######## design 1 ########
[src/rtl/square_root_pkg.sv]
// Shared constants for the digit-by-digit square root: default widths and FSM state codes.
package square_root_pkg;

  localparam int IW_DEF   = 11;
  localparam int FRAC_DEF = 5;
  localparam int OW_DEF   = 8;

  localparam logic [1:0] ST_IDLE = 2'd0;
  localparam logic [1:0] ST_CALC = 2'd1;
  localparam logic [1:0] ST_DONE = 2'd2;

endpackage

[src/rtl/square_root_step.sv]
// One radix-2 restoring square-root iteration: pulls in two radicand bits, decides one root bit.
// Purely combinational; the rem_in/root_in relationship (rem <= 2*root) keeps everything in OW+2 bits.
module square_root_step #(
  parameter int OW = 8
) (
  input  logic [OW+1:0] rem_in,
  input  logic [OW-1:0] root_in,
  input  logic [1:0]    bits,
  output logic [OW+1:0] rem_out,
  output logic          root_bit
);

  logic [OW+1:0] shifted;
  logic [OW+1:0] trial;

  assign shifted  = (rem_in << 2) | {{OW{1'b0}}, bits};
  assign trial    = {root_in, 2'b01};
  assign root_bit = (shifted >= trial);
  assign rem_out  = root_bit ? (shifted - trial) : shifted;

endmodule

[src/rtl/square_root.sv]
// Sequential integer square root of {v2, FRAC zeros}: one root bit per clock, OW CALC cycles.
// Valid/ready on both sides; result registers update only on entry to DONE and hold through IDLE.
module square_root
  import square_root_pkg::*;
#(
  parameter int IW   = IW_DEF,
  parameter int FRAC = FRAC_DEF,
  parameter int OW   = OW_DEF
) (
  input  logic          clk,
  input  logic          rst_n,
  input  logic          in_valid,
  output logic          in_ready,
  input  logic [IW-1:0] v2,
  output logic          out_valid,
  input  logic          out_ready,
  output logic [OW-1:0] root,
  output logic [OW:0]   rem,
  output logic          busy
);

  localparam int RW = IW + FRAC;
  localparam int CW = (OW > 1) ? $clog2(OW) : 1;

  logic [1:0]    state;
  logic [RW-1:0] rad;
  logic [OW-1:0] part;
  logic [OW+1:0] wrem;
  logic [CW-1:0] cnt;

  logic [OW+1:0] rem_nxt;
  logic          root_bit;
  logic [OW-1:0] part_nxt;

  square_root_step #(.OW(OW)) u_step (
    .rem_in   (wrem),
    .root_in  (part),
    .bits     (rad[RW-1:RW-2]),
    .rem_out  (rem_nxt),
    .root_bit (root_bit)
  );

  assign part_nxt  = {part[OW-2:0], root_bit};

  assign in_ready  = (state == ST_IDLE);
  assign out_valid = (state == ST_DONE);
  assign busy      = (state == ST_CALC);

  always_ff @(posedge clk or negedge rst_n) begin
    if (!rst_n) begin
      state <= ST_IDLE;
      rad   <= '0;
      part  <= '0;
      wrem  <= '0;
      cnt   <= '0;
      root  <= '0;
      rem   <= '0;
    end else begin
      case (state)
        ST_IDLE: begin
          if (in_valid) begin
            rad   <= {v2, {FRAC{1'b0}}};
            part  <= '0;
            wrem  <= '0;
            cnt   <= CW'(OW - 1);
            state <= ST_CALC;
          end
        end
        ST_CALC: begin
          rad  <= {rad[RW-3:0], 2'b00};
          part <= part_nxt;
          wrem <= rem_nxt;
          if (cnt == '0) begin
            // Publish the final step straight into the output registers as DONE is entered.
            root  <= part_nxt;
            rem   <= rem_nxt[OW:0];
            state <= ST_DONE;
          end else begin
            cnt <= cnt - 1'b1;
          end
        end
        ST_DONE: begin
          if (out_ready) state <= ST_IDLE;
        end
        default: state <= ST_IDLE;
      endcase
    end
  end

endmodule

[config.mk]
export PLATFORM = sky130hd
export DESIGN_NAME = square_root
export DESIGN_NICKNAME = d
export VERILOG_FILES = /design/src/rtl/square_root_pkg.sv /design/src/rtl/square_root_step.sv /design/src/rtl/square_root.sv
export SDC_FILE = /design/constraint.sdc
export NUM_CORES = 1
export LEC_CHECK = 0
export CORE_ASPECT_RATIO = 0.75
export CORE_MARGIN = 2
export CORE_UTILIZATION = 51
export DETAILED_ROUTE_END_ITERATION = 8
export PLACE_DENSITY = 0.75
export SYNTH_ARGS = -nofsm -noshare
export SYNTH_HDL_FRONTEND = slang
export SYNTH_SLANG_ARGS = --single-unit
[constraint.sdc]
create_clock -name clk -period 2.5 [get_ports clk]
set_input_delay 0.5 -clock clk [delete_from_list [all_inputs] [get_ports clk]]
set_output_delay 0.5 -clock clk [all_outputs]
set_load 0.02 [all_outputs]
Fig. 1: design 1, sequential cells coloured by netlist name
The bar under the picture is 20 µm long.
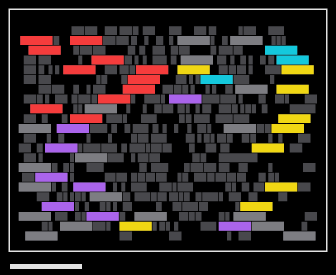
Key: yellow = rem [placed flops 9]; cyan = cnt [placed flops 3]; purple = part [placed flops 8]; red = rad [placed flops 11, where north-west]
Another 18 sequential cells are not coloured.

Fig. 2: design 1, pin map
The bar under the picture is 20 µm long. Pins as bars across the die edge, other pins in grey.
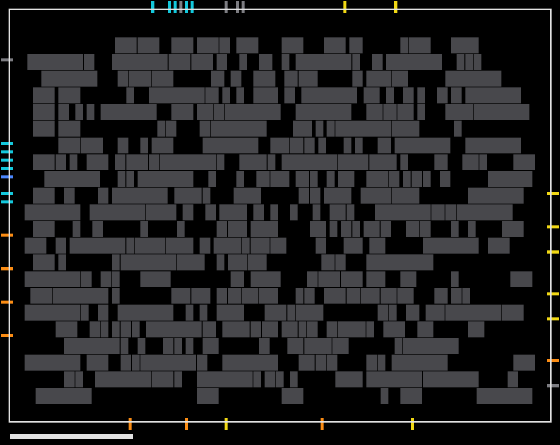
Key: cyan = v2 [pins 11, direction input, edge 6 west, 5 north]; yellow = rem [pins 9, direction output, edge 5 east, 2 north, 2 south]; orange = root [pins 8, direction output, edge 4 west, 3 south, 1 east]; blue = busy [pins 1, direction output, edge west]
All pins by edge: 12 west, 11 north, 7 east, 5 south.
Die X: 87.9 µm
die height: 66.9 µm
port buffer count: 34

==> flow_summary.ini <==
; generated from flow reports
[critical_path]
worstPathMaxFanout = 10
path_depth = 3
critPathRequiredTime_ns = 2.00
startpoint_type = flip-flop

[clocking]
cts-root-buf = clkbuf_8
cts_buffer_depth = 2
numCtsBuffers = 5

[synth]
netlist.area_leader.share_pct = 45.5
top_cell = nand2_1
synth_cell_types = 46
simple_gate_area_share_pct = 16.3

[pwr]
p_per_area_mw_per_mm2 = 1580
comb_power_share_pct = 61.4
maxPowerGroup = combinational cells

[floorplan]
core_area_mm2 = 0.00498

[timing]
tightest_slew_ns = 0.618
final_hold_viol_count = 0

[outcome]
status = finished clean

[route]
postRouteAntennaNets = 0
drt-total-wl_um = 6230
top_layer = met4

[job]
maxCapViolations = 0

[placement]
dp_cells = 394
dpl-instance-area_mm2 = 0.00314
dp_slack_ns = 0.271

[global_route]
grt_busiest_layer = met2

[final_layout]
final_area_mm2 = 0.00326
num_antenna_cells = 0
inverters = 17
layout.cells.most_common = nand2_1
reg_top3 = rad x11, rem x9

######## design 2 ########
Fig. 3: design 2, signal metal coverage by tile
The bar under the picture is 20 µm long. The die is cut into 21 by 21 equal tiles; dark blue is low, red is high, scaled to the fullest tile. Values are wire area over tile area, all layers added.
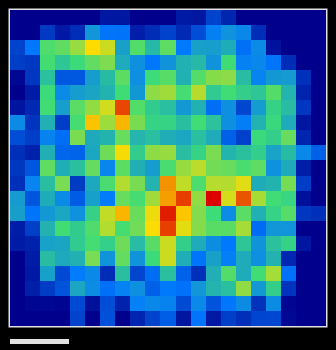
Fig. 4: design 2, clock nets
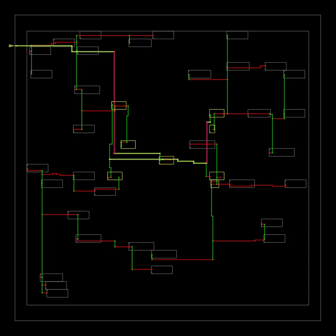
<file path="src/rtl/bitmap_index_encoder_pkg.sv">
// Shared constants for the bitmap index encoder: FSM state encodings.
package bitmap_index_encoder_pkg;

  // IDLE: waiting for a bitmap. BUSY: emitting indices of the held bitmap.
  typedef enum logic {
    ST_IDLE = 1'b0,
    ST_BUSY = 1'b1
  } state_t;

endpackage

</file>
<file path="src/rtl/bitmap_index_encoder_prio_encoder.sv">
// Combinational priority encoder: index of the lowest set bit plus an
// any-bit-set flag. With no bit set, o_idx is 0 and o_valid is 0.
module prio_encoder #(
  parameter int IDX_WIDTH = 5,
  parameter int N         = 1 << IDX_WIDTH
) (
  input  logic [N-1:0]         i_in,
  output logic [IDX_WIDTH-1:0] o_idx,
  output logic                 o_valid
);

  // Scan from the top down so the lowest set bit is the final assignment.
  always_comb begin
    o_idx = '0;
    for (int i = N - 1; i >= 0; i--) begin
      if (i_in[i]) begin
        o_idx = IDX_WIDTH'(i);
      end
    end
  end

  // Any bit set.
  assign o_valid = |i_in;

endmodule

</file>
<file path="src/rtl/bitmap_index_encoder.sv">
// Bitmap index encoder: accepts an N-bit bitmap and emits the index of each
// set bit, lowest first, one per idx handshake. A zero bitmap produces only
// an o_done pulse. i_flush drops the held bitmap without an o_done pulse.
//
// Handshakes: a transfer happens on a rising clk edge where valid and ready
// are both 1. The load side transfers on i_load_valid & o_load_ready; the
// index side on o_idx_valid & i_idx_ready. o_idx_valid never drops without
// a transfer or a flush, and o_idx/o_idx_last/o_remain hold while stalled.
// A transfer in a cycle with i_flush high is discarded.
module bitmap_index_encoder
  import bitmap_index_encoder_pkg::*;
#(
  parameter int IDX_WIDTH = 5,
  parameter int N         = 1 << IDX_WIDTH
) (
  input  logic                 clk,
  input  logic                 rst_n,
  input  logic                 i_flush,
  input  logic                 i_load_valid,
  output logic                 o_load_ready,
  input  logic [N-1:0]         i_bitmap,
  output logic                 o_idx_valid,
  input  logic                 i_idx_ready,
  output logic [IDX_WIDTH-1:0] o_idx,
  output logic                 o_idx_last,
  output logic [IDX_WIDTH:0]   o_remain,
  output logic                 o_done,
  output state_t               o_state
);

  // Number of set bits; IDX_WIDTH+1 bits so a full bitmap of N fits.
  function automatic logic [IDX_WIDTH:0] popcount(input logic [N-1:0] v);
    logic [IDX_WIDTH:0] c;
    c = '0;
    for (int i = 0; i < N; i++) begin
      c = c + {{IDX_WIDTH{1'b0}}, v[i]};
    end
    return c;
  endfunction

  state_t               state_q, state_d;
  logic [N-1:0]         bitmap_q, bitmap_d;
  logic                 done_q, done_d;

  logic [IDX_WIDTH-1:0] enc_idx;
  logic                 any_set;
  logic [IDX_WIDTH:0]   remain;
  logic                 is_last;
  logic                 load_ready;
  logic                 load_hs;
  logic                 idx_valid;
  logic                 idx_hs;

  prio_encoder #(
    .IDX_WIDTH (IDX_WIDTH),
    .N         (N)
  ) u_prio (
    .i_in    (bitmap_q),
    .o_idx   (enc_idx),
    .o_valid (any_set)
  );

  assign remain  = popcount(bitmap_q);
  assign is_last = (remain == (IDX_WIDTH + 1)'(1));

  // Next-state, next-bitmap and handshake decode; flush overrides everything.
  always_comb begin
    state_d    = state_q;
    bitmap_d   = bitmap_q;
    done_d     = 1'b0;
    load_ready = 1'b0;
    load_hs    = 1'b0;
    idx_valid  = 1'b0;
    idx_hs     = 1'b0;
    case (state_q)
      ST_IDLE: begin
        load_ready = !i_flush;
        load_hs    = i_load_valid & load_ready;
        if (load_hs) begin
          if (|i_bitmap) begin
            bitmap_d = i_bitmap;
            state_d  = ST_BUSY;
          end else begin
            // Empty bitmap: nothing to emit, report completion right away.
            done_d = 1'b1;
          end
        end
      end
      ST_BUSY: begin
        idx_valid = any_set;
        idx_hs    = idx_valid & i_idx_ready & !i_flush;
        if (idx_hs) begin
          // Clearing the lowest set bit: v & (v - 1).
          bitmap_d = bitmap_q & (bitmap_q - N'(1));
          if (is_last) begin
            state_d = ST_IDLE;
            done_d  = 1'b1;
          end
        end
      end
    endcase
    if (i_flush) begin
      state_d  = ST_IDLE;
      bitmap_d = '0;
      done_d   = 1'b0;
    end
  end

  // State, bitmap and done-pulse registers with synchronous active-low reset.
  always_ff @(posedge clk) begin
    if (!rst_n) begin
      state_q  <= ST_IDLE;
      bitmap_q <= '0;
      done_q   <= 1'b0;
    end else begin
      state_q  <= state_d;
      bitmap_q <= bitmap_d;
      done_q   <= done_d;
    end
  end

  // Index outputs are forced to zero whenever no index is being offered.
  assign o_load_ready = load_ready;
  assign o_idx_valid  = idx_valid;
  assign o_idx        = idx_valid ? enc_idx : '0;
  assign o_remain     = idx_valid ? remain : '0;
  assign o_idx_last   = idx_valid & is_last;
  assign o_done       = done_q;
  assign o_state      = state_q;

endmodule

</file>
<file path="config.mk">
export PLATFORM = sky130hd
export DESIGN_NAME = bitmap_index_encoder
export DESIGN_NICKNAME = d
export VERILOG_FILES = /design/src/rtl/bitmap_index_encoder_pkg.sv /design/src/rtl/bitmap_index_encoder_prio_encoder.sv /design/src/rtl/bitmap_index_encoder.sv
export SDC_FILE = /design/constraint.sdc
export NUM_CORES = 1
export LEC_CHECK = 0
export ABC_AREA = 1
export CAP_MARGIN = 20
export CORE_MARGIN = 4
export CORE_UTILIZATION = 40
export DETAILED_ROUTE_END_ITERATION = 10
export PLACE_DENSITY_LB_ADDON = 0.1
export SYNTH_ARGS = -nofsm -noshare
export SYNTH_HDL_FRONTEND = slang
export SYNTH_HIERARCHICAL = 1
export SYNTH_SLANG_ARGS = --single-unit
export TNS_END_PERCENT = 5
</file>
<file path="constraint.sdc">
create_clock -name clk -period 6.6 [get_ports clk]
set_input_delay 1.32 -clock clk [delete_from_list [all_inputs] [get_ports clk]]
set_output_delay 1.32 -clock clk [all_outputs]
set_load 0.1 [all_outputs]
</file>
==> flow_summary.ini <==
; generated from flow reports
[synth]
yosysWarnings = 6
ys_sh_mux_pct = 0
yosys-top-cells-area = nand2_1, dfxtp_1, fa_1
yosysTopAreaCell = nand2_1

[final_layout]
buffers = 66
buf_share_pct = 14.3
area_growth_syn_to_layout_pct = 23.7
clkCellAreaFrac_pct = 1.99
logic_gates = 493
largest_reg_flops = 32
layout-drive-gt1-share_pct = 10.1

[pwr]
comb_power_share_pct = 43.9
power_uw = 703
p_leak_nw = 2.39
p_int_uw = 403

[critical_path]
cpPeakStageDelay_ns = 0.55
ff2ff_setup_slack_ns = 1.67
cp.arrival_ns = 5.15
path_depth = 16
critPathRequiredTime_ns = 5.28
crit_top_cell = fa_1

[route]
wl_met3_um = 630
drt-met1-wl_um = 6310

[placement]
gp_congestion = 0.937
dpl-instance-area_mm2 = 0.00454

[min_path]
worstHoldStart = bitmap_q[23]$_SDFFE_PP0P_
min_path_type = reg2reg

[global_route]
antenna_found_initial = 0
grt_busiest_layer = met2
grt_pass1_wl_um = 21000

[clocking]
postCtsSetupBuffers = 0
path_clk_slew_ns = 0.08

[timing]
setup_viol = 0
period_used_pct = 98.0
whs_ns = 0.513
fin_crit_ns = 6.47
drv_slew = 0

[job]
tool_warnings = 30
maxCapViolations = 0

[outcome]
status = finished clean

[floorplan]
ios = 53
## Picture notes: Fig. 3
14% of the tiles are nearly empty. 25% of the tiles are over half the peak. The fullest tile reaches 0.56. The densest ninth of the die: centre.

## Picture notes: Fig. 4
Worst Skew: 0.00665 ns
clock insertion delay at the later pin of the skew report: 0.30 ns
clock buffers: 6
clock tree sinks: 34


######## design 3 ########
==> config.mk <==
export PLATFORM = sky130hd
export DESIGN_NAME = prefetch_fetcher
export DESIGN_NICKNAME = d
export VERILOG_FILES = /design/src/rtl/gpu_pkg.sv /design/src/rtl/fetch_queue.sv /design/src/rtl/prefetch_fetcher.sv
export SDC_FILE = /design/constraint.sdc
export NUM_CORES = 1
export LEC_CHECK = 0
export CORE_UTILIZATION = 27
export DETAILED_ROUTE_END_ITERATION = 8
export PLACE_DENSITY_LB_ADDON = 0.1
export SYNTH_ARGS = -nofsm -noshare
export SYNTH_HDL_FRONTEND = slang
export SYNTH_SLANG_ARGS = --single-unit
==> constraint.sdc <==
create_clock -name clk -period 2.8 [get_ports clk]
set_input_delay 0.56 -clock clk [delete_from_list [all_inputs] [get_ports clk]]
set_output_delay 0.56 -clock clk [all_outputs]
set_load 0.02 [all_outputs]
==> src/rtl/gpu_pkg.sv <==
// Shared types and default widths for the core front-end blocks.
package gpu_pkg;

  localparam int DEFAULT_ADDRESS_BITS = 8;
  localparam int DEFAULT_INSTR_BITS   = 16;

  typedef enum logic [1:0] {
    IDLE     = 2'd0,
    WAIT     = 2'd1,
    FETCHING = 2'd2,
    DISCARD  = 2'd3
  } fetch_state_e;

endpackage

==> src/rtl/fetch_queue.sv <==
// DEPTH-entry FIFO of {pc, instr} pairs; flush beats push/pop, empty pops are no-ops.
// Head is a combinational read of the entry at rd_ptr.
module fetch_queue #(
  parameter int DEPTH = 4,
  parameter int WIDTH = 24
) (
  input  logic                         clk,
  input  logic                         reset,
  input  logic                         flush,
  input  logic                         push,
  input  logic [WIDTH-1:0]             push_data,
  input  logic                         pop,
  output logic [WIDTH-1:0]             head,
  output logic [$clog2(DEPTH+1)-1:0]   count
);

  localparam int PTR_W = $clog2(DEPTH);
  localparam int CNT_W = $clog2(DEPTH + 1);
  localparam logic [CNT_W-1:0] FULL_CNT = CNT_W'(DEPTH);

  logic [WIDTH-1:0] entries_q [DEPTH];
  logic [PTR_W-1:0] rd_ptr_q, rd_ptr_d;
  logic [PTR_W-1:0] wr_ptr_q, wr_ptr_d;
  logic [CNT_W-1:0] count_q, count_d;
  logic             do_push, do_pop;

  assign do_pop  = pop && (count_q != '0);
  assign do_push = push && ((count_q != FULL_CNT) || do_pop);

  always_comb begin
    rd_ptr_d = rd_ptr_q;
    wr_ptr_d = wr_ptr_q;
    count_d  = count_q;
    if (flush) begin
      rd_ptr_d = '0;
      wr_ptr_d = '0;
      count_d  = '0;
    end else begin
      if (do_pop)  rd_ptr_d = rd_ptr_q + PTR_W'(1);
      if (do_push) wr_ptr_d = wr_ptr_q + PTR_W'(1);
      case ({do_push, do_pop})
        2'b10:   count_d = count_q + CNT_W'(1);
        2'b01:   count_d = count_q - CNT_W'(1);
        default: count_d = count_q;
      endcase
    end
  end

  always_ff @(posedge clk) begin
    if (!reset) begin
      rd_ptr_q <= '0;
      wr_ptr_q <= '0;
      count_q  <= '0;
    end else begin
      rd_ptr_q <= rd_ptr_d;
      wr_ptr_q <= wr_ptr_d;
      count_q  <= count_d;
    end
  end

  // Storage needs no reset: entries are only observable once counted.
  always_ff @(posedge clk) begin
    if (do_push && !flush) entries_q[wr_ptr_q] <= push_data;
  end

  assign head  = entries_q[rd_ptr_q];
  assign count = count_q;

endmodule

==> src/rtl/prefetch_fetcher.sv <==
// Sequential instruction prefetcher: FSM, fetch PC and program-memory request port
// in front of a small {pc, instr} queue; redirects flush and drop stale responses.
module prefetch_fetcher
  import gpu_pkg::*;
#(
  parameter int ADDRESS_BITS = DEFAULT_ADDRESS_BITS,
  parameter int INSTR_BITS   = DEFAULT_INSTR_BITS,
  parameter int DEPTH        = 4
) (
  input  logic                    clk,
  input  logic                    reset,
  input  logic                    redirect_valid,
  input  logic [ADDRESS_BITS-1:0] redirect_pc,
  input  logic                    halt,
  output logic                    instr_valid,
  output logic [INSTR_BITS-1:0]   instr_data,
  output logic [ADDRESS_BITS-1:0] instr_pc,
  input  logic                    instr_ready,
  output logic                    mem_read_valid,
  output logic [ADDRESS_BITS-1:0] mem_read_address,
  input  logic                    mem_read_ready,
  input  logic [INSTR_BITS-1:0]   mem_read_data,
  output logic                    busy
);

  localparam int CNT_W   = $clog2(DEPTH + 1);
  localparam int ENTRY_W = ADDRESS_BITS + INSTR_BITS;
  localparam logic [CNT_W-1:0] FULL_CNT = CNT_W'(DEPTH);

  fetch_state_e            state_q, state_d;
  logic [ADDRESS_BITS-1:0] fetch_pc_q, fetch_pc_d;
  logic                    mem_vld_q, mem_vld_d;
  logic [ADDRESS_BITS-1:0] mem_addr_q, mem_addr_d;

  logic                    q_push, q_pop, q_flush;
  logic [ENTRY_W-1:0]      q_head;
  logic [CNT_W-1:0]        q_count;
  logic                    outstanding;

  assign instr_valid = (q_count != '0);
  assign outstanding = (state_q == FETCHING) || (state_q == DISCARD);

  always_comb begin
    state_d    = state_q;
    fetch_pc_d = fetch_pc_q;
    mem_vld_d  = mem_vld_q;
    mem_addr_d = mem_addr_q;
    q_push     = 1'b0;
    q_flush    = 1'b0;
    q_pop      = instr_valid && instr_ready && !redirect_valid;

    if (redirect_valid) begin
      q_flush    = 1'b1;
      fetch_pc_d = redirect_pc;
      // A response landing with the redirect closes the old request, so the
      // next request on the bus is already the redirect target.
      if (outstanding && !mem_read_ready) begin
        state_d = DISCARD;
      end else begin
        state_d   = WAIT;
        mem_vld_d = 1'b0;
      end
    end else begin
      case (state_q)
        IDLE: state_d = IDLE;
        WAIT: begin
          if (halt) begin
            state_d = IDLE;
          end else if (q_count != FULL_CNT) begin
            mem_vld_d  = 1'b1;
            mem_addr_d = fetch_pc_q;
            state_d    = FETCHING;
          end
        end
        FETCHING: begin
          if (mem_read_ready) begin
            q_push     = 1'b1;
            fetch_pc_d = fetch_pc_q + ADDRESS_BITS'(1);
            mem_vld_d  = 1'b0;
            state_d    = halt ? IDLE : WAIT;
          end
        end
        DISCARD: begin
          if (mem_read_ready) begin
            mem_vld_d = 1'b0;
            state_d   = halt ? IDLE : WAIT;
          end
        end
        default: state_d = IDLE;
      endcase
    end
  end

  always_ff @(posedge clk) begin
    if (!reset) begin
      state_q    <= IDLE;
      fetch_pc_q <= '0;
      mem_vld_q  <= 1'b0;
      mem_addr_q <= '0;
    end else begin
      state_q    <= state_d;
      fetch_pc_q <= fetch_pc_d;
      mem_vld_q  <= mem_vld_d;
      mem_addr_q <= mem_addr_d;
    end
  end

  fetch_queue #(
    .DEPTH (DEPTH),
    .WIDTH (ENTRY_W)
  ) u_queue (
    .clk       (clk),
    .reset     (reset),
    .flush     (q_flush),
    .push      (q_push),
    .push_data ({mem_addr_q, mem_read_data}),
    .pop       (q_pop),
    .head      (q_head),
    .count     (q_count)
  );

  assign instr_pc         = instr_valid ? q_head[ENTRY_W-1:INSTR_BITS] : '0;
  assign instr_data       = instr_valid ? q_head[INSTR_BITS-1:0] : '0;
  assign mem_read_valid   = mem_vld_q;
  assign mem_read_address = mem_addr_q;
  assign busy             = (state_q != IDLE);

endmodule
Fig. 5: design 3, met1 routing
The bar under the picture is 50 µm long.
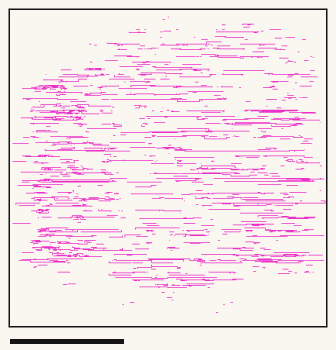
The wires run mostly horizontal. 382 nets have wire on it. The longest straight run is 49.7 µm. The layer holds 48% of the routed length.
total number of vias: 2868
grt met1 use: 15.6%
final wirelength: 10500 µm

==> flow_summary.ini <==
; generated from flow reports
[clocking]
h-tree-depth = 4
postCtsSetupBuffers = 0
cts_buffer_depth = 2
cts_resized = 15

[route]
drt-met1-wl_um = 4980
top_layer = met4
drc = 8
vias_per_cell = 4.52

[critical_path]
path_depth = 4

[synth]
async_reset_ff_share_pct = 0
top_logic_kind = multiplexers
simple_gate_area_share_pct = 9.41
synth.net_count = 349
synth.cellmix.compoundShare_pct = 4.47

[pwr]
p_seq_mw = 2.01
sw_frac_of_total_pct = 19.3

[final_layout]
layout-drive-gt1-share_pct = 16.8
num_antenna_cells = 0
nets = 429
seq_area_mm2 = 0.00344

[outcome]
status = finished with violations
violations = DRC

[floorplan]
die_y_um = 139

[timing]
fin_crit_ns = 2.56

######## design 4 ########
Fig. 6: design 4, sequential cells coloured by netlist name
The bar under the picture is 20 µm long.
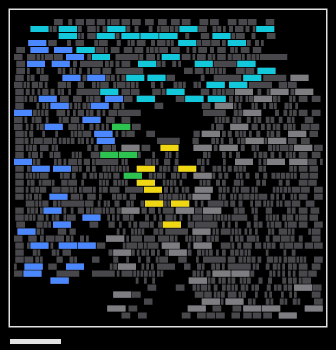
Fig. 7: design 4, pin map
The bar under the picture is 20 µm long. Pins as bars across the die edge, other pins in grey.
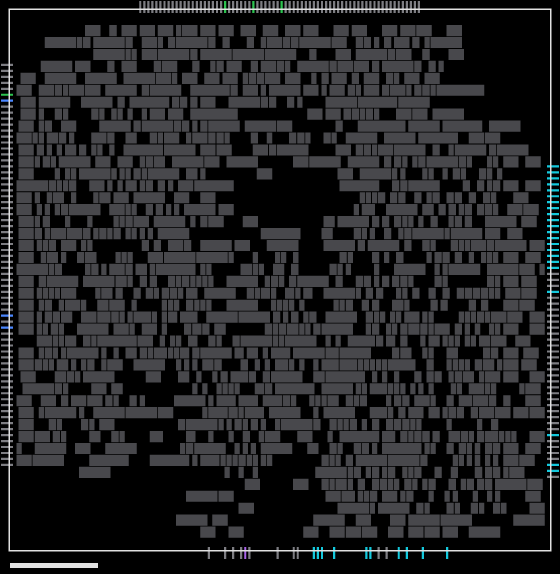
Fig. 8: design 4, zoomed window
The bar under the picture is 20 µm long. Region (37, 61) to (87, 111) µm. Cells in grey, sequential cells in the stronger grey; small squares are vias.
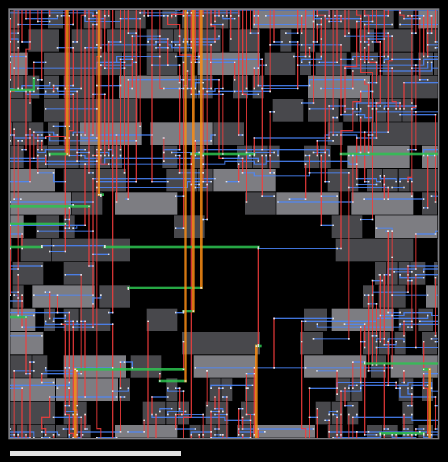
## config.mk

```make
export PLATFORM = sky130hd
export DESIGN_NAME = lsu_ctrl
export DESIGN_NICKNAME = d
export VERILOG_FILES = /design/src/rtl/lsu_pkg.sv /design/src/rtl/load_ext.sv /design/src/rtl/lsu_ctrl.sv
export SDC_FILE = /design/constraint.sdc
export NUM_CORES = 1
export LEC_CHECK = 0
export ABC_AREA = 1
export CAP_MARGIN = 15
export CORE_UTILIZATION = 44
export DETAILED_ROUTE_END_ITERATION = 10
export HOLD_SLACK_MARGIN = 0.08
export PLACE_DENSITY = 0.83
export RECOVER_POWER = 25
export SLEW_MARGIN = 20
export SYNTH_ARGS = -nofsm -noshare
export SYNTH_HDL_FRONTEND = slang
export SYNTH_HIERARCHICAL = 1
export SYNTH_SLANG_ARGS = --single-unit
```

## constraint.sdc

```tcl
create_clock -name clk -period 2.8 [get_ports clk]
set_clock_uncertainty 0.2 [all_clocks]
set_input_delay 0.28 -clock clk [delete_from_list [all_inputs] [get_ports clk]]
set_output_delay 0.28 -clock clk [all_outputs]
set_load 0.02 [all_outputs]
```

## src/rtl/lsu_pkg.sv

```systemverilog
// Shared definitions for the load/store unit controller: FSM states, RISC-V
// width codes, response error codes and access legality/strobe helpers.
package lsu_pkg;

  typedef enum logic [1:0] {
    ST_IDLE = 2'd0,
    ST_REQ  = 2'd1,
    ST_WAIT = 2'd2,
    ST_RESP = 2'd3
  } lsu_state_e;

  localparam logic [2:0] F3_B  = 3'b000;
  localparam logic [2:0] F3_H  = 3'b001;
  localparam logic [2:0] F3_W  = 3'b010;
  localparam logic [2:0] F3_BU = 3'b100;
  localparam logic [2:0] F3_HU = 3'b101;

  localparam logic [1:0] ERR_OK      = 2'd0;
  localparam logic [1:0] ERR_ALIGN   = 2'd1;
  localparam logic [1:0] ERR_TIMEOUT = 2'd2;

  // Unsigned widths exist only for loads; halfwords need even, words 4-byte alignment.
  function automatic logic lsu_legal(input logic store, input logic [2:0] f3,
                                     input logic [1:0] off);
    logic ok;
    case (f3)
      F3_B:    ok = 1'b1;
      F3_H:    ok = ~off[0];
      F3_W:    ok = (off == 2'b00);
      F3_BU:   ok = ~store;
      F3_HU:   ok = ~store & ~off[0];
      default: ok = 1'b0;
    endcase
    return ok;
  endfunction

  function automatic logic [3:0] lsu_strobe(input logic [2:0] f3, input logic [1:0] off);
    logic [3:0] s;
    case (f3[1:0])
      2'b00:   s = 4'b0001 << off;
      2'b01:   s = 4'b0011 << off;
      default: s = 4'b1111;
    endcase
    return s;
  endfunction

endpackage

```

## src/rtl/load_ext.sv

```systemverilog
// Sign/zero extension of a right-aligned load word according to funct3.
module load_ext
  import lsu_pkg::*;
(
  input  logic [2:0]  i_funct3,
  input  logic [31:0] i_word,
  output logic [31:0] o_word
);

  always_comb begin
    o_word = i_word;
    case (i_funct3)
      F3_B:    o_word = {{24{i_word[7]}}, i_word[7:0]};
      F3_H:    o_word = {{16{i_word[15]}}, i_word[15:0]};
      F3_BU:   o_word = {24'd0, i_word[7:0]};
      F3_HU:   o_word = {16'd0, i_word[15:0]};
      default: o_word = i_word;
    endcase
  end

endmodule

```

## src/rtl/lsu_ctrl.sv

```systemverilog
// Load/store unit controller: one outstanding memory operation, lane
// alignment, load extension and a REQ+WAIT bus timeout.
module lsu_ctrl
  import lsu_pkg::*;
#(
  parameter int unsigned TIMEOUT_CYCLES = 255
) (
  input  logic        clk,
  input  logic        rst,
  input  logic        req_valid,
  output logic        req_ready,
  input  logic        req_store,
  input  logic [2:0]  req_funct3,
  input  logic [31:0] req_addr,
  input  logic [31:0] req_wdata,
  output logic        resp_valid,
  input  logic        resp_ready,
  output logic [31:0] resp_rdata,
  output logic [1:0]  resp_err,
  output logic        mem_req,
  output logic        mem_we,
  output logic [31:0] mem_addr,
  output logic [3:0]  mem_wstrb,
  output logic [31:0] mem_wdata,
  input  logic        mem_gnt,
  input  logic        mem_rvalid,
  input  logic [31:0] mem_rdata
);

  localparam int unsigned CW = $clog2(TIMEOUT_CYCLES + 1);

  lsu_state_e  r_state, w_state_next;
  logic        r_store;
  logic [2:0]  r_funct3;
  logic [1:0]  r_off;
  logic [CW-1:0] r_cnt;

  logic        r_resp_valid;
  logic [31:0] r_resp_rdata;
  logic [1:0]  r_resp_err;
  logic        r_mem_req;
  logic        r_mem_we;
  logic [31:0] r_mem_addr;
  logic [3:0]  r_mem_wstrb;
  logic [31:0] r_mem_wdata;

  logic        w_accept;
  logic        w_legal;
  logic        w_timeout;
  logic [31:0] w_lane;
  logic [31:0] w_ext;
  logic [31:0] w_rdata_next;
  logic [1:0]  w_err_next;

  assign w_accept  = (r_state == ST_IDLE) & req_valid;
  assign w_legal   = lsu_legal(req_store, req_funct3, req_addr[1:0]);
  assign w_timeout = (r_cnt == CW'(TIMEOUT_CYCLES - 1));
  assign w_lane    = mem_rdata >> {r_off, 3'b000};

  load_ext u_load_ext (
    .i_funct3 (r_funct3),
    .i_word   (w_lane),
    .o_word   (w_ext)
  );

  // Grant / read-valid take priority over a timeout expiring in the same cycle.
  always_comb begin
    w_state_next = r_state;
    w_rdata_next = r_resp_rdata;
    w_err_next   = r_resp_err;
    unique case (r_state)
      ST_IDLE: begin
        if (req_valid) begin
          if (w_legal) begin
            w_state_next = ST_REQ;
          end else begin
            w_state_next = ST_RESP;
            w_rdata_next = '0;
            w_err_next   = ERR_ALIGN;
          end
        end
      end
      ST_REQ: begin
        if (mem_gnt) begin
          if (r_store) begin
            w_state_next = ST_RESP;
            w_rdata_next = '0;
            w_err_next   = ERR_OK;
          end else begin
            w_state_next = ST_WAIT;
          end
        end else if (w_timeout) begin
          w_state_next = ST_RESP;
          w_rdata_next = '0;
          w_err_next   = ERR_TIMEOUT;
        end
      end
      ST_WAIT: begin
        if (mem_rvalid) begin
          w_state_next = ST_RESP;
          w_rdata_next = w_ext;
          w_err_next   = ERR_OK;
        end else if (w_timeout) begin
          w_state_next = ST_RESP;
          w_rdata_next = '0;
          w_err_next   = ERR_TIMEOUT;
        end
      end
      ST_RESP: begin
        if (resp_ready) w_state_next = ST_IDLE;
      end
      default: w_state_next = ST_IDLE;
    endcase
  end

  always_ff @(posedge clk) begin
    if (rst) begin
      r_state      <= ST_IDLE;
      r_store      <= 1'b0;
      r_funct3     <= '0;
      r_off        <= '0;
      r_cnt        <= '0;
      r_resp_valid <= 1'b0;
      r_resp_rdata <= '0;
      r_resp_err   <= '0;
      r_mem_req    <= 1'b0;
      r_mem_we     <= 1'b0;
      r_mem_addr   <= '0;
      r_mem_wstrb  <= '0;
      r_mem_wdata  <= '0;
    end else begin
      r_state      <= w_state_next;
      r_resp_valid <= (w_state_next == ST_RESP);
      r_resp_rdata <= w_rdata_next;
      r_resp_err   <= w_err_next;
      r_mem_req    <= (w_state_next == ST_REQ);

      unique case (r_state)
        ST_IDLE:          r_cnt <= '0;
        ST_REQ, ST_WAIT:  r_cnt <= r_cnt + CW'(1);
        default:          r_cnt <= r_cnt;
      endcase

      if (w_accept) begin
        r_store  <= req_store;
        r_funct3 <= req_funct3;
        r_off    <= req_addr[1:0];
        if (w_legal) begin
          r_mem_addr  <= {req_addr[31:2], 2'b00};
          r_mem_we    <= req_store;
          r_mem_wstrb <= req_store ? lsu_strobe(req_funct3, req_addr[1:0]) : 4'b0000;
          r_mem_wdata <= req_store ? (req_wdata << {req_addr[1:0], 3'b000}) : '0;
        end
      end

      if ((r_state == ST_REQ) && (w_state_next != ST_REQ)) begin
        r_mem_we    <= 1'b0;
        r_mem_wstrb <= '0;
      end
    end
  end

  assign req_ready  = (r_state == ST_IDLE);
  assign resp_valid = r_resp_valid;
  assign resp_rdata = r_resp_rdata;
  assign resp_err   = r_resp_err;
  assign mem_req    = r_mem_req;
  assign mem_we     = r_mem_we;
  assign mem_addr   = r_mem_addr;
  assign mem_wstrb  = r_mem_wstrb;
  assign mem_wdata  = r_mem_wdata;

endmodule

```

==> flow_summary.ini <==
; generated from flow reports
[pwr]
pg_comb_mw = 1.61
p_seq_share_pct = 32.6
comb_power_share_pct = 27.9
p_per_area_mw_per_mm2 = 632
clkPwrFrac_pct = 39.5

[synth]
synth_cell_types = 37
syn_area_per_cell_um2 = 6.60
ys_cells = 976
netlist_top_cells_count = nand2_1, a21oi_1, dfxtp_1
synth.cellmix.compoundShare_pct = 19.3
top_cell = nand2_1
syn_inst = 976
netlist.area_leader.share_pct = 37.0
synthAdderAreaFrac_pct = 1.36
ff_type = dfxtp_1

[global_route]
grt_remaining_overflow = 0
antenna_found_initial = 0
use_met1_pct = 30.6

[clocking]
cts-root-buf = clkbuf_16
numCtsBuffers = 17
cts_resized = 0

[floorplan]
initCoreUtil_pct = 45.7
tap-cell-count = 180
dieArea_mm2 = 0.0151

[route]
wl_met3_um = 1810
drc = 0
dr_wl_met2_um = 9320

[timing]
fin_crit_ns = 2.38
fin_ws_ns = 0.422

[outcome]
status = finished clean

[critical_path]
r2r_cells = 8
worst_path_max_delay_cell = clkdlybuf4s50_1
worstSetupPathType = reg2out

[final_layout]
logic_area_mm2 = 0.00332
buf_share_pct = 24.6
logic_gates = 696

[placement]
dpl-instance-area_mm2 = 0.00847
dpl.hpwl_um = 13800
## Picture notes: Fig. 6
Key: cyan = mem_addr [placed flops 30]; yellow = r_cnt [placed flops 8, where centre]; green = mem_wstrb [placed flops 4]; blue = mem_wdata [placed flops 32, where a column on the left]

## Picture notes: Fig. 7
Key: green = mem_wstrb [pins 4, direction output, edge 3 north, 1 west]; blue = req_funct3 [pins 3, direction input, edge west]; cyan = resp_rdata [pins 32, direction output, edge 22 east, 10 south]; purple = mem_gnt [pins 1, direction input, edge south]
die height: 123 µm
Die X: 123 µm
port buffer count: 209

## Picture notes: Fig. 8
Key: blue = metal 1; red = metal 2; orange = metal 4; green = metal 3
Sequential cells in the window: 25. Most frequent: nand2_1 (36), a21oi_1 (28), clkdlybuf4s50_1 (26). 182 logic cells have their middle in the window. Netlist names of flops here include mem_addr (12), resp_rdata (4), mem_wstrb (3).


######## design 5 ########
==> config.mk <==
export PLATFORM = sky130hd
export DESIGN_NAME = led_scan_controller
export DESIGN_NICKNAME = d
export VERILOG_FILES = /design/src/rtl/led_scan_controller.sv
export SDC_FILE = /design/constraint.sdc
export NUM_CORES = 1
export LEC_CHECK = 0
export CAP_MARGIN = 15
export CORE_MARGIN = 2
export CORE_UTILIZATION = 50
export DETAILED_ROUTE_END_ITERATION = 16
export GPL_TIMING_DRIVEN = 0
export PLACE_DENSITY = 0.75
export REMOVE_ABC_BUFFERS = 1
export SLEW_MARGIN = 5
export SYNTH_ARGS = -nofsm -noshare
export SYNTH_HDL_FRONTEND = slang
export SYNTH_SLANG_ARGS = --single-unit
==> constraint.sdc <==
create_clock -name clk -period 2.61 [get_ports clk]
set_clock_uncertainty 0.1 [all_clocks]
set_input_delay 0.783 -clock clk [delete_from_list [all_inputs] [get_ports clk]]
set_output_delay 0.783 -clock clk [all_outputs]
set_load 0.05 [all_outputs]
==> src/rtl/led_scan_controller.sv <==
// ---------------------------------------------------------------------------
// led_scan_controller
//
// Scan sequencer for a one-bit-per-colour shift-register LED panel. Pixels
// are pulled from an upstream source over a req/valid handshake and shifted
// into the panel one column at a time. At the end of each row the panel is
// blanked, the ripple row address is stepped (aclk) or reset (arst), the
// shifted row is latched and the panel is unblanked. Each row stays lit
// for at least ON_CYCLES clocks before the next blank.
//
// Ports:
//   clk              panel-domain clock
//   reset_n          asynchronous active-low reset
//   enable_in        scan enable, sampled at frame boundaries only
//   rowmax_in        index of last row, sampled at frame boundaries only
//   pix_req_out      pixel request for (pix_row_out, pix_col_out)
//   pix_valid_in     pixel valid; a transfer is pix_req_out & pix_valid_in
//   pix_rgb_in       {red, green, blue} pixel bits
//   pix_row_out      row currently being shifted
//   pix_col_out      column currently being requested
//   red/green/blue_out  serial pixel data
//   sclk_out         shift clock
//   latch_out        latch strobe
//   blank_out        1 = panel dark
//   aclk_out         row address increment pulse
//   arst_out         row address reset pulse
//   row_out          row currently latched / displayed
//   frame_start_out  one-cycle pulse coincident with arst_out
// ---------------------------------------------------------------------------
module led_scan_controller #(
    parameter int COLS      = 32,
    parameter int COL_BITS  = 5,
    parameter int ON_CYCLES = 128
) (
    input  logic                clk,
    input  logic                reset_n,
    input  logic                enable_in,
    input  logic [3:0]          rowmax_in,
    output logic                pix_req_out,
    input  logic                pix_valid_in,
    input  logic [2:0]          pix_rgb_in,
    output logic [3:0]          pix_row_out,
    output logic [COL_BITS-1:0] pix_col_out,
    output logic                red_out,
    output logic                green_out,
    output logic                blue_out,
    output logic                sclk_out,
    output logic                latch_out,
    output logic                blank_out,
    output logic                aclk_out,
    output logic                arst_out,
    output logic [3:0]          row_out,
    output logic                frame_start_out
);

    typedef enum logic [2:0] {
        S_IDLE,
        S_FETCH,
        S_SCLK,
        S_WAIT_ON,
        S_BLANK,
        S_ADDR,
        S_LATCH
    } state_e;

    localparam logic [COL_BITS-1:0] LAST_COL = COL_BITS'(COLS - 1);
    localparam logic [15:0]         ON_MAX   = 16'(ON_CYCLES);

    state_e              state_q, state_d;
    logic [COL_BITS-1:0] col_q, col_d;
    logic [3:0]          shift_row_q, shift_row_d;
    logic [3:0]          rowmax_q, rowmax_d;
    logic [15:0]         on_cnt_q, on_cnt_d;
    logic [15:0]         on_cnt_inc;
    logic                on_ok;
    logic                xfer;

    logic                pix_req_q, pix_req_d;
    logic [2:0]          rgb_q, rgb_d;
    logic                sclk_q, sclk_d;
    logic                latch_q, latch_d;
    logic                blank_q, blank_d;
    logic                aclk_q, aclk_d;
    logic                arst_q, arst_d;
    logic [3:0]          row_q, row_d;
    logic                fs_q, fs_d;

    // ------------------------------------------------------------------
    // State and output registers
    // ------------------------------------------------------------------
    // NOTE: sequential state uses non-blocking (<=) so every register
    // samples the pre-edge value of every other register.
    always_ff @(posedge clk or negedge reset_n) begin
        if (!reset_n) begin
            state_q     <= S_IDLE;
            col_q       <= '0;
            shift_row_q <= '0;
            rowmax_q    <= '0;
            // Reset to "satisfied" so the very first row never waits.
            on_cnt_q    <= ON_MAX;
            pix_req_q   <= 1'b0;
            rgb_q       <= '0;
            sclk_q      <= 1'b0;
            latch_q     <= 1'b0;
            blank_q     <= 1'b1;
            aclk_q      <= 1'b0;
            arst_q      <= 1'b0;
            row_q       <= '0;
            fs_q        <= 1'b0;
        end else begin
            state_q     <= state_d;
            col_q       <= col_d;
            shift_row_q <= shift_row_d;
            rowmax_q    <= rowmax_d;
            on_cnt_q    <= on_cnt_d;
            pix_req_q   <= pix_req_d;
            rgb_q       <= rgb_d;
            sclk_q      <= sclk_d;
            latch_q     <= latch_d;
            blank_q     <= blank_d;
            aclk_q      <= aclk_d;
            arst_q      <= arst_d;
            row_q       <= row_d;
            fs_q        <= fs_d;
        end
    end

    // ------------------------------------------------------------------
    // Next-state and counter logic
    // ------------------------------------------------------------------
    assign xfer       = (state_q == S_FETCH) && pix_valid_in;
    assign on_cnt_inc = (on_cnt_q >= ON_MAX) ? ON_MAX : on_cnt_q + 16'd1;

    // The on-time test looks at the count this cycle will end with, so the
    // panel is lit for exactly ON_CYCLES clocks before the BLANK cycle.
    assign on_ok = ((blank_q ? on_cnt_q : on_cnt_inc) >= ON_MAX);

    // NOTE: every signal gets a default before the case so no path leaves
    // it unassigned and no latch is inferred.
    always_comb begin
        state_d     = state_q;
        col_d       = col_q;
        shift_row_d = shift_row_q;
        rowmax_d    = rowmax_q;
        on_cnt_d    = blank_q ? on_cnt_q : on_cnt_inc;

        unique case (state_q)
            S_IDLE: begin
                if (enable_in) begin
                    rowmax_d    = rowmax_in;
                    shift_row_d = '0;
                    col_d       = '0;
                    state_d     = S_FETCH;
                end
            end
            S_FETCH: begin
                if (pix_valid_in) state_d = S_SCLK;
            end
            S_SCLK: begin
                if (col_q == LAST_COL) begin
                    col_d   = '0;
                    state_d = on_ok ? S_BLANK : S_WAIT_ON;
                end else begin
                    col_d   = col_q + 1'b1;
                    state_d = S_FETCH;
                end
            end
            S_WAIT_ON: begin
                if (on_ok) state_d = S_BLANK;
            end
            S_BLANK: state_d = S_ADDR;
            S_ADDR:  state_d = S_LATCH;
            S_LATCH: begin
                if (shift_row_q == rowmax_q) begin
                    if (!enable_in) begin
                        state_d = S_IDLE;
                    end else begin
                        rowmax_d    = rowmax_in;
                        shift_row_d = '0;
                        state_d     = S_FETCH;
                    end
                end else begin
                    shift_row_d = shift_row_q + 4'd1;
                    state_d     = S_FETCH;
                end
                // The on-time restarts only when the panel is actually lit;
                // going idle keeps the count saturated so a later restart
                // cannot wait on a counter that never runs while dark.
                if (state_d == S_FETCH) on_cnt_d = '0;
            end
            default: state_d = S_IDLE;
        endcase
    end

    // ------------------------------------------------------------------
    // Output logic: values registered on entry to each state
    // ------------------------------------------------------------------
    always_comb begin
        pix_req_d = (state_d == S_FETCH);
        sclk_d    = (state_d == S_SCLK);
        latch_d   = (state_d == S_LATCH);
        arst_d    = (state_d == S_ADDR) && (shift_row_q == 4'd0);
        aclk_d    = (state_d == S_ADDR) && (shift_row_q != 4'd0);
        fs_d      = arst_d;
        rgb_d     = xfer ? pix_rgb_in : rgb_q;
        row_d     = (state_q == S_ADDR) ? shift_row_q : row_q;

        blank_d = blank_q;
        if (state_d == S_BLANK) begin
            blank_d = 1'b1;
        end else if ((state_q == S_LATCH) && (state_d == S_FETCH)) begin
            blank_d = 1'b0;
        end
    end

    assign pix_req_out     = pix_req_q;
    assign pix_row_out     = shift_row_q;
    assign pix_col_out     = col_q;
    assign red_out         = rgb_q[2];
    assign green_out       = rgb_q[1];
    assign blue_out        = rgb_q[0];
    assign sclk_out        = sclk_q;
    assign latch_out       = latch_q;
    assign blank_out       = blank_q;
    assign aclk_out        = aclk_q;
    assign arst_out        = arst_q;
    assign row_out         = row_q;
    assign frame_start_out = fs_q;

endmodule

Fig. 9: design 5, signal metal coverage by tile
The bar under the picture is 20 µm long. The die is cut into 14 by 14 equal tiles; dark blue is low, red is high, scaled to the fullest tile. Values are wire area over tile area, all layers added.
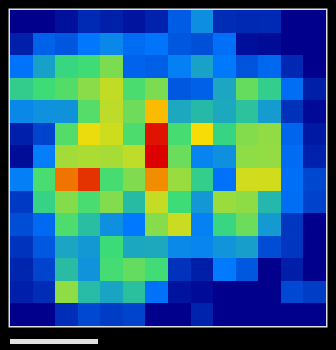
28% of the tiles are over half the peak. 12% of the tiles are nearly empty. The densest ninth of the die: centre. The mean over all tiles is 0.14. The fullest tile reaches 0.44. The emptiest ninth of the die: south-east.
total number of vias: 1761
final wirelength: 4500 µm
All-Layer GR Usage: 19.4%
drt wl/cell: 14.6 µm

Fig. 10: design 5, clock nets
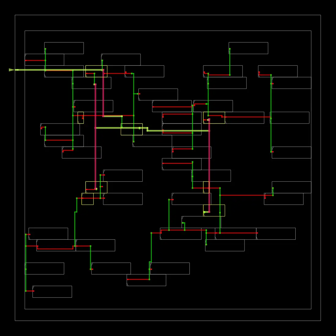
clock buffers: 7
Seq cells: 45
clk pwr: 415 µW
Inserted Clock Buffers: 5

==> flow_summary.ini <==
; generated from flow reports
[outcome]
status = finished clean

[timing]
whs_ns = 0.274
fmax_mhz = 393
rsz0062_at_grt = no
fin_crit_ns = 2.54
setup_viol = 0
tightest_slew_ns = 0.687
drv_slew = 0
final_hold_viol_count = 0
setup_tns_ns = 0
period_used_pct = 97.5

[final_layout]
final_cell_mix = dfrtp_1, clkdlybuf4s50_1, nor2_1
area_dominant_class = flip-flops and latches
layout-drive-gt1-share_pct = 9.73
layout.cells.most_common = dfrtp_1
buffers = 34
final_util_pct = 62.4
fill_cells = 377

[synth]
yosys.stat.seqShare_pct = 49.3
ff_type = dfrtp_1
simple_gate_area_share_pct = 21.6
netlist.area_leader.share_pct = 47.0
synth_flops = 45
yosysWarnings = 0
xor_share_pct = 4.21
top_logic_kind = simple AND/OR/NAND/NOR gates
synth.cellmix.compoundShare_pct = 15.2
synth_area_mm2 = 0.00229
yosysTopAreaCell = dfrtp_1
syn_inst = 225
ys_sh_mux_pct = 3.44
synth-edff-count = 0

[job]
tool_warnings = 28
maxCapViolations = 0

[critical_path]
r2r_end = pix_col_out[3]$_DFFE_PN0P_
path_depth = 1
path_buffers = 1
critPathTopFamily = buffers and inverters
startpoint_type = flip-flop
r2r_cells = 7
worst_path_max_delay_cell = clkdlybuf4s50_1
end_kind = primary output

[route]
top_layer = met4
vias_per_cell = 5.70
drt-met1-wl_um = 2050
dr_wl_met2_um = 2220

[floorplan]
ios = 34
tap-cell-count = 52

[placement]
dp_cells = 301
dpl.hpwl_um = 3270

[pwr]
p_int_mw = 1.25
sw_frac_of_total_pct = 37.2
pg_comb_uw = 668
switchingPower_uw = 739
comb_power_share_pct = 33.6
p_seq_share_pct = 45.5

[clocking]
postCtsSetupBuffers = 0
cts-root-buf = clkbuf_8

[global_route]
grt_busiest_layer = met2
grt_pass1_wl_um = 7800
antenna_found_initial = 0

######## design 6 ########
Fig. 11: design 6, pin map
The bar under the picture is 20 µm long. Pins as bars across the die edge, other pins in grey.
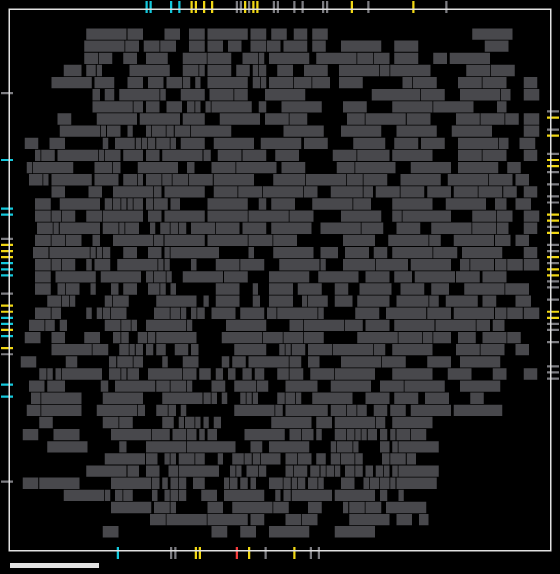
Fig. 12: design 6, sequential cells coloured by netlist name
The bar under the picture is 20 µm long.
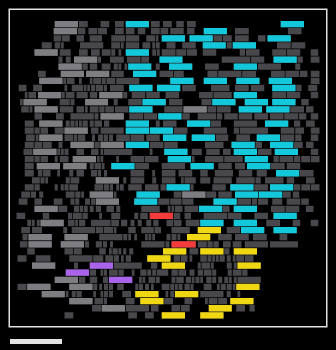
--- src/rtl/adc_pack_pkg.sv ---
// adc_pack_pkg: shared widths, trailer tag and FSM states for the ADC frame packer
package adc_pack_pkg;
   localparam int DATA_W = 32;
   localparam int CNT_W = 16;
   localparam logic [7:0] TRAILER_TAG = 8'hE0;
   typedef enum logic [2:0] {
      S_IDLE,
      S_HDR,
      S_PAYLOAD,
      S_TRAILER,
      S_CSUM,
      S_FLIP,
      S_WAIT
   } state_t;
endpackage

--- src/rtl/pack_skid_buf.sv ---
// pack_skid_buf: 2-entry valid/ready output buffer exposing its occupancy for read gating
module pack_skid_buf
   import adc_pack_pkg::*;
(
   input  logic              clk,
   input  logic              rst,
   input  logic              push_i,
   input  logic [DATA_W-1:0] push_data_i,
   input  logic              push_last_i,
   output logic [DATA_W-1:0] data_o,
   output logic              last_o,
   output logic              valid_o,
   input  logic              ready_i,
   output logic [1:0]        count_o
);
   logic [DATA_W:0] mem_q [2];
   logic            wr_q;
   logic            rd_q;
   logic [1:0]      cnt_q;
   logic            pop;
   assign valid_o = cnt_q != 2'd0;
   assign pop = valid_o & ready_i;
   assign {last_o, data_o} = mem_q[rd_q];
   assign count_o = cnt_q;
   // Two-slot ring; the head is presented directly so it holds steady while stalled
   always_ff @(posedge clk or posedge rst)
      if (rst) begin
         mem_q <= '{default: '0};
         wr_q <= 1'b0;
         rd_q <= 1'b0;
         cnt_q <= 2'd0;
      end else begin
         if (push_i) mem_q[wr_q] <= {push_last_i, push_data_i};
         wr_q <= wr_q ^ push_i;
         rd_q <= rd_q ^ pop;
         cnt_q <= cnt_q + 2'(push_i) - 2'(pop);
      end
endmodule

--- src/rtl/adc_frame_packer.sv ---
// adc_frame_packer: drains ping-pong FIFO banks into header/payload/trailer frames on a valid/ready stream.
// Build option ADC_PACK_CHECKSUM_EN appends a payload-sum word that then carries m_last.
module adc_frame_packer
   import adc_pack_pkg::*;
#(
   parameter int unsigned BURST_LEN = 512,
   parameter logic [15:0] HDR_MAGIC = 16'hA55A,
   parameter int unsigned FLIP_WAIT = 64
) (
   input  logic              clk_100m,
   input  logic              rst,
   input  logic              full_ppfifo,
   input  logic              empty_ppfifo,
   input  logic              done_task,
   output logic              adc_out_rd,
   input  logic [DATA_W-1:0] data_out_adc,
   output logic              force_flip,
   output logic [DATA_W-1:0] m_data,
   output logic              m_valid,
   input  logic              m_ready,
   output logic              m_last,
   output logic [CNT_W-1:0]  seq_num
);
   localparam logic [CNT_W:0] BL = BURST_LEN[CNT_W:0];
   localparam logic [CNT_W-1:0] WAIT_LAST = CNT_W'(FLIP_WAIT - 1);
   state_t            state_q;
   logic [2:0]        sync_q;
   logic [CNT_W-1:0]  seq_q;
   logic [CNT_W-1:0]  n_q;
   logic [CNT_W-1:0]  wait_q;
   logic              flush_q;
   logic              flush_pend_q;
   logic              rd_pend_q;
   logic              force_flip_q;
   logic [1:0]        sb_count;
   logic [2:0]        occ;
   logic              pop;
   logic              space;
   logic              done_edge;
   logic              hdr_push;
   logic              trl_push;
   logic              push;
   logic              push_last;
   logic [DATA_W-1:0] push_data;
`ifdef ADC_PACK_CHECKSUM_EN
   logic [DATA_W-1:0] csum_q;
   logic              csum_push;
`endif
   assign pop = m_valid & m_ready;
   assign done_edge = sync_q[1] & ~sync_q[2];
   assign force_flip = force_flip_q;
   assign seq_num = seq_q;
   // Read gating and buffer push selection; a read is only issued when its word is guaranteed a slot
   always_comb begin
      occ = {1'b0, sb_count} - {2'b0, pop} + {2'b0, rd_pend_q};
      space = sb_count != 2'd2 || pop;
      adc_out_rd = state_q == S_PAYLOAD && !empty_ppfifo && occ < 3'd2 &&
                   ({1'b0, n_q} + {{CNT_W{1'b0}}, rd_pend_q}) < BL;
      hdr_push = state_q == S_HDR && space;
      trl_push = state_q == S_TRAILER && space;
`ifdef ADC_PACK_CHECKSUM_EN
      csum_push = state_q == S_CSUM && space;
      push_last = csum_push;
      push = hdr_push | trl_push | csum_push | rd_pend_q;
      push_data = hdr_push ? {HDR_MAGIC, seq_q} :
                  trl_push ? {TRAILER_TAG, 7'd0, flush_q, n_q} :
                  csum_push ? csum_q : data_out_adc;
`else
      push_last = trl_push;
      push = hdr_push | trl_push | rd_pend_q;
      push_data = hdr_push ? {HDR_MAGIC, seq_q} :
                  trl_push ? {TRAILER_TAG, 7'd0, flush_q, n_q} : data_out_adc;
`endif
   end
   // Task-done synchroniser, frame sequencing, payload counting and flush handshake
   always_ff @(posedge clk_100m or posedge rst)
      if (rst) begin
         state_q <= S_IDLE;
         sync_q <= 3'd0;
         seq_q <= '0;
         n_q <= '0;
         wait_q <= '0;
         flush_q <= 1'b0;
         flush_pend_q <= 1'b0;
         rd_pend_q <= 1'b0;
         force_flip_q <= 1'b0;
`ifdef ADC_PACK_CHECKSUM_EN
         csum_q <= '0;
`endif
      end else begin
         sync_q <= {sync_q[1:0], done_task};
         rd_pend_q <= adc_out_rd;
         force_flip_q <= 1'b0;
         if (done_edge) flush_pend_q <= 1'b1;
         if (rd_pend_q) begin
            n_q <= n_q + 1'b1;
`ifdef ADC_PACK_CHECKSUM_EN
            csum_q <= csum_q + data_out_adc;
`endif
         end
         case (state_q)
            S_IDLE:
               if (full_ppfifo) begin
                  state_q <= S_HDR;
                  flush_q <= 1'b0;
               end else if (flush_pend_q) begin
                  state_q <= S_FLIP;
                  force_flip_q <= 1'b1;
               end
            S_FLIP: begin
               flush_pend_q <= done_edge;
               wait_q <= '0;
               state_q <= S_WAIT;
            end
            S_WAIT:
               if (!empty_ppfifo) begin
                  state_q <= S_HDR;
                  flush_q <= 1'b1;
               end else if (wait_q == WAIT_LAST) state_q <= S_IDLE;
               else wait_q <= wait_q + 1'b1;
            S_HDR: begin
               n_q <= '0;
`ifdef ADC_PACK_CHECKSUM_EN
               csum_q <= '0;
`endif
               if (hdr_push) state_q <= S_PAYLOAD;
            end
            S_PAYLOAD:
               if (!rd_pend_q && (n_q == BL[CNT_W-1:0] || empty_ppfifo)) state_q <= S_TRAILER;
            S_TRAILER:
               if (trl_push) begin
`ifdef ADC_PACK_CHECKSUM_EN
                  state_q <= S_CSUM;
`else
                  state_q <= S_IDLE;
                  seq_q <= seq_q + 1'b1;
`endif
               end
`ifdef ADC_PACK_CHECKSUM_EN
            S_CSUM:
               if (csum_push) begin
                  state_q <= S_IDLE;
                  seq_q <= seq_q + 1'b1;
               end
`endif
            default: state_q <= S_IDLE;
         endcase
      end
   pack_skid_buf u_skid (
      .clk         (clk_100m),
      .rst         (rst),
      .push_i      (push),
      .push_data_i (push_data),
      .push_last_i (push_last),
      .data_o      (m_data),
      .last_o      (m_last),
      .valid_o     (m_valid),
      .ready_i     (m_ready),
      .count_o     (sb_count)
   );
endmodule

--- config.mk ---
export PLATFORM = sky130hd
export DESIGN_NAME = adc_frame_packer
export DESIGN_NICKNAME = d
export VERILOG_FILES = /design/src/rtl/adc_pack_pkg.sv /design/src/rtl/pack_skid_buf.sv /design/src/rtl/adc_frame_packer.sv
export SDC_FILE = /design/constraint.sdc
export NUM_CORES = 1
export LEC_CHECK = 0
export CAP_MARGIN = 20
export CORE_MARGIN = 2
export CORE_UTILIZATION = 51
export CTS_CLUSTER_DIAMETER = 100
export DETAILED_ROUTE_END_ITERATION = 8
export GPL_TIMING_DRIVEN = 0
export MAX_ROUTING_LAYER = met4
export PLACE_DENSITY_LB_ADDON = 0.3
export SLEW_MARGIN = 20
export SYNTH_ARGS = -nofsm -noshare
export SYNTH_HDL_FRONTEND = slang
export SYNTH_HIERARCHICAL = 1
export SYNTH_SLANG_ARGS = --single-unit
--- constraint.sdc ---
create_clock -name clk_100m -period 2.4 [get_ports clk_100m]
set_input_delay 0.48 -clock clk_100m [delete_from_list [all_inputs] [get_ports clk_100m]]
set_output_delay 0.48 -clock clk_100m [all_outputs]
set_load 0.02 [all_outputs]
==> flow_summary.ini <==
; generated from flow reports
[outcome]
status = finished with violations
violations = setup timing

[global_route]
antenna_found_initial = 0
grt_max_degree = 48
grt_remaining_overflow = 0
grt_pass1_vias = 5057
grt_busiest_layer = met2
grt_pass1_wl_um = 26500

[timing]
final_hold_viol_count = 0
rsz0062_at_grt = yes
tightest_slew_ns = 1.01
skew_ns = 0.00867
drv_slew = 0
setup_viol = 67
fin_ws_ns = -0.632
whs_ns = 0.349

[critical_path]
end_kind = primary output
cpPeakStageDelay_ns = 0.50
cp.arrival_ns = 2.55
critPathCapture = adc_out_rd
startpoint_type = flip-flop
timing.rr.start = u_skid/count_o[1]$_DFF_PP0_
crit_start = u_skid/count_o[1]$_DFF_PP0_
worstSetupPathType = reg2out

[final_layout]
logic_area_mm2 = 0.00349
finalNonFillerCells = 879
layout-drive-gt1-share_pct = 24.2
largest_reg_flops = 66
layout.cells.most_common = dfrtp_1
fill_cells = 1016
nets = 738
final_area_mm2 = 0.00886
flops = 128

[placement]
portBuffers = 89
dpl-instance-area_mm2 = 0.00818
gp_congestion = 0.888

[pwr]
sw_frac_of_total_pct = 35.3
power_mw = 12.8
maxPowerGroup = combinational cells
comb_power_share_pct = 50.0

[floorplan]
num_rows = 42
core_area_mm2 = 0.0133
die_y_um = 121
initCoreUtil_pct = 52.5
floorplan.die.width_um = 121
tap-cell-count = 176

[synth]
xor_share_pct = 3.50
ys_area_mm2 = 0.00698
ys_sh_mux_pct = 24.6
yosys.stat.seqShare_pct = 45.9
synth_flops = 128

[job]
maxCapViolations = 0

[min_path]
hold_end = sync_q[1]$_DFF_PP0_
min_path_type = reg2reg
worstHoldStart = sync_q[0]$_DFF_PP0_

[clocking]
cts_tree = built
cts_resized = 39
numCtsBuffers = 17
h-tree-depth = 4

[route]
drt-met1-wl_um = 7200
drt-total-wl_um = 16100
drtIter0Drc = 257
About Fig. 11:
Key: red = empty_ppfifo [pins 1, direction input, edge south]; yellow = data_out_adc [pins 32, direction input, edge 12 east, 9 north, 7 west, 4 south]; cyan = seq_num [pins 16, direction output, edge 11 west, 4 north, 1 south]
All pins by edge: 32 east, 24 north, 23 west, 11 south.

About Fig. 12:
Key: red = u_skid/count_o [placed flops 2]; cyan = u_skid/mem_q [placed flops 66]; purple = state_q [placed flops 3]; yellow = wait_q [placed flops 16]
Another 41 sequential cells are not coloured.
Seq area share: 36.2%
sequential power: 3.51 mW
final core utilization: 66.6%
Register Area: 0.00320 mm²


######## design 7 ########
**src/rtl/token_pkg.sv**
```systemverilog
// Shared definitions for the ASCII decimal token loader: character codes,
// error codes and the loader state encoding.
package token_pkg;

  localparam logic [7:0] ASC_0     = 8'h30;
  localparam logic [7:0] ASC_9     = 8'h39;
  localparam logic [7:0] ASC_SPACE = 8'h20;
  localparam logic [7:0] ASC_CR    = 8'h0D;
  localparam logic [7:0] ASC_LF    = 8'h0A;
  localparam logic [7:0] ASC_MINUS = 8'h2D;

  localparam logic [1:0] ERR_NONE     = 2'd0;
  localparam logic [1:0] ERR_BAD_CHAR = 2'd1;
  localparam logic [1:0] ERR_OVERFLOW = 2'd2;
  localparam logic [1:0] ERR_FULL     = 2'd3;

  typedef enum logic [1:0] {
    ST_IDLE  = 2'd0,
    ST_ACCUM = 2'd1,
    ST_SKIP  = 2'd2,
    ST_DONE  = 2'd3
  } state_t;

  function automatic logic is_digit(input logic [7:0] b);
    return (b >= ASC_0) && (b <= ASC_9);
  endfunction

  function automatic logic is_delim(input logic [7:0] b);
    return (b == ASC_SPACE) || (b == ASC_CR) || (b == ASC_LF);
  endfunction

endpackage

```
**src/rtl/dec_accumulator.sv**
```systemverilog
// Combinational decimal step: nxt = acc*10 + digit, evaluated 4 bits wider
// than DATA_W so the overflow compare against limit is exact.
module dec_accumulator #(
  parameter int DATA_W = 32
) (
  input  logic [DATA_W-1:0] acc,
  input  logic [3:0]        digit,
  input  logic [DATA_W-1:0] limit,
  output logic [DATA_W-1:0] nxt,
  output logic              ovf
);

  logic [DATA_W+3:0] acc_wide;
  logic [DATA_W+3:0] sum_wide;

  assign acc_wide = {4'd0, acc};
  // acc*10 as (acc<<3)+(acc<<1); max (2^DATA_W-1)*10+9 fits in DATA_W+4 bits
  assign sum_wide = (acc_wide << 3) + (acc_wide << 1) + {{DATA_W{1'b0}}, digit};
  assign nxt      = sum_wide[DATA_W-1:0];
  assign ovf      = sum_wide > {4'd0, limit};

endmodule

```
**src/rtl/ascii_token_loader.sv**
```systemverilog
// Parses a stream of ASCII decimal tokens and writes each number to storage
// at sequential addresses. Signed tokens need ASCII_TOKEN_LOADER_NEG_EN.
module ascii_token_loader
  import token_pkg::*;
#(
  parameter int DATA_W     = 32,
  parameter int ADDR_W     = 8,
  parameter int BASE_ADDR  = 0,
  parameter int MAX_DIGITS = 10
) (
  input  logic              clk,
  input  logic              rst,
  input  logic              en,
  input  logic [ADDR_W:0]   cfg_count,
  input  logic [7:0]        rx_data,
  input  logic              rx_valid,
  output logic              wr_en,
  output logic [ADDR_W-1:0] wr_addr,
  output logic [DATA_W-1:0] wr_data,
  output logic [ADDR_W:0]   count,
  output logic              done,
  output logic              err_flag,
  output logic [1:0]        err_code,
  output state_t            dbg_state
);

  localparam int NDIG_W = $clog2(MAX_DIGITS + 1);
  localparam logic [NDIG_W-1:0] NDIG_MAX   = NDIG_W'(MAX_DIGITS);
  localparam logic [ADDR_W:0]   FULL_COUNT = {1'b1, {ADDR_W{1'b0}}};
  localparam logic [ADDR_W-1:0] BASE       = ADDR_W'(BASE_ADDR);

  state_t            state;
  logic [DATA_W-1:0] acc;
  logic [NDIG_W-1:0] ndig;
  logic [ADDR_W:0]   target;
  logic [DATA_W-1:0] acc_nxt;
  logic              acc_ovf;
  logic [DATA_W-1:0] limit;
  logic [ADDR_W:0]   cnt_inc;
  logic              reach_end;
  logic              neg;

  assign cnt_inc   = count + 1'b1;
  assign reach_end = ((target != '0) && (cnt_inc == target)) || (cnt_inc == FULL_COUNT);
  assign dbg_state = state;

`ifdef ASCII_TOKEN_LOADER_NEG_EN
  // Negative tokens may reach one further in magnitude than positive ones
  assign limit = neg ? {1'b1, {(DATA_W-1){1'b0}}} : {1'b0, {(DATA_W-1){1'b1}}};
`else
  assign limit = '1;
`endif

  dec_accumulator #(.DATA_W(DATA_W)) u_dec (
    .acc   (acc),
    .digit (rx_data[3:0]),
    .limit (limit),
    .nxt   (acc_nxt),
    .ovf   (acc_ovf)
  );

  always_ff @(posedge clk or posedge rst) begin
    if (rst) begin
      state    <= ST_IDLE;
      acc      <= '0;
      ndig     <= '0;
      count    <= '0;
      target   <= '0;
      neg      <= 1'b0;
      wr_en    <= 1'b0;
      wr_addr  <= BASE;
      wr_data  <= '0;
      done     <= 1'b0;
      err_flag <= 1'b0;
      err_code <= ERR_NONE;
    end else begin
      wr_en    <= 1'b0;
      err_flag <= 1'b0;
      if (!en) begin
        state <= ST_IDLE;
        acc   <= '0;
        ndig  <= '0;
        count <= '0;
        neg   <= 1'b0;
        done  <= 1'b0;
      end else begin
        case (state)
          ST_IDLE: begin
            target   <= cfg_count;
            count    <= '0;
            wr_addr  <= BASE;
            err_code <= ERR_NONE;
            acc      <= '0;
            ndig     <= '0;
            neg      <= 1'b0;
            state    <= ST_ACCUM;
          end
          ST_ACCUM: begin
            if (rx_valid) begin
              if (is_digit(rx_data)) begin
                if (acc_ovf || (ndig == NDIG_MAX)) begin
                  err_code <= ERR_OVERFLOW;
                  err_flag <= 1'b1;
                  acc      <= '0;
                  ndig     <= '0;
                  neg      <= 1'b0;
                  state    <= ST_SKIP;
                end else begin
                  acc  <= acc_nxt;
                  ndig <= ndig + 1'b1;
                end
              end else if (is_delim(rx_data)) begin
                if (ndig != '0) begin
                  wr_en   <= 1'b1;
                  wr_data <= neg ? (~acc + 1'b1) : acc;
                  wr_addr <= BASE + count[ADDR_W-1:0];
                  count   <= cnt_inc;
                  acc     <= '0;
                  ndig    <= '0;
                  neg     <= 1'b0;
                  if (reach_end) begin
                    done  <= 1'b1;
                    state <= ST_DONE;
                  end
                end else if (neg) begin
                  // A sign with no digits is a malformed token
                  err_code <= ERR_BAD_CHAR;
                  err_flag <= 1'b1;
                  neg      <= 1'b0;
                end
`ifdef ASCII_TOKEN_LOADER_NEG_EN
              end else if ((rx_data == ASC_MINUS) && (ndig == '0) && !neg) begin
                neg <= 1'b1;
`endif
              end else begin
                err_code <= ERR_BAD_CHAR;
                err_flag <= 1'b1;
                acc      <= '0;
                ndig     <= '0;
                neg      <= 1'b0;
                state    <= ST_SKIP;
              end
            end
          end
          ST_SKIP: begin
            if (rx_valid && is_delim(rx_data)) state <= ST_ACCUM;
          end
          ST_DONE: begin
            // Once storage is full, a further complete numeric token is reported
            if (rx_valid && (count == FULL_COUNT)) begin
              if (is_digit(rx_data)) begin
                ndig <= NDIG_W'(1);
              end else if (is_delim(rx_data) && (ndig != '0)) begin
                err_code <= ERR_FULL;
                err_flag <= 1'b1;
                ndig     <= '0;
              end
            end
          end
          default: state <= ST_IDLE;
        endcase
      end
    end
  end

endmodule

```
**config.mk**
```make
export PLATFORM = sky130hd
export DESIGN_NAME = ascii_token_loader
export DESIGN_NICKNAME = d
export VERILOG_FILES = /design/src/rtl/token_pkg.sv /design/src/rtl/dec_accumulator.sv /design/src/rtl/ascii_token_loader.sv
export SDC_FILE = /design/constraint.sdc
export NUM_CORES = 1
export LEC_CHECK = 0
export CORE_UTILIZATION = 35
export CTS_CLUSTER_DIAMETER = 100
export DETAILED_ROUTE_END_ITERATION = 10
export SLEW_MARGIN = 25
export SYNTH_ARGS = -nofsm -noshare
export SYNTH_HDL_FRONTEND = slang
export SYNTH_HIERARCHICAL = 1
export SYNTH_SLANG_ARGS = --single-unit
```
**constraint.sdc**
```tcl
create_clock -name clk -period 12.23 [get_ports clk]
set_input_delay 1.8345 -clock clk [delete_from_list [all_inputs] [get_ports clk]]
set_output_delay 1.8345 -clock clk [all_outputs]
set_load 0.01 [all_outputs]
```
==> flow_summary.ini <==
; generated from flow reports
[outcome]
status = finished clean

[critical_path]
critPathCapture = acc[13]$_DFFE_PP0P_
crit_top_cell = o21ai_0
worstPathMaxFanout = 20

[global_route]
grt_busiest_layer = met2
met2_usage_pct = 27.4

[timing]
fin_crit_ns = 7.55
tightest_slew_ns = 0.787
drv_slew = 0
setup_viol = 0

[final_layout]
fill_cells = 2176
area_growth_syn_to_layout_pct = 17.5
finalNonFillerCells = 1282
num_antenna_cells = 0
reg_top3 = acc x32, wr_data x32

[min_path]
worstHoldStart = wr_data[25]$_DFFE_PP0P_
hold_depth = 2

[synth]
yosysTopAreaCell = dfrtp_1
ys_cells = 916
top_cell = nand2_1
simple_gate_area_share_pct = 19.7
netlist.area_leader.share_pct = 32.4

[placement]
dp_cells = 1266

[pwr]
p_int_uw = 535
p_per_area_mw_per_mm2 = 80.2
p_seq_uw = 351

[route]
drtIter0Drc = 318
vias_per_cell = 5.11

[clocking]
cts.sinks = 101
Fig. 13: design 7, clock nets
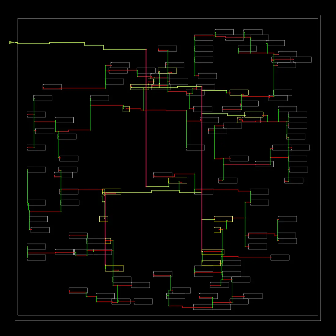
Inserted Clock Buffers: 9
Seq cells: 101
clk pwr: 309 µW
clock insertion delay at the later pin of the skew report: 0.36 ns

Fig. 14: design 7, pin map
The bar under the picture is 50 µm long. Pins as bars across the die edge, other pins in grey.
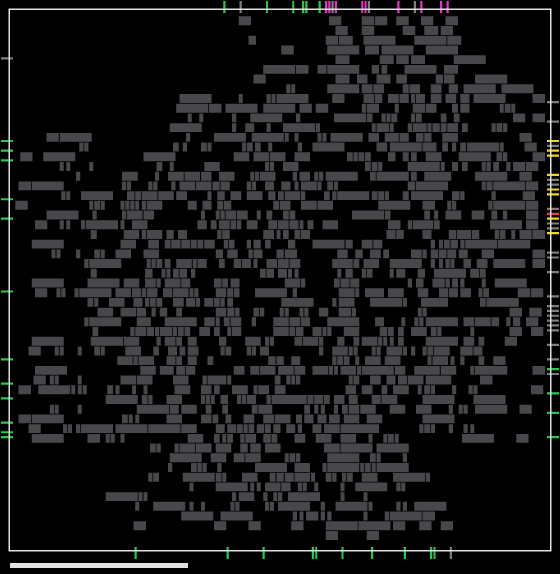
Key: yellow = wr_addr [pins 8, direction output, edge east]; red = en [pins 1, direction input, edge east]; green = wr_data [pins 32, direction output, edge 12 west, 10 south, 6 north, 4 east]; magenta = cfg_count [pins 9, direction input, edge north]
All pins by edge: 34 east, 19 north, 13 west, 11 south.
die height: 151 µm
port buffer count: 76

Fig. 15: design 7, sequential cells coloured by netlist name
The bar under the picture is 50 µm long.
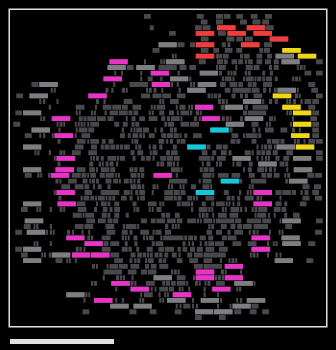
Key: magenta = acc [placed flops 32, where widely spread]; yellow = wr_addr [placed flops 8]; red = target [placed flops 9, where north-east]; cyan = ndig [placed flops 4]
Another 48 sequential cells are not coloured.


######## design 8 ########
Fig. 16: design 8, pin map
The bar under the picture is 20 µm long. Pins as bars across the die edge, other pins in grey.
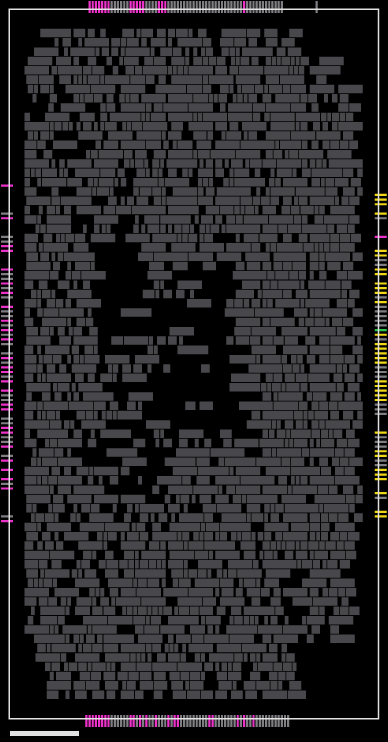
Fig. 17: design 8, clock nets
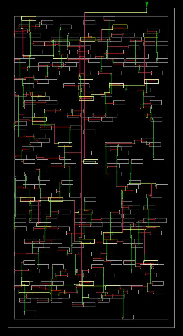
==> config.mk <==
export PLATFORM = sky130hd
export DESIGN_NAME = pipe_skid_stage_flat
export DESIGN_NICKNAME = d
export VERILOG_FILES = /design/src/rtl/pipe_skid_stage_pkg.sv /design/src/rtl/pipe_skid_stage_if.sv /design/src/rtl/pipe_skid_stage_fmt.sv /design/src/rtl/pipe_skid_stage.sv /design/src/flat_wrapper.sv
export SDC_FILE = /design/constraint.sdc
export NUM_CORES = 1
export LEC_CHECK = 0
export CAP_MARGIN = 20
export CORE_ASPECT_RATIO = 2
export CORE_MARGIN = 4
export CORE_UTILIZATION = 50
export CTS_CLUSTER_SIZE = 10
export DETAILED_ROUTE_END_ITERATION = 8
export GPL_TIMING_DRIVEN = 0
export HOLD_SLACK_MARGIN = 0.06
export PLACE_DENSITY = 0.9
export REMOVE_ABC_BUFFERS = 1
export SYNTH_ARGS = -nofsm -noshare
export SYNTH_HDL_FRONTEND = slang
export SYNTH_SLANG_ARGS = --single-unit
==> constraint.sdc <==
create_clock -name clk -period 2.2 [get_ports clk]
set_input_delay 0.66 -clock clk [delete_from_list [all_inputs] [get_ports clk]]
set_output_delay 0.66 -clock clk [all_outputs]
set_load 0.02 [all_outputs]
==> src/rtl/pipe_skid_stage_pkg.sv <==
// Shared types and constants for the handshaked pipeline stage registers.
package pipe_skid_stage_pkg;

    localparam int PC_W_DEF   = 64;
    localparam int INST_W_DEF = 32;
    localparam int LANES_MAX  = 4;

    // addi x0,x0,0 -- driven on every lane that carries no instruction
    localparam logic [31:0] NOP_INSN = 32'h0000_0013;

    // Default-width fetch bundle shared with the later stage boundaries
    // (ID/EX etc.). Parameterised stages build a local equivalent of this.
    typedef struct packed {
        logic                                 valid;
        logic [PC_W_DEF-1:0]                  pc;
        logic [LANES_MAX-1:0][INST_W_DEF-1:0] inst;
        logic [LANES_MAX-1:0]                 lane_valid;
    } bundle_t;

endpackage

==> src/rtl/pipe_skid_stage_if.sv <==
// Upstream/downstream handshake bundle for a pipeline stage register.
// slave = the stage register's view, master = the surrounding pipeline's view.
interface pipe_skid_stage_if
    import pipe_skid_stage_pkg::*;
#(
    parameter int PC_W   = PC_W_DEF,
    parameter int INST_W = INST_W_DEF,
    parameter int LANES  = 1
);
    logic                    in_valid;
    logic                    in_ready;
    logic [PC_W-1:0]         in_pc;
    logic [LANES*INST_W-1:0] in_inst;
    logic [LANES-1:0]        in_lane_valid;

    logic                    out_valid;
    logic                    out_ready;
    logic [PC_W-1:0]         out_pc;
    logic [LANES*INST_W-1:0] out_inst;
    logic [LANES-1:0]        out_lane_valid;

    modport slave (
        input  in_valid, in_pc, in_inst, in_lane_valid, out_ready,
        output in_ready, out_valid, out_pc, out_inst, out_lane_valid
    );

    modport master (
        output in_valid, in_pc, in_inst, in_lane_valid, out_ready,
        input  in_ready, out_valid, out_pc, out_inst, out_lane_valid
    );
endinterface

==> src/rtl/pipe_skid_stage_fmt.sv <==
// Output formatter for a stored bundle: zeroes PC/valids of an empty entry
// and substitutes NOP on every lane that is not valid.
module pipe_bundle_fmt
    import pipe_skid_stage_pkg::*;
#(
    parameter int                PC_W   = PC_W_DEF,
    parameter int                INST_W = INST_W_DEF,
    parameter int                LANES  = 1,
    parameter logic [INST_W-1:0] NOP    = INST_W'(NOP_INSN)
) (
    input  logic                    valid,
    input  logic [PC_W-1:0]         pc,
    input  logic [LANES*INST_W-1:0] inst,
    input  logic [LANES-1:0]        lane_valid,
    output logic [PC_W-1:0]         o_pc,
    output logic [LANES*INST_W-1:0] o_inst,
    output logic [LANES-1:0]        o_lane_valid
);
    assign o_pc         = valid ? pc : '0;
    assign o_lane_valid = valid ? lane_valid : '0;

    for (genvar gi = 0; gi < LANES; gi++) begin : g_lane
        assign o_inst[gi*INST_W +: INST_W] =
            o_lane_valid[gi] ? inst[gi*INST_W +: INST_W] : NOP;
    end
endmodule

==> src/rtl/pipe_skid_stage.sv <==
// IF/ID-style stage register with a 2-entry skid buffer: the main entry
// drives the outputs, the skid entry catches the one bundle that can arrive
// while downstream stalls, so in_ready is purely a flop output.
module pipe_skid_stage
    import pipe_skid_stage_pkg::*;
#(
    parameter int                PC_W   = PC_W_DEF,
    parameter int                INST_W = INST_W_DEF,
    parameter int                LANES  = 1,
    parameter logic [INST_W-1:0] NOP    = INST_W'(NOP_INSN),
    parameter int                CNT_W  = 32
) (
    input  logic                  clk,
    input  logic                  rst,
    pipe_skid_stage_if.slave      bus,
    input  logic                  stall,
    input  logic                  flush,
    output logic [CNT_W-1:0]      bp_cnt
);
    typedef struct packed {
        logic                    valid;
        logic [PC_W-1:0]         pc;
        logic [LANES*INST_W-1:0] inst;
        logic [LANES-1:0]        lane_valid;
    } entry_t;

    entry_t           main_q, main_d;
    entry_t           skid_q, skid_d;
    entry_t           incoming;
    logic [CNT_W-1:0] bp_cnt_q, bp_cnt_d;
    logic             eff_ready;
    logic             acc_in;
    logic             acc_out;

    // Handshake qualifiers and next-state of both entries and the counter
    always_comb begin
        incoming.valid      = 1'b1;
        incoming.pc         = bus.in_pc;
        incoming.inst       = bus.in_inst;
        incoming.lane_valid = bus.in_lane_valid;

        // An all-empty bundle is accepted but never stored.
        eff_ready = bus.out_ready & ~stall;
        acc_in    = bus.in_valid & ~skid_q.valid & (|bus.in_lane_valid);
        acc_out   = main_q.valid & eff_ready;

        main_d   = main_q;
        skid_d   = skid_q;
        bp_cnt_d = bp_cnt_q;

        if (main_q.valid && !eff_ready && (bp_cnt_q != {CNT_W{1'b1}})) begin
            bp_cnt_d = bp_cnt_q + CNT_W'(1);
        end

        if (flush) begin
            // Anything delivered this edge already belongs to downstream.
            main_d.valid = 1'b0;
            skid_d.valid = 1'b0;
        end else if (!main_q.valid) begin
            if (acc_in) begin
                main_d = incoming;
            end
        end else if (acc_out) begin
            if (skid_q.valid) begin
                main_d       = skid_q;
                skid_d.valid = 1'b0;
            end else if (acc_in) begin
                main_d = incoming;
            end else begin
                main_d.valid = 1'b0;
            end
        end else if (acc_in) begin
            skid_d = incoming;
        end
    end

    // State registers; reset wins over flush and every transfer
    always_ff @(posedge clk) begin
        if (rst) begin
            main_q   <= '0;
            skid_q   <= '0;
            bp_cnt_q <= '0;
        end else begin
            main_q   <= main_d;
            skid_q   <= skid_d;
            bp_cnt_q <= bp_cnt_d;
        end
    end

    assign bus.in_ready  = ~skid_q.valid;
    assign bus.out_valid = main_q.valid;
    assign bp_cnt        = bp_cnt_q;

    pipe_bundle_fmt #(
        .PC_W   (PC_W),
        .INST_W (INST_W),
        .LANES  (LANES),
        .NOP    (NOP)
    ) u_fmt (
        .valid        (main_q.valid),
        .pc           (main_q.pc),
        .inst         (main_q.inst),
        .lane_valid   (main_q.lane_valid),
        .o_pc         (bus.out_pc),
        .o_inst       (bus.out_inst),
        .o_lane_valid (bus.out_lane_valid)
    );
endmodule

==> src/flat_wrapper.sv <==
// flat-port wrapper written by rule: the top's interface ports become plain ports
module pipe_skid_stage_flat import pipe_skid_stage_pkg::*;
#(
    parameter int                PC_W   = PC_W_DEF,
    parameter int                INST_W = INST_W_DEF,
    parameter int                LANES  = 1,
    parameter logic [INST_W-1:0] NOP    = INST_W'(NOP_INSN),
    parameter int                CNT_W  = 32
)
  (clk, rst, stall, flush, bp_cnt, bus_in_valid, bus_in_pc, bus_in_inst, bus_in_lane_valid, bus_out_ready, bus_in_ready, bus_out_valid, bus_out_pc, bus_out_inst, bus_out_lane_valid);
  pipe_skid_stage_if #(.PC_W(PC_W), .INST_W(INST_W), .LANES(LANES)) bus_i ();
  input  logic clk;
  input  logic rst;
  input  logic stall;
  input  logic flush;
  output logic [CNT_W-1:0] bp_cnt;
  input wire logic [$bits(bus_i.in_valid)-1:0] bus_in_valid;
  input wire logic [$bits(bus_i.in_pc)-1:0] bus_in_pc;
  input wire logic [$bits(bus_i.in_inst)-1:0] bus_in_inst;
  input wire logic [$bits(bus_i.in_lane_valid)-1:0] bus_in_lane_valid;
  input wire logic [$bits(bus_i.out_ready)-1:0] bus_out_ready;
  output wire logic [$bits(bus_i.in_ready)-1:0] bus_in_ready;
  output wire logic [$bits(bus_i.out_valid)-1:0] bus_out_valid;
  output wire logic [$bits(bus_i.out_pc)-1:0] bus_out_pc;
  output wire logic [$bits(bus_i.out_inst)-1:0] bus_out_inst;
  output wire logic [$bits(bus_i.out_lane_valid)-1:0] bus_out_lane_valid;
  assign bus_i.in_valid = bus_in_valid;
  assign bus_i.in_pc = bus_in_pc;
  assign bus_i.in_inst = bus_in_inst;
  assign bus_i.in_lane_valid = bus_in_lane_valid;
  assign bus_i.out_ready = bus_out_ready;
  assign bus_in_ready = bus_i.in_ready;
  assign bus_out_valid = bus_i.out_valid;
  assign bus_out_pc = bus_i.out_pc;
  assign bus_out_inst = bus_i.out_inst;
  assign bus_out_lane_valid = bus_i.out_lane_valid;
  pipe_skid_stage #(.PC_W(PC_W), .INST_W(INST_W), .LANES(LANES), .NOP(NOP), .CNT_W(CNT_W)) u_core (.clk(clk), .rst(rst), .bus(bus_i), .stall(stall), .flush(flush), .bp_cnt(bp_cnt));
endmodule
==> flow_summary.ini <==
; generated from flow reports
[synth]
ff_type = dfxtp_1
xor_share_pct = 0.622
synth_area_mm2 = 0.00986
async_reset_ff_share_pct = 0
syn_inst = 1192
ys_sh_mux_pct = 0.304
top_logic_kind = simple AND/OR/NAND/NOR gates

[timing]
fin_ws_ns = -0.0942
tightest_slew_ns = 0.784
setup_viol = 73

[floorplan]
dieArea_mm2 = 0.0222
initCoreUtil_pct = 50.9

[clocking]
cts_buffer_depth = 3
postCtsHoldBufs = 0

[route]
dr_wl_met2_um = 20600

[pwr]
comb_power_share_pct = 10.4
pg_comb_uw = 944

[final_layout]
final_area_mm2 = 0.0146
layout.cells.most_common = dfxtp_1
layout-drive-gt1-share_pct = 24.5
area_growth_syn_to_layout_pct = 47.8
flops = 228
largest_reg_flops = 98

[global_route]
grt_pass1_vias = 9996
grt_pass1_wl_um = 53300

[critical_path]
timing.rr.start = u_core.bp_cnt[2]$_SDFFE_PP0P_
critPathRequiredTime_ns = 1.54
worstPathMaxFanout = 6

[outcome]
violations = setup timing
status = finished with violations
About Fig. 16:
Key: magenta = bus_in_pc [pins 64, direction input, edge 26 west, 21 south, 16 north, 1 east]; green = bus_in_lane_valid [pins 1, direction input, edge east]; yellow = bp_cnt [pins 32, direction output, edge east]
All pins by edge: 65 south, 63 north, 56 east, 50 west.
Die X: 107 µm
port buffer count: 233
die height: 207 µm

About Fig. 17:
clock tree sinks: 228
Inserted Clock Buffers: 26


######## design 9 ########
Fig. 18: design 9, zoomed window
The bar under the picture is 20 µm long. Region (41, 60) to (91, 110) µm. Cells in grey, sequential cells in the stronger grey; small squares are vias.
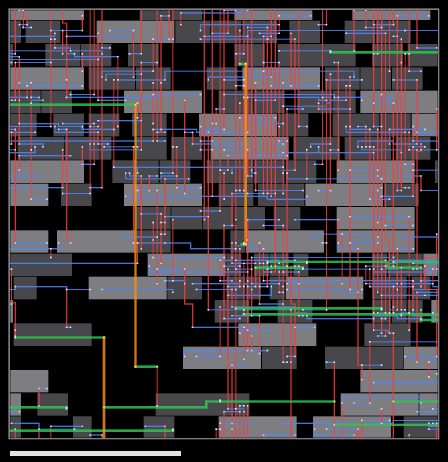
Fig. 19: design 9, clock nets
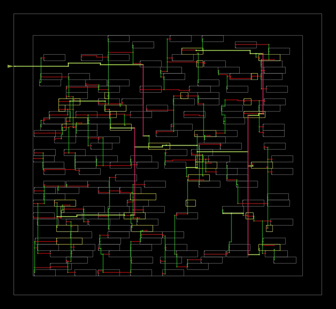
$ cat src/rtl/c5_sram_responder_pkg.sv
// Shared types for the c5 bus to 16-bit async SRAM responder: FSM states and
// the registered SRAM strobe bundle, plus the per-state strobe decode.
package c5_sram_responder_pkg;

  typedef enum logic [2:0] {
    ST_IDLE   = 3'd0,
    ST_LO     = 3'd1,
    ST_LO_REC = 3'd2,
    ST_HI     = 3'd3,
    ST_HI_REC = 3'd4,
    ST_ACK    = 3'd5
  } state_t;

  typedef struct packed {
    logic ce_n;
    logic oe_n;
    logic we_n;
    logic lb_n;
    logic ub_n;
    logic dq_oe;
  } sram_ctl_t;

  localparam sram_ctl_t CTL_IDLE = '{ce_n: 1'b1, oe_n: 1'b1, we_n: 1'b1,
                                     lb_n: 1'b1, ub_n: 1'b1, dq_oe: 1'b0};

  // Strobe pattern held while in state s; recovery states keep data driven
  // with we_n released so the SRAM sees its data hold time.
  function automatic sram_ctl_t ctl_for(input state_t s, input logic [3:0] we);
    sram_ctl_t  c;
    logic       rd;
    logic [1:0] be;
    c  = CTL_IDLE;
    rd = (we == 4'b0000);
    be = (s == ST_HI || s == ST_HI_REC) ? we[3:2] : we[1:0];
    case (s)
      ST_LO, ST_HI: begin
        c.ce_n  = 1'b0;
        c.oe_n  = ~rd;
        c.we_n  = rd;
        c.dq_oe = ~rd;
        c.lb_n  = rd ? 1'b0 : ~be[0];
        c.ub_n  = rd ? 1'b0 : ~be[1];
      end
      ST_LO_REC, ST_HI_REC: begin
        c.ce_n  = 1'b0;
        c.dq_oe = 1'b1;
        c.lb_n  = ~be[0];
        c.ub_n  = ~be[1];
      end
      default: c = CTL_IDLE;
    endcase
    return c;
  endfunction

endpackage

$ cat src/rtl/c5_sram_responder.sv
// c5 pipelined-bus target in front of a 16-bit async SRAM. Each 32-bit word is
// two sequential halfword accesses; one transaction in flight, stall while busy.
module c5_sram_responder
  import c5_sram_responder_pkg::*;
#(
  parameter int ADR_BITS    = 20,
  parameter int WAIT_CYCLES = 1
) (
  input  logic                I_clk,
  input  logic                I_rst_n,
  input  logic                I_cyc,
  input  logic                I_stb,
  input  logic [3:0]          I_we,
  input  logic [31:0]         I_adr,
  input  logic [31:0]         I_dat,
  output logic [31:0]         O_dat,
  output logic                O_stall,
  output logic                O_ack,
  output logic [ADR_BITS-2:0] O_sram_adr,
  output logic [15:0]         O_sram_dq,
  output logic                O_sram_dq_oe,
  input  logic [15:0]         I_sram_dq,
  output logic                O_sram_ce_n,
  output logic                O_sram_oe_n,
  output logic                O_sram_we_n,
  output logic                O_sram_lb_n,
  output logic                O_sram_ub_n
);

  localparam int CNT_W = (WAIT_CYCLES > 0) ? $clog2(WAIT_CYCLES + 1) : 1;

  state_t              state;
  sram_ctl_t           ctl_q;
  logic [CNT_W-1:0]    cnt;
  logic [ADR_BITS-3:0] adr_q;
  logic [3:0]          we_q;
  logic [31:0]         dat_q;
  logic [15:0]         rd_lo;
  logic [15:0]         rd_hi;
  logic                drop;

  logic is_wr;
  logic skip_hi;
  logic acc_skip_lo;
  logic cnt_done;
  logic unused;

  assign is_wr       = |we_q;
  assign skip_hi     = is_wr & ~|we_q[3:2];
  assign acc_skip_lo = (|I_we) & ~|I_we[1:0];
  assign cnt_done    = (cnt == CNT_W'(WAIT_CYCLES));
  // Upper address bits alias; byte offset is implied by the word access.
  assign unused      = ^{I_adr[31:ADR_BITS], I_adr[1:0]};

  assign O_stall      = (state != ST_IDLE);
  assign O_sram_ce_n  = ctl_q.ce_n;
  assign O_sram_oe_n  = ctl_q.oe_n;
  assign O_sram_we_n  = ctl_q.we_n;
  assign O_sram_lb_n  = ctl_q.lb_n;
  assign O_sram_ub_n  = ctl_q.ub_n;
  assign O_sram_dq_oe = ctl_q.dq_oe;

  always_ff @(posedge I_clk or negedge I_rst_n) begin
    if (!I_rst_n) begin
      state      <= ST_IDLE;
      ctl_q      <= CTL_IDLE;
      cnt        <= '0;
      adr_q      <= '0;
      we_q       <= '0;
      dat_q      <= '0;
      rd_lo      <= '0;
      rd_hi      <= '0;
      drop       <= 1'b0;
      O_sram_adr <= '0;
      O_sram_dq  <= '0;
      O_ack      <= 1'b0;
      O_dat      <= '0;
    end else begin
      O_ack <= 1'b0;
      O_dat <= '0;
      // Initiator walking away never tears an SRAM write; it only loses the ack.
      if (state != ST_IDLE && !I_cyc) drop <= 1'b1;
      case (state)
        ST_IDLE: begin
          if (I_cyc && I_stb) begin
            adr_q <= I_adr[ADR_BITS-1:2];
            we_q  <= I_we;
            dat_q <= I_dat;
            drop  <= 1'b0;
            cnt   <= '0;
            if (acc_skip_lo) begin
              state      <= ST_HI;
              ctl_q      <= ctl_for(ST_HI, I_we);
              O_sram_adr <= {I_adr[ADR_BITS-1:2], 1'b1};
              O_sram_dq  <= I_dat[31:16];
            end else begin
              state      <= ST_LO;
              ctl_q      <= ctl_for(ST_LO, I_we);
              O_sram_adr <= {I_adr[ADR_BITS-1:2], 1'b0};
              O_sram_dq  <= I_dat[15:0];
            end
          end
        end
        ST_LO: begin
          if (cnt_done) begin
            cnt <= '0;
            if (is_wr) begin
              state <= ST_LO_REC;
              ctl_q <= ctl_for(ST_LO_REC, we_q);
            end else begin
              rd_lo      <= I_sram_dq;
              state      <= ST_HI;
              ctl_q      <= ctl_for(ST_HI, we_q);
              O_sram_adr <= {adr_q, 1'b1};
              O_sram_dq  <= dat_q[31:16];
            end
          end else begin
            cnt <= cnt + 1'b1;
          end
        end
        ST_LO_REC: begin
          if (skip_hi) begin
            state <= ST_ACK;
            ctl_q <= CTL_IDLE;
          end else begin
            state      <= ST_HI;
            ctl_q      <= ctl_for(ST_HI, we_q);
            O_sram_adr <= {adr_q, 1'b1};
            O_sram_dq  <= dat_q[31:16];
          end
        end
        ST_HI: begin
          if (cnt_done) begin
            cnt <= '0;
            if (is_wr) begin
              state <= ST_HI_REC;
              ctl_q <= ctl_for(ST_HI_REC, we_q);
            end else begin
              rd_hi <= I_sram_dq;
              state <= ST_ACK;
              ctl_q <= CTL_IDLE;
            end
          end else begin
            cnt <= cnt + 1'b1;
          end
        end
        ST_HI_REC: begin
          state <= ST_ACK;
          ctl_q <= CTL_IDLE;
        end
        ST_ACK: begin
          state <= ST_IDLE;
          O_ack <= ~drop & I_cyc;
          O_dat <= is_wr ? 32'h0 : {rd_hi, rd_lo};
        end
        default: begin
          state <= ST_IDLE;
          ctl_q <= CTL_IDLE;
        end
      endcase
    end
  end

endmodule
$ cat config.mk
export PLATFORM = sky130hd
export DESIGN_NAME = c5_sram_responder
export DESIGN_NICKNAME = d
export VERILOG_FILES = /design/src/rtl/c5_sram_responder_pkg.sv /design/src/rtl/c5_sram_responder.sv
export SDC_FILE = /design/constraint.sdc
export NUM_CORES = 1
export LEC_CHECK = 0
export ABC_AREA = 0
export CORE_ASPECT_RATIO = 0.9
export CORE_MARGIN = 8
export CORE_UTILIZATION = 53
export DETAILED_ROUTE_END_ITERATION = 8
export PLACE_DENSITY = 0.83
export SETUP_SLACK_MARGIN = 0.3
export SYNTH_ARGS = -nofsm -noshare
export SYNTH_HDL_FRONTEND = slang
export SYNTH_SLANG_ARGS = --single-unit
$ cat constraint.sdc
create_clock -name I_clk -period 5.05 [get_ports I_clk]
set_clock_uncertainty 0.05 [all_clocks]
set_input_delay 1.01 -clock I_clk [delete_from_list [all_inputs] [get_ports I_clk]]
set_output_delay 1.01 -clock I_clk [all_outputs]
set_load 0.05 [all_outputs]
==> flow_summary.ini <==
; generated from flow reports
[route]
drtPass1Iterations = 6
top_layer = met4

[critical_path]
cp.arrival_ns = 2.48
timing.rr.start = we_q[3]$_DFFE_PN0P_

[pwr]
switchingPower_mw = 2.34
comb_power_share_pct = 46.8
clkPwrFrac_pct = 20.3

[floorplan]
dieArea_mm2 = 0.0160

[placement]
dp_slack_ns = 1.82

[final_layout]
area_dominant_class = flip-flops and latches
logic_area_mm2 = 0.00254
final_area_mm2 = 0.00860
sh_comb_area_pct = 29.6
seq_share_pct = 43.4
clkCellAreaFrac_pct = 6.78

[global_route]
met2_usage_pct = 30.6
antenna_found_initial = 0
grt_pass1_wl_um = 24700
grtUsageMet3_pct = 9.49

[clocking]
numCtsBuffers = 17

[job]
maxCapViolations = 0

[outcome]
status = finished clean

[min_path]
hold_depth = 1
## Picture notes: Fig. 18
Key: orange = metal 4; green = metal 3; red = metal 2; blue = metal 1
110 logic cells have their middle in the window. Sequential cells in the window: 24. Most frequent: clkdlybuf4s50_1 (27), dfrtp_1 (24), mux2_2 (23). Netlist names of flops here include O_sram_adr (8), adr_q (6), dat_q (6).

## Picture notes: Fig. 19
Seq cells: 149
clock insertion delay at the later pin of the skew report: 0.42 ns
clock tree sinks: 149


######## design 10 ########
Fig. 20: design 10, zoomed window
The bar under the picture is 20 µm long. Region (42, 69) to (92, 119) µm. Cells in grey, sequential cells in the stronger grey; small squares are vias.
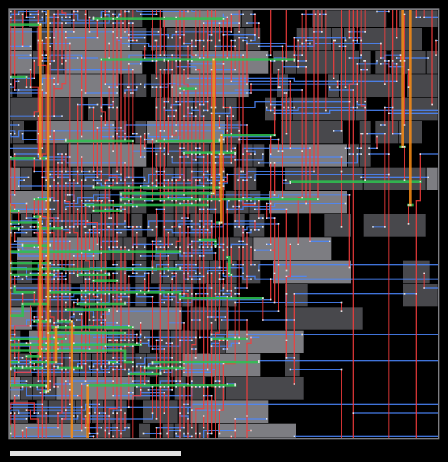
Fig. 21: design 10, pin map
The bar under the picture is 50 µm long. Pins as bars across the die edge, other pins in grey.
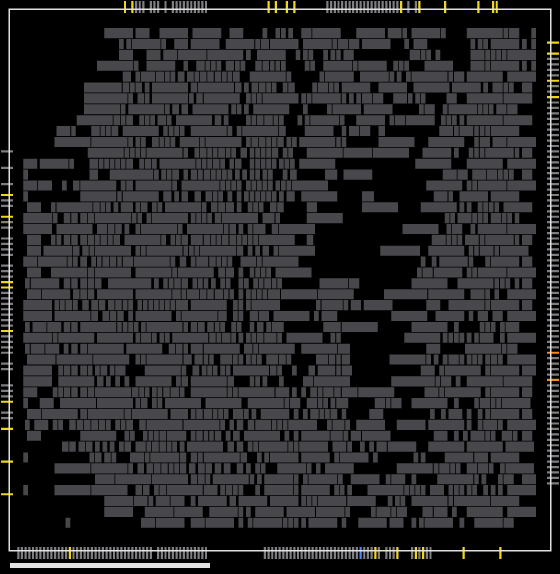
[src/rtl/ysyx_23060236_ifu_pcgen.sv]
// rtl/ysyx_23060236_ifu_pcgen.sv - fetch-side PC generator and instruction-fetch controller
//
// Holds the fetch PC. It issues one instruction read at a time on an AXI4-Lite-style
// read channel and hands {inst, pc, predicted next pc, err} to decode. It also absorbs
// EXU mispredict redirects, discarding any read still in flight.
//
// Build option: YSYX_IFU_BTB_EN
//   defined   - next pc is taken from the BTB lookup of the current pc
//   undefined - next pc is pc+4 and the BTB lookup address is tied to 0
//
// Ports:
//   clock, reset        rising-edge clock, asynchronous active-low reset
//   btb_araddr/rdata    BTB lookup address (the pc) and its combinational prediction
//   ifu_ar*             read address channel (arvalid/araddr out, arready in)
//   ifu_r*              read data channel (rvalid/rdata/rresp in, rready out)
//   out_valid/ready     handshake to decode
//   out_inst/pc/pnpc    fetched word, its pc and predicted next pc
//   out_err             read response was not OKAY
//   redirect_valid/pc   one-cycle EXU mispredict redirect

module ysyx_23060236_ifu_pcgen #(
    parameter int                  DATA_LEN = 32,
    parameter logic [DATA_LEN-1:0] RESET_PC = 32'h3000_0000
) (
    input  logic                clock,
    input  logic                reset,

    output logic [DATA_LEN-1:0] btb_araddr,
    input  logic [DATA_LEN-1:0] btb_rdata,

    output logic                ifu_arvalid,
    output logic [DATA_LEN-1:0] ifu_araddr,
    input  logic                ifu_arready,

    input  logic                ifu_rvalid,
    input  logic [DATA_LEN-1:0] ifu_rdata,
    input  logic [1:0]          ifu_rresp,
    output logic                ifu_rready,

    output logic                out_valid,
    input  logic                out_ready,
    output logic [DATA_LEN-1:0] out_inst,
    output logic [DATA_LEN-1:0] out_pc,
    output logic [DATA_LEN-1:0] out_pnpc,
    output logic                out_err,

    input  logic                redirect_valid,
    input  logic [DATA_LEN-1:0] redirect_pc
);

    typedef enum logic [1:0] {
        S_IDLE = 2'd0,
        S_REQ  = 2'd1,
        S_WAIT = 2'd2,
        S_OUT  = 2'd3
    } state_t;

    state_t              r_state;
    state_t              w_state_nxt;

    logic [DATA_LEN-1:0] r_pc;
    logic [DATA_LEN-1:0] r_pnpc;
    logic [DATA_LEN-1:0] r_inst;
    logic                r_err;
    // r_kill marks the outstanding read as stale; r_rpc is where to resume once it drains
    logic                r_kill;
    logic [DATA_LEN-1:0] r_rpc;

    logic [DATA_LEN-1:0] w_pnpc_pred;

`ifdef YSYX_IFU_BTB_EN
    assign w_pnpc_pred = btb_rdata;
    assign btb_araddr  = r_pc;
`else
    logic w_unused_btb;
    assign w_pnpc_pred  = r_pc + DATA_LEN'(4);
    assign btb_araddr   = '0;
    assign w_unused_btb = ^btb_rdata;
`endif

    // ------------------------------------------------------------------
    // State register
    // ------------------------------------------------------------------
    always_ff @(posedge clock or negedge reset) begin
        if (!reset) begin
            r_state <= S_IDLE;
        end else begin
            r_state <= w_state_nxt;
        end
    end

    // ------------------------------------------------------------------
    // Next state and state-decoded outputs
    // ------------------------------------------------------------------
    always_comb begin
        w_state_nxt = r_state;
        ifu_arvalid = 1'b0;
        ifu_araddr  = '0;
        ifu_rready  = 1'b0;
        out_valid   = 1'b0;
        out_inst    = '0;
        out_pc      = '0;
        out_pnpc    = '0;
        out_err     = 1'b0;

        case (r_state)
            S_IDLE: begin
                w_state_nxt = S_REQ;
            end
            S_REQ: begin
                ifu_arvalid = 1'b1;
                ifu_araddr  = r_pc;
                // A redirect here does not withdraw the request; the read is drained in WAIT
                if (ifu_arready) begin
                    w_state_nxt = S_WAIT;
                end
            end
            S_WAIT: begin
                ifu_rready = 1'b1;
                if (ifu_rvalid) begin
                    w_state_nxt = (redirect_valid || r_kill) ? S_REQ : S_OUT;
                end
            end
            S_OUT: begin
                out_valid = 1'b1;
                out_inst  = r_inst;
                out_pc    = r_pc;
                out_pnpc  = r_pnpc;
                out_err   = r_err;
                // A transfer coinciding with a redirect is void; EXU ignores it
                if (redirect_valid || out_ready) begin
                    w_state_nxt = S_REQ;
                end
            end
            default: begin
                w_state_nxt = S_IDLE;
            end
        endcase
    end

    // ------------------------------------------------------------------
    // Datapath: pc, prediction, captured read data and kill bookkeeping
    // ------------------------------------------------------------------
    always_ff @(posedge clock or negedge reset) begin
        if (!reset) begin
            r_pc   <= RESET_PC;
            r_pnpc <= '0;
            r_inst <= '0;
            r_err  <= 1'b0;
            r_kill <= 1'b0;
            r_rpc  <= '0;
        end else begin
            case (r_state)
                S_REQ: begin
                    if (redirect_valid) begin
                        r_kill <= 1'b1;
                        r_rpc  <= redirect_pc;
                    end
                    if (ifu_arready) begin
                        r_pnpc <= w_pnpc_pred;
                    end
                end
                S_WAIT: begin
                    if (ifu_rvalid) begin
                        if (redirect_valid) begin
                            r_pc   <= redirect_pc;
                            r_kill <= 1'b0;
                        end else if (r_kill) begin
                            r_pc   <= r_rpc;
                            r_kill <= 1'b0;
                        end else begin
                            r_inst <= ifu_rdata;
                            r_err  <= |ifu_rresp;
                        end
                    end else if (redirect_valid) begin
                        // Newest redirect overwrites any earlier pending one
                        r_kill <= 1'b1;
                        r_rpc  <= redirect_pc;
                    end
                end
                S_OUT: begin
                    if (redirect_valid) begin
                        r_pc <= redirect_pc;
                    end else if (out_ready) begin
                        r_pc <= r_pnpc;
                    end
                end
                default: begin
                end
            endcase
        end
    end

endmodule

[config.mk]
export PLATFORM = sky130hd
export DESIGN_NAME = ysyx_23060236_ifu_pcgen
export DESIGN_NICKNAME = d
export VERILOG_FILES = /design/src/rtl/ysyx_23060236_ifu_pcgen.sv
export SDC_FILE = /design/constraint.sdc
export NUM_CORES = 1
export LEC_CHECK = 0
export ABC_AREA = 1
export CORE_MARGIN = 3
export CORE_UTILIZATION = 46
export DETAILED_ROUTE_END_ITERATION = 6
export HOLD_SLACK_MARGIN = 0.08
export PLACE_DENSITY = 0.89
export RECOVER_POWER = 25
export SKIP_LAST_GASP = 1
export SYNTH_ARGS = -nofsm -noshare
export SYNTH_HDL_FRONTEND = slang
export SYNTH_SLANG_ARGS = --single-unit
[constraint.sdc]
create_clock -name clock -period 2.3 [get_ports clock]
set_input_delay 0.46 -clock clock [delete_from_list [all_inputs] [get_ports clock]]
set_output_delay 0.46 -clock clock [all_outputs]
set_load 0.05 [all_outputs]
==> flow_summary.ini <==
; generated from flow reports
[outcome]
status = finished with violations
violations = DRC

[global_route]
grtUsageMet3_pct = 6.30
grt_pass1_wl_um = 39200
grt_pass1_vias = 7889
grt_busiest_layer = met2
met2_usage_pct = 45.2

[min_path]
hold_depth = 2
worstHoldStart = r_inst[21]$_DFFE_PN0P_
hold_end = r_inst[21]$_DFFE_PN0P_

[timing]
drv_slew = 0
tightest_slew_ns = 0.964
final_hold_viol_count = 0
fmax_mhz = 445
skew_ns = 0.0125

[final_layout]
nets = 1426
layout.cells.most_common = nand2_1
seq_area_mm2 = 0.00331
final_util_pct = 74.6
inverters = 176
finalNonFillerCells = 1546
area_dominant_class = buffers
clkCellAreaFrac_pct = 5.57
area_growth_syn_to_layout_pct = 56.6

[critical_path]
r2r_cells = 7
worstPathMaxFanout = 28
path_depth = 5
critPathTopFamily = buffers and inverters
timing.rr.start = r_state[0]$_DFFE_PN0P_
worstSetupPathType = reg2out
path_buffers = 3
critPathRequiredTime_ns = 1.84
cp_cell_sequence = ha_4, buf_12, nand2_1, inv_1, buf_12
end_kind = primary output
worst_path_max_delay_cell = dfrtp_1

[route]
top_layer = met4
postRouteAntennaNets = 0
drtIter0Drc = 993
drc = 5
dr_wl_met2_um = 12300
drtPass1Iterations = 7
vias_per_cell = 5.26

[synth]
ys_area_mm2 = 0.00765
syn_area_per_cell_um2 = 6.80
yosys-top-cells-area = dfrtp_1, nand2_1, inv_1
yosys.stat.seqShare_pct = 43.2
top_cell = nand2_1
ys_sh_mux_pct = 0
yosysWarnings = 0
netlist_top_cells_count = nand2_1, inv_1, dfrtp_1
syn_inst = 1126
synth_cell_types = 28

[pwr]
clkPwrFrac_pct = 20.8
p_seq_share_pct = 29.9
pg_clk_mw = 3.04
pg_comb_mw = 7.22
p_per_area_mw_per_mm2 = 1220

[floorplan]
ios = 268
core_area_mm2 = 0.0161

[placement]
dpl.hpwl_um = 17900
dp_cells = 1510
portBuffers = 203

[job]
tool_warnings = 63
maxCapViolations = 0

[clocking]
path_clk_slew_ns = 0.06
numCtsBuffers = 17
cts_tree = built
h-tree-depth = 4
insertion_delay_ns = 0.42
postCtsHoldBufs = 1
## Picture notes: Fig. 20
Key: green = metal 3; blue = metal 1; red = metal 2; orange = metal 4
246 logic cells have their middle in the window. Most frequent: nand2_1 (95), inv_1 (28), nand3_1 (26). Netlist names of flops here include r_pc (14), r_pnpc (5), r_rpc (3). Sequential cells in the window: 22.

## Picture notes: Fig. 21
Key: orange = ifu_rresp [pins 2, direction input, edge east]; yellow = btb_araddr [pins 32, direction output, edge 12 north, 9 west, 7 south, 4 east]; blue = ifu_arvalid [pins 1, direction output, edge south]
Die X: 135 µm
die height: 135 µm


######## design 11 ########
**src/rtl/demux_rr_nx1.sv**
```systemverilog
// demux_rr_nx1: registered 1-to-NUM_CH demultiplexer with two routing modes.
//   mode 0 routes to 'select'. mode 1 routes round-robin from rr_ptr and
//   skips channels whose downstream FIFO asserts pause.
// Ports:
//   clk, reset      clock; asynchronous active-low reset
//   data_in         input word
//   valid_in        data_in carries a word this cycle
//   mode            0 = explicit select, 1 = round-robin
//   select          target channel in mode 0
//   pause           per-channel downstream backpressure (1 = do not write)
//   ready_out       combinational: a word presented now would be accepted
//   data_out        flattened channel words; channel i at [i*DATA_WIDTH +: DATA_WIDTH]
//   valid_out       registered one-cycle write strobe per channel
//   rr_ptr          registered round-robin start pointer
//   err_drop        registered one-cycle pulse when a presented word is rejected
module demux_rr_nx1 #(
  parameter int unsigned DATA_WIDTH = 10,
  parameter int unsigned NUM_CH     = 4,
  parameter int unsigned SEL_WIDTH  = 2
) (
  input  logic                         clk,
  input  logic                         reset,
  input  logic [DATA_WIDTH-1:0]        data_in,
  input  logic                         valid_in,
  input  logic                         mode,
  input  logic [SEL_WIDTH-1:0]         select,
  input  logic [NUM_CH-1:0]            pause,
  output logic                         ready_out,
  output logic [NUM_CH*DATA_WIDTH-1:0] data_out,
  output logic [NUM_CH-1:0]            valid_out,
  output logic [SEL_WIDTH-1:0]         rr_ptr,
  output logic                         err_drop
);

  localparam int unsigned DOUT_W = NUM_CH * DATA_WIDTH;

  logic [DOUT_W-1:0]    data_out_q,  data_out_d;
  logic [NUM_CH-1:0]    valid_out_q, valid_out_d;
  logic [SEL_WIDTH-1:0] rr_ptr_q,    rr_ptr_d;
  logic                 err_drop_q,  err_drop_d;

  logic [SEL_WIDTH-1:0] rr_target;
  logic                 rr_found;
  logic [SEL_WIDTH-1:0] target;
  logic                 ready;
  logic                 accept;

  // Round-robin search: first unpaused channel at or after rr_ptr, wrapping.
  always_comb begin
    int unsigned          idx;
    logic [SEL_WIDTH-1:0] idx_s;
    rr_target = rr_ptr_q;
    rr_found  = 1'b0;
    idx       = 0;
    idx_s     = '0;
    for (int unsigned k = 0; k < NUM_CH; k++) begin
      // rr_ptr_q < NUM_CH, so one conditional subtract implements the modulo.
      idx = 32'(rr_ptr_q) + k;
      if (idx >= NUM_CH) idx = idx - NUM_CH;
      idx_s = SEL_WIDTH'(idx);
      if (!rr_found && !pause[idx_s]) begin
        rr_found  = 1'b1;
        rr_target = idx_s;
      end
    end
  end

  // Mode mux for target and readiness; independent of valid_in.
  always_comb begin
    target = select;
    ready  = 1'b0;
    if (mode) begin
      target = rr_target;
      ready  = rr_found;
    end else begin
      // Guard keeps non-power-of-two NUM_CH from indexing past pause.
      ready = (32'(select) < NUM_CH) && !pause[select];
    end
  end

  assign accept    = valid_in && ready;
  assign ready_out = ready;

  // Next-state for strobes, channel words, pointer and drop flag.
  always_comb begin
    valid_out_d = '0;
    data_out_d  = data_out_q;
    rr_ptr_d    = rr_ptr_q;
    err_drop_d  = valid_in && !ready;
    for (int unsigned c = 0; c < NUM_CH; c++) begin
      if (accept && (target == SEL_WIDTH'(c))) begin
        valid_out_d[c]                          = 1'b1;
        data_out_d[c*DATA_WIDTH +: DATA_WIDTH] = data_in;
      end
    end
    if (mode && accept) begin
      if (32'(target) == NUM_CH - 1) rr_ptr_d = '0;
      else                           rr_ptr_d = target + SEL_WIDTH'(1);
    end
  end

  always_ff @(posedge clk or negedge reset) begin
    if (!reset) begin
      data_out_q  <= '0;
      valid_out_q <= '0;
      rr_ptr_q    <= '0;
      err_drop_q  <= 1'b0;
    end else begin
      data_out_q  <= data_out_d;
      valid_out_q <= valid_out_d;
      rr_ptr_q    <= rr_ptr_d;
      err_drop_q  <= err_drop_d;
    end
  end

  assign data_out  = data_out_q;
  assign valid_out = valid_out_q;
  assign rr_ptr    = rr_ptr_q;
  assign err_drop  = err_drop_q;

endmodule

```
**config.mk**
```make
export PLATFORM = sky130hd
export DESIGN_NAME = demux_rr_nx1
export DESIGN_NICKNAME = d
export VERILOG_FILES = /design/src/rtl/demux_rr_nx1.sv
export SDC_FILE = /design/constraint.sdc
export NUM_CORES = 1
export LEC_CHECK = 0
export ABC_AREA = 1
export CAP_MARGIN = 20
export CORE_UTILIZATION = 40
export CTS_BUF_LIST = sky130_fd_sc_hd__clkbuf_2
export DETAILED_ROUTE_END_ITERATION = 7
export PLACE_DENSITY = 0.68
export SLEW_MARGIN = 20
export SYNTH_ARGS = -nofsm -noshare
export SYNTH_HDL_FRONTEND = slang
export SYNTH_SLANG_ARGS = --single-unit
```
**constraint.sdc**
```tcl
create_clock -name clk -period 2.6 [get_ports clk]
set_input_delay 0.78 -clock clk [delete_from_list [all_inputs] [get_ports clk]]
set_output_delay 0.78 -clock clk [all_outputs]
set_load 0.005 [all_outputs]
```
Fig. 22: design 11, met1 routing
The bar under the picture is 20 µm long.
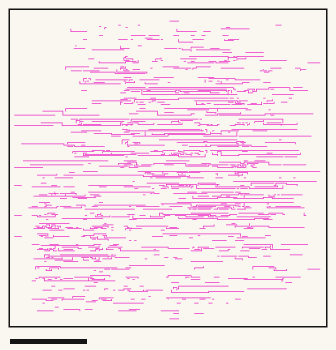
The wires run mostly horizontal. The layer holds 46% of the routed length.

==> flow_summary.ini <==
; generated from flow reports
[floorplan]
num_rows = 28
floorplan.die.width_um = 82.3

[timing]
fmax_mhz = 387
drv_slew = 0
slew_headroom_pct = 45.9

[pwr]
clkPwrFrac_pct = 7.0
p_seq_mw = 1.27

[clocking]
cts-root-buf = clkbuf_2

[synth]
ff_type = dfrtp_1
yosys-top-cells-area = dfrtp_1, nand2_2, nand2_1
simple_gate_area_share_pct = 41.8
synth_cell_types = 22
async_reset_ff_share_pct = 100

[final_layout]
final_cell_mix = nand2_2, clkdlybuf4s50_1, nand2_1
nets = 395
clkbuf_count = 5
final_area_mm2 = 0.00361
clkCellAreaFrac_pct = 0.936
fill_cells = 536

[job]
tool_warnings = 31

[critical_path]
cpPeakStageDelay_ns = 0.23

[global_route]
grt_busiest_layer = met2

[route]
drt-total-wl_um = 6530
dr_wl_met2_um = 3190
wl_met3_um = 302

[outcome]
status = finished clean
Fig. 23: design 11, sequential cells coloured by netlist name
The bar under the picture is 20 µm long.
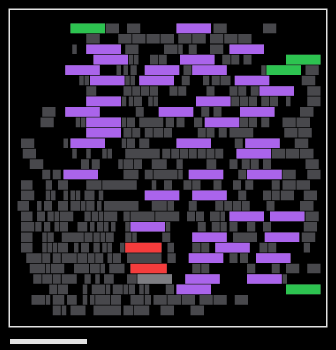
Key: red = rr_ptr [placed flops 2]; green = valid_out [placed flops 4]; purple = data_out [placed flops 40]


######## design 12 ########
Fig. 24: design 12, clock nets
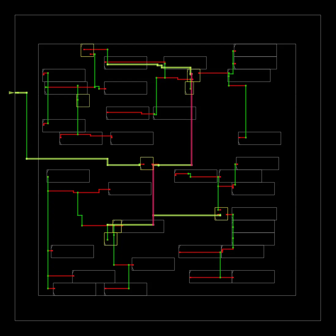
Fig. 25: design 12, pin map
The bar under the picture is 20 µm long. Pins as bars across the die edge, other pins in grey.
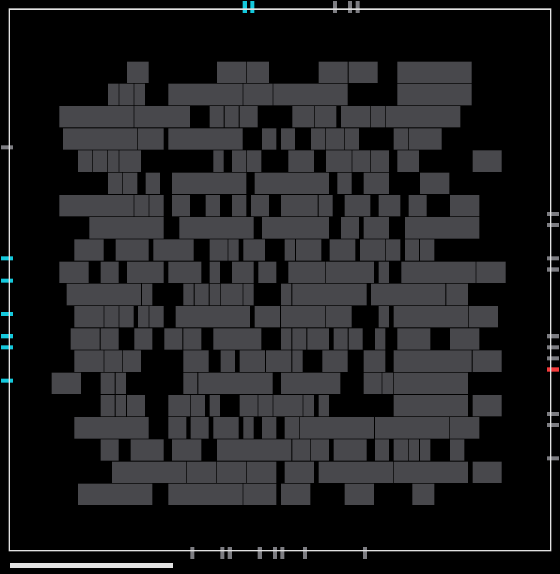
$ cat config.mk
export PLATFORM = sky130hd
export DESIGN_NAME = enc_round_sequencer
export DESIGN_NICKNAME = d
export VERILOG_FILES = /design/src/rtl/enc_round_sequencer.sv
export SDC_FILE = /design/constraint.sdc
export NUM_CORES = 1
export LEC_CHECK = 0
export ABC_AREA = 0
export CAP_MARGIN = 20
export CORE_MARGIN = 5
export CORE_UTILIZATION = 55
export CTS_CLUSTER_SIZE = 28
export DETAILED_ROUTE_END_ITERATION = 10
export GPL_TIMING_DRIVEN = 0
export MAX_ROUTING_LAYER = met4
export PLACE_DENSITY = 0.83
export SETUP_SLACK_MARGIN = 0.2
export SLEW_MARGIN = 25
export SYNTH_ARGS = -nofsm -noshare
export SYNTH_HDL_FRONTEND = slang
export SYNTH_SLANG_ARGS = --single-unit
export TNS_END_PERCENT = 1
$ cat constraint.sdc
create_clock -name clock -period 3.84 [get_ports clock]
set_input_delay 0.384 -clock clock [delete_from_list [all_inputs] [get_ports clock]]
set_output_delay 0.384 -clock clock [all_outputs]
set_load 0.05 [all_outputs]
$ cat src/rtl/enc_round_sequencer.sv
// Multi-round nibble-Feistel encryption sequencer: valid/ready byte in, ROUNDS rounds, valid/ready byte out.
// Optional feature: define ENC_DECRYPT_EN to add the mode port (decrypt via reversed key schedule).
module enc_round_sequencer #(
  parameter int unsigned ROUNDS = 4
) (
  input  logic       clock,
  input  logic       reset,
  input  logic       in_valid,
  output logic       in_ready,
  input  logic [7:0] in_data,
  input  logic [7:0] in_key,
  output logic       out_valid,
  input  logic       out_ready,
  output logic [7:0] out_data,
  output logic       busy
`ifdef ENC_DECRYPT_EN
  ,
  input  logic       mode
`endif
);

  localparam int unsigned CNT_W = 4;
  localparam logic [CNT_W-1:0] LAST_CNT = CNT_W'(ROUNDS - 1);

  localparam logic [1:0] ST_IDLE = 2'd0;
  localparam logic [1:0] ST_RUN  = 2'd1;
  localparam logic [1:0] ST_DONE = 2'd2;

  logic [1:0]       state, state_next;
  logic [3:0]       l, l_next;
  logic [3:0]       r, r_next;
  logic [7:0]       k, k_next;
  logic [CNT_W-1:0] cnt, cnt_next;
  logic [7:0]       out_data_next;
  logic [7:0]       key_load;
  logic [3:0]       f_val;
  logic [3:0]       r_new;

  // Round function: expansion, key mix, carry-select add (K[0]=0 injects +1).
  function automatic logic [3:0] round_f(input logic [3:0] rv, input logic [7:0] kv);
    logic [7:0] e;
    logic [7:0] x;
    e = {rv[3], rv[0], rv[1], rv[2], rv[1], rv[3], rv[2], rv[0]};
    x = e ^ kv;
    return x[7:4] + x[3:0] + {3'b000, ~kv[0]};
  endfunction

  assign f_val = round_f(r, k);
  assign r_new = l ^ f_val;

`ifdef ENC_DECRYPT_EN
  localparam int unsigned DEC_ROT = (ROUNDS - 1) % 8;

  logic dec, dec_next;

  // Decrypt starts from the last encrypt round key and walks backwards.
  assign key_load = mode ? 8'(({in_key, in_key} << DEC_ROT) >> 8) : in_key;
`else
  assign key_load = in_key;
`endif

  // Next-state and datapath update.
  always_comb begin
    state_next    = state;
    l_next        = l;
    r_next        = r;
    k_next        = k;
    cnt_next      = cnt;
    out_data_next = out_data;
`ifdef ENC_DECRYPT_EN
    dec_next      = dec;
`endif
    case (state)
      ST_IDLE: begin
        if (in_valid) begin
          l_next     = in_data[7:4];
          r_next     = in_data[3:0];
          k_next     = key_load;
          cnt_next   = '0;
`ifdef ENC_DECRYPT_EN
          dec_next   = mode;
`endif
          state_next = ST_RUN;
        end
      end
      ST_RUN: begin
        l_next   = r;
        r_next   = r_new;
`ifdef ENC_DECRYPT_EN
        k_next   = dec ? {k[0], k[7:1]} : {k[6:0], k[7]};
`else
        k_next   = {k[6:0], k[7]};
`endif
        cnt_next = cnt + CNT_W'(1);
        if (cnt == LAST_CNT) begin
          // Output undoes the final swap: {R, L} of the post-round state.
          out_data_next = {r_new, r};
          state_next    = ST_DONE;
        end
      end
      ST_DONE: begin
        if (out_ready) begin
          state_next = ST_IDLE;
        end
      end
      default: begin
        state_next = ST_IDLE;
      end
    endcase
  end

  // State register with registered handshake/status outputs.
  always_ff @(posedge clock or negedge reset) begin
    if (!reset) begin
      state     <= ST_IDLE;
      l         <= '0;
      r         <= '0;
      k         <= '0;
      cnt       <= '0;
      out_data  <= '0;
      in_ready  <= 1'b1;
      out_valid <= 1'b0;
      busy      <= 1'b0;
`ifdef ENC_DECRYPT_EN
      dec       <= 1'b0;
`endif
    end else begin
      state     <= state_next;
      l         <= l_next;
      r         <= r_next;
      k         <= k_next;
      cnt       <= cnt_next;
      out_data  <= out_data_next;
      in_ready  <= (state_next == ST_IDLE);
      out_valid <= (state_next == ST_DONE);
      busy      <= (state_next != ST_IDLE);
`ifdef ENC_DECRYPT_EN
      dec       <= dec_next;
`endif
    end
  end

endmodule

==> flow_summary.ini <==
; generated from flow reports
[outcome]
status = finished clean

[clocking]
cts_resized = 0
postCtsSetupBuffers = 0
postCtsHoldBufs = 0

[pwr]
sw_frac_of_total_pct = 47.3
p_seq_share_pct = 29.0

[synth]
syn_inst = 167
ys_cells = 167
top_logic_kind = AND-OR/OR-AND gates
ys_sh_mux_pct = 3.25

[final_layout]
final_area_mm2 = 0.00214
clkCellAreaFrac_pct = 2.58
layout.cells.most_common = dfrtp_1
buffers = 40
inverters = 4

[critical_path]
cp_cell_sequence = clkdlybuf4s50_1
path_buffers = 1
critPathTopFamily = buffers and inverters

[floorplan]
core_area_mm2 = 0.00303

[job]
maxCapViolations = 0

[route]
drtPass1Iterations = 4

[timing]
tightest_slew_ns = 0.724
Notes on Fig. 24 above:
clock buffers: 5
Seq cells: 33
Worst Skew: 0.00811 ns

Notes on Fig. 25 above:
Key: red = busy [pins 1, direction output, edge east]; cyan = in_key [pins 8, direction input, edge 6 west, 2 north]
All pins by edge: 11 east, 8 south, 7 west, 5 north.
die height: 66.1 µm
Die X: 66.1 µm
port buffer count: 30



==> notes/layouts.md <==
Pictures saved along the way, in no particular order.

Pin map.
(a)
The bar under the picture is 20 µm long. Pins as bars across the die edge, other pins in grey.
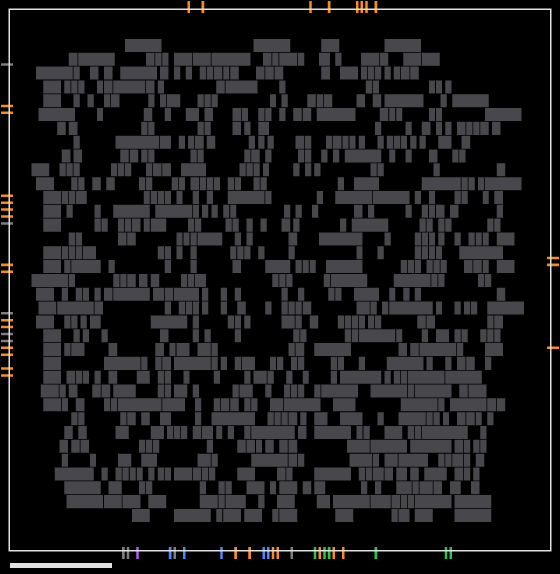
(b)
The bar under the picture is 50 µm long. Pins as bars across the die edge, other pins in grey.
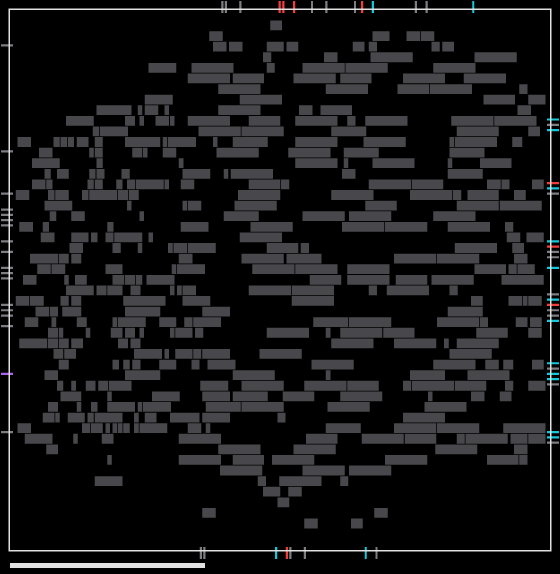
(c)
The bar under the picture is 50 µm long. Pins as bars across the die edge, other pins in grey.
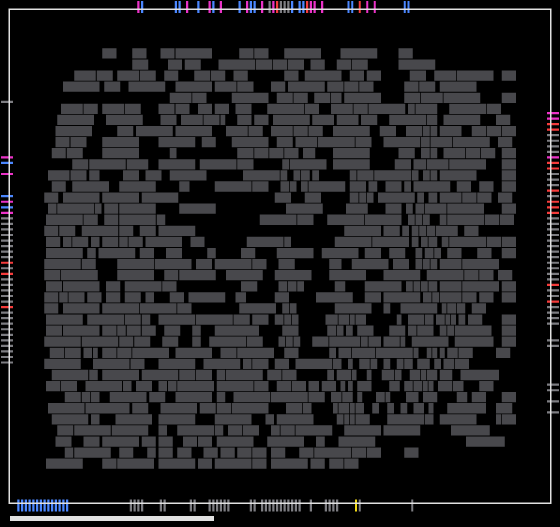
(d)
The bar under the picture is 20 µm long. Pins as bars across the die edge, other pins in grey.
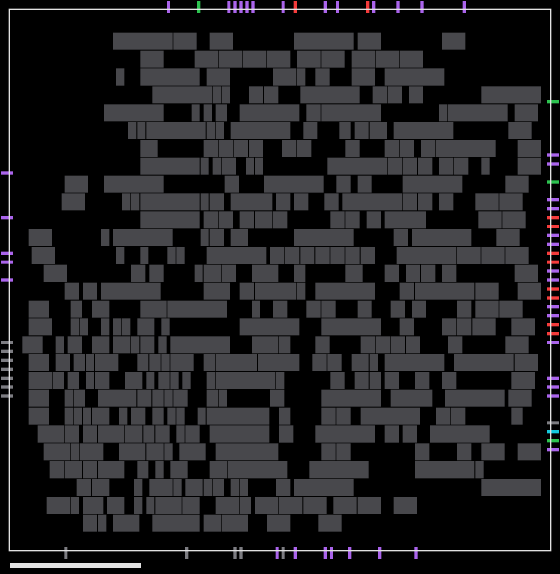
(e)
The bar under the picture is 20 µm long. Pins as bars across the die edge, other pins in grey.
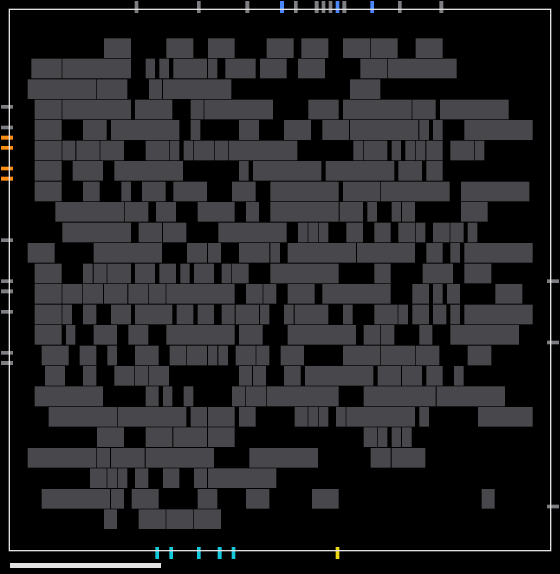
design 9 -> (c)
design 3 -> (b)
design 11 -> (d)
design 5 -> (e)
design 2 -> (a)
The one with the largest die is (b).
The one with the fewest pins is (e).


==> screenshots <==
Met1 routing.
Plate I
The bar under the picture is 50 µm long.
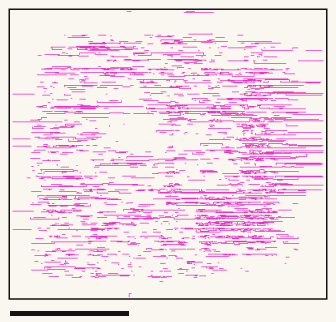
Plate II
The bar under the picture is 20 µm long.
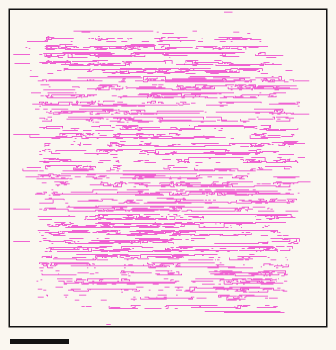
Plate III
The bar under the picture is 20 µm long.
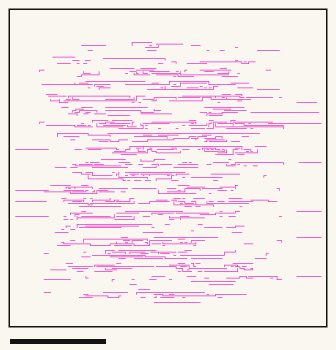
Plate IV
The bar under the picture is 20 µm long.
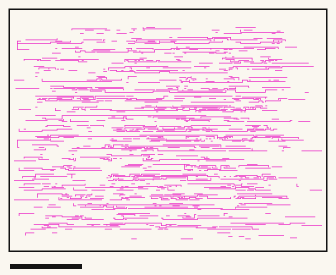
Plate V
The bar under the picture is 20 µm long.
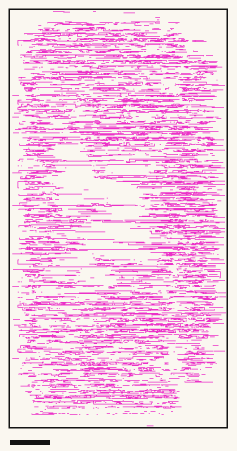
Plate VI
The bar under the picture is 50 µm long.
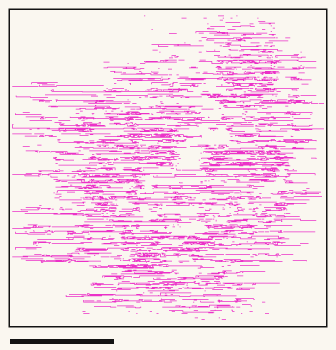
Of these, smallest die: Plate III
- Plate VI = design 7
- Plate I = design 9
- Plate V = design 8
- Plate II = design 2
- Plate IV = design 1
- Plate III = design 12

Key to Plate I:
The layer carries 6180 µm of wire. 624 nets have wire on it. The longest straight run is 34.0 µm. The wires run mostly horizontal. The layer holds 40% of the routed length.

Power is estimated from default activity; no workload was simulated.
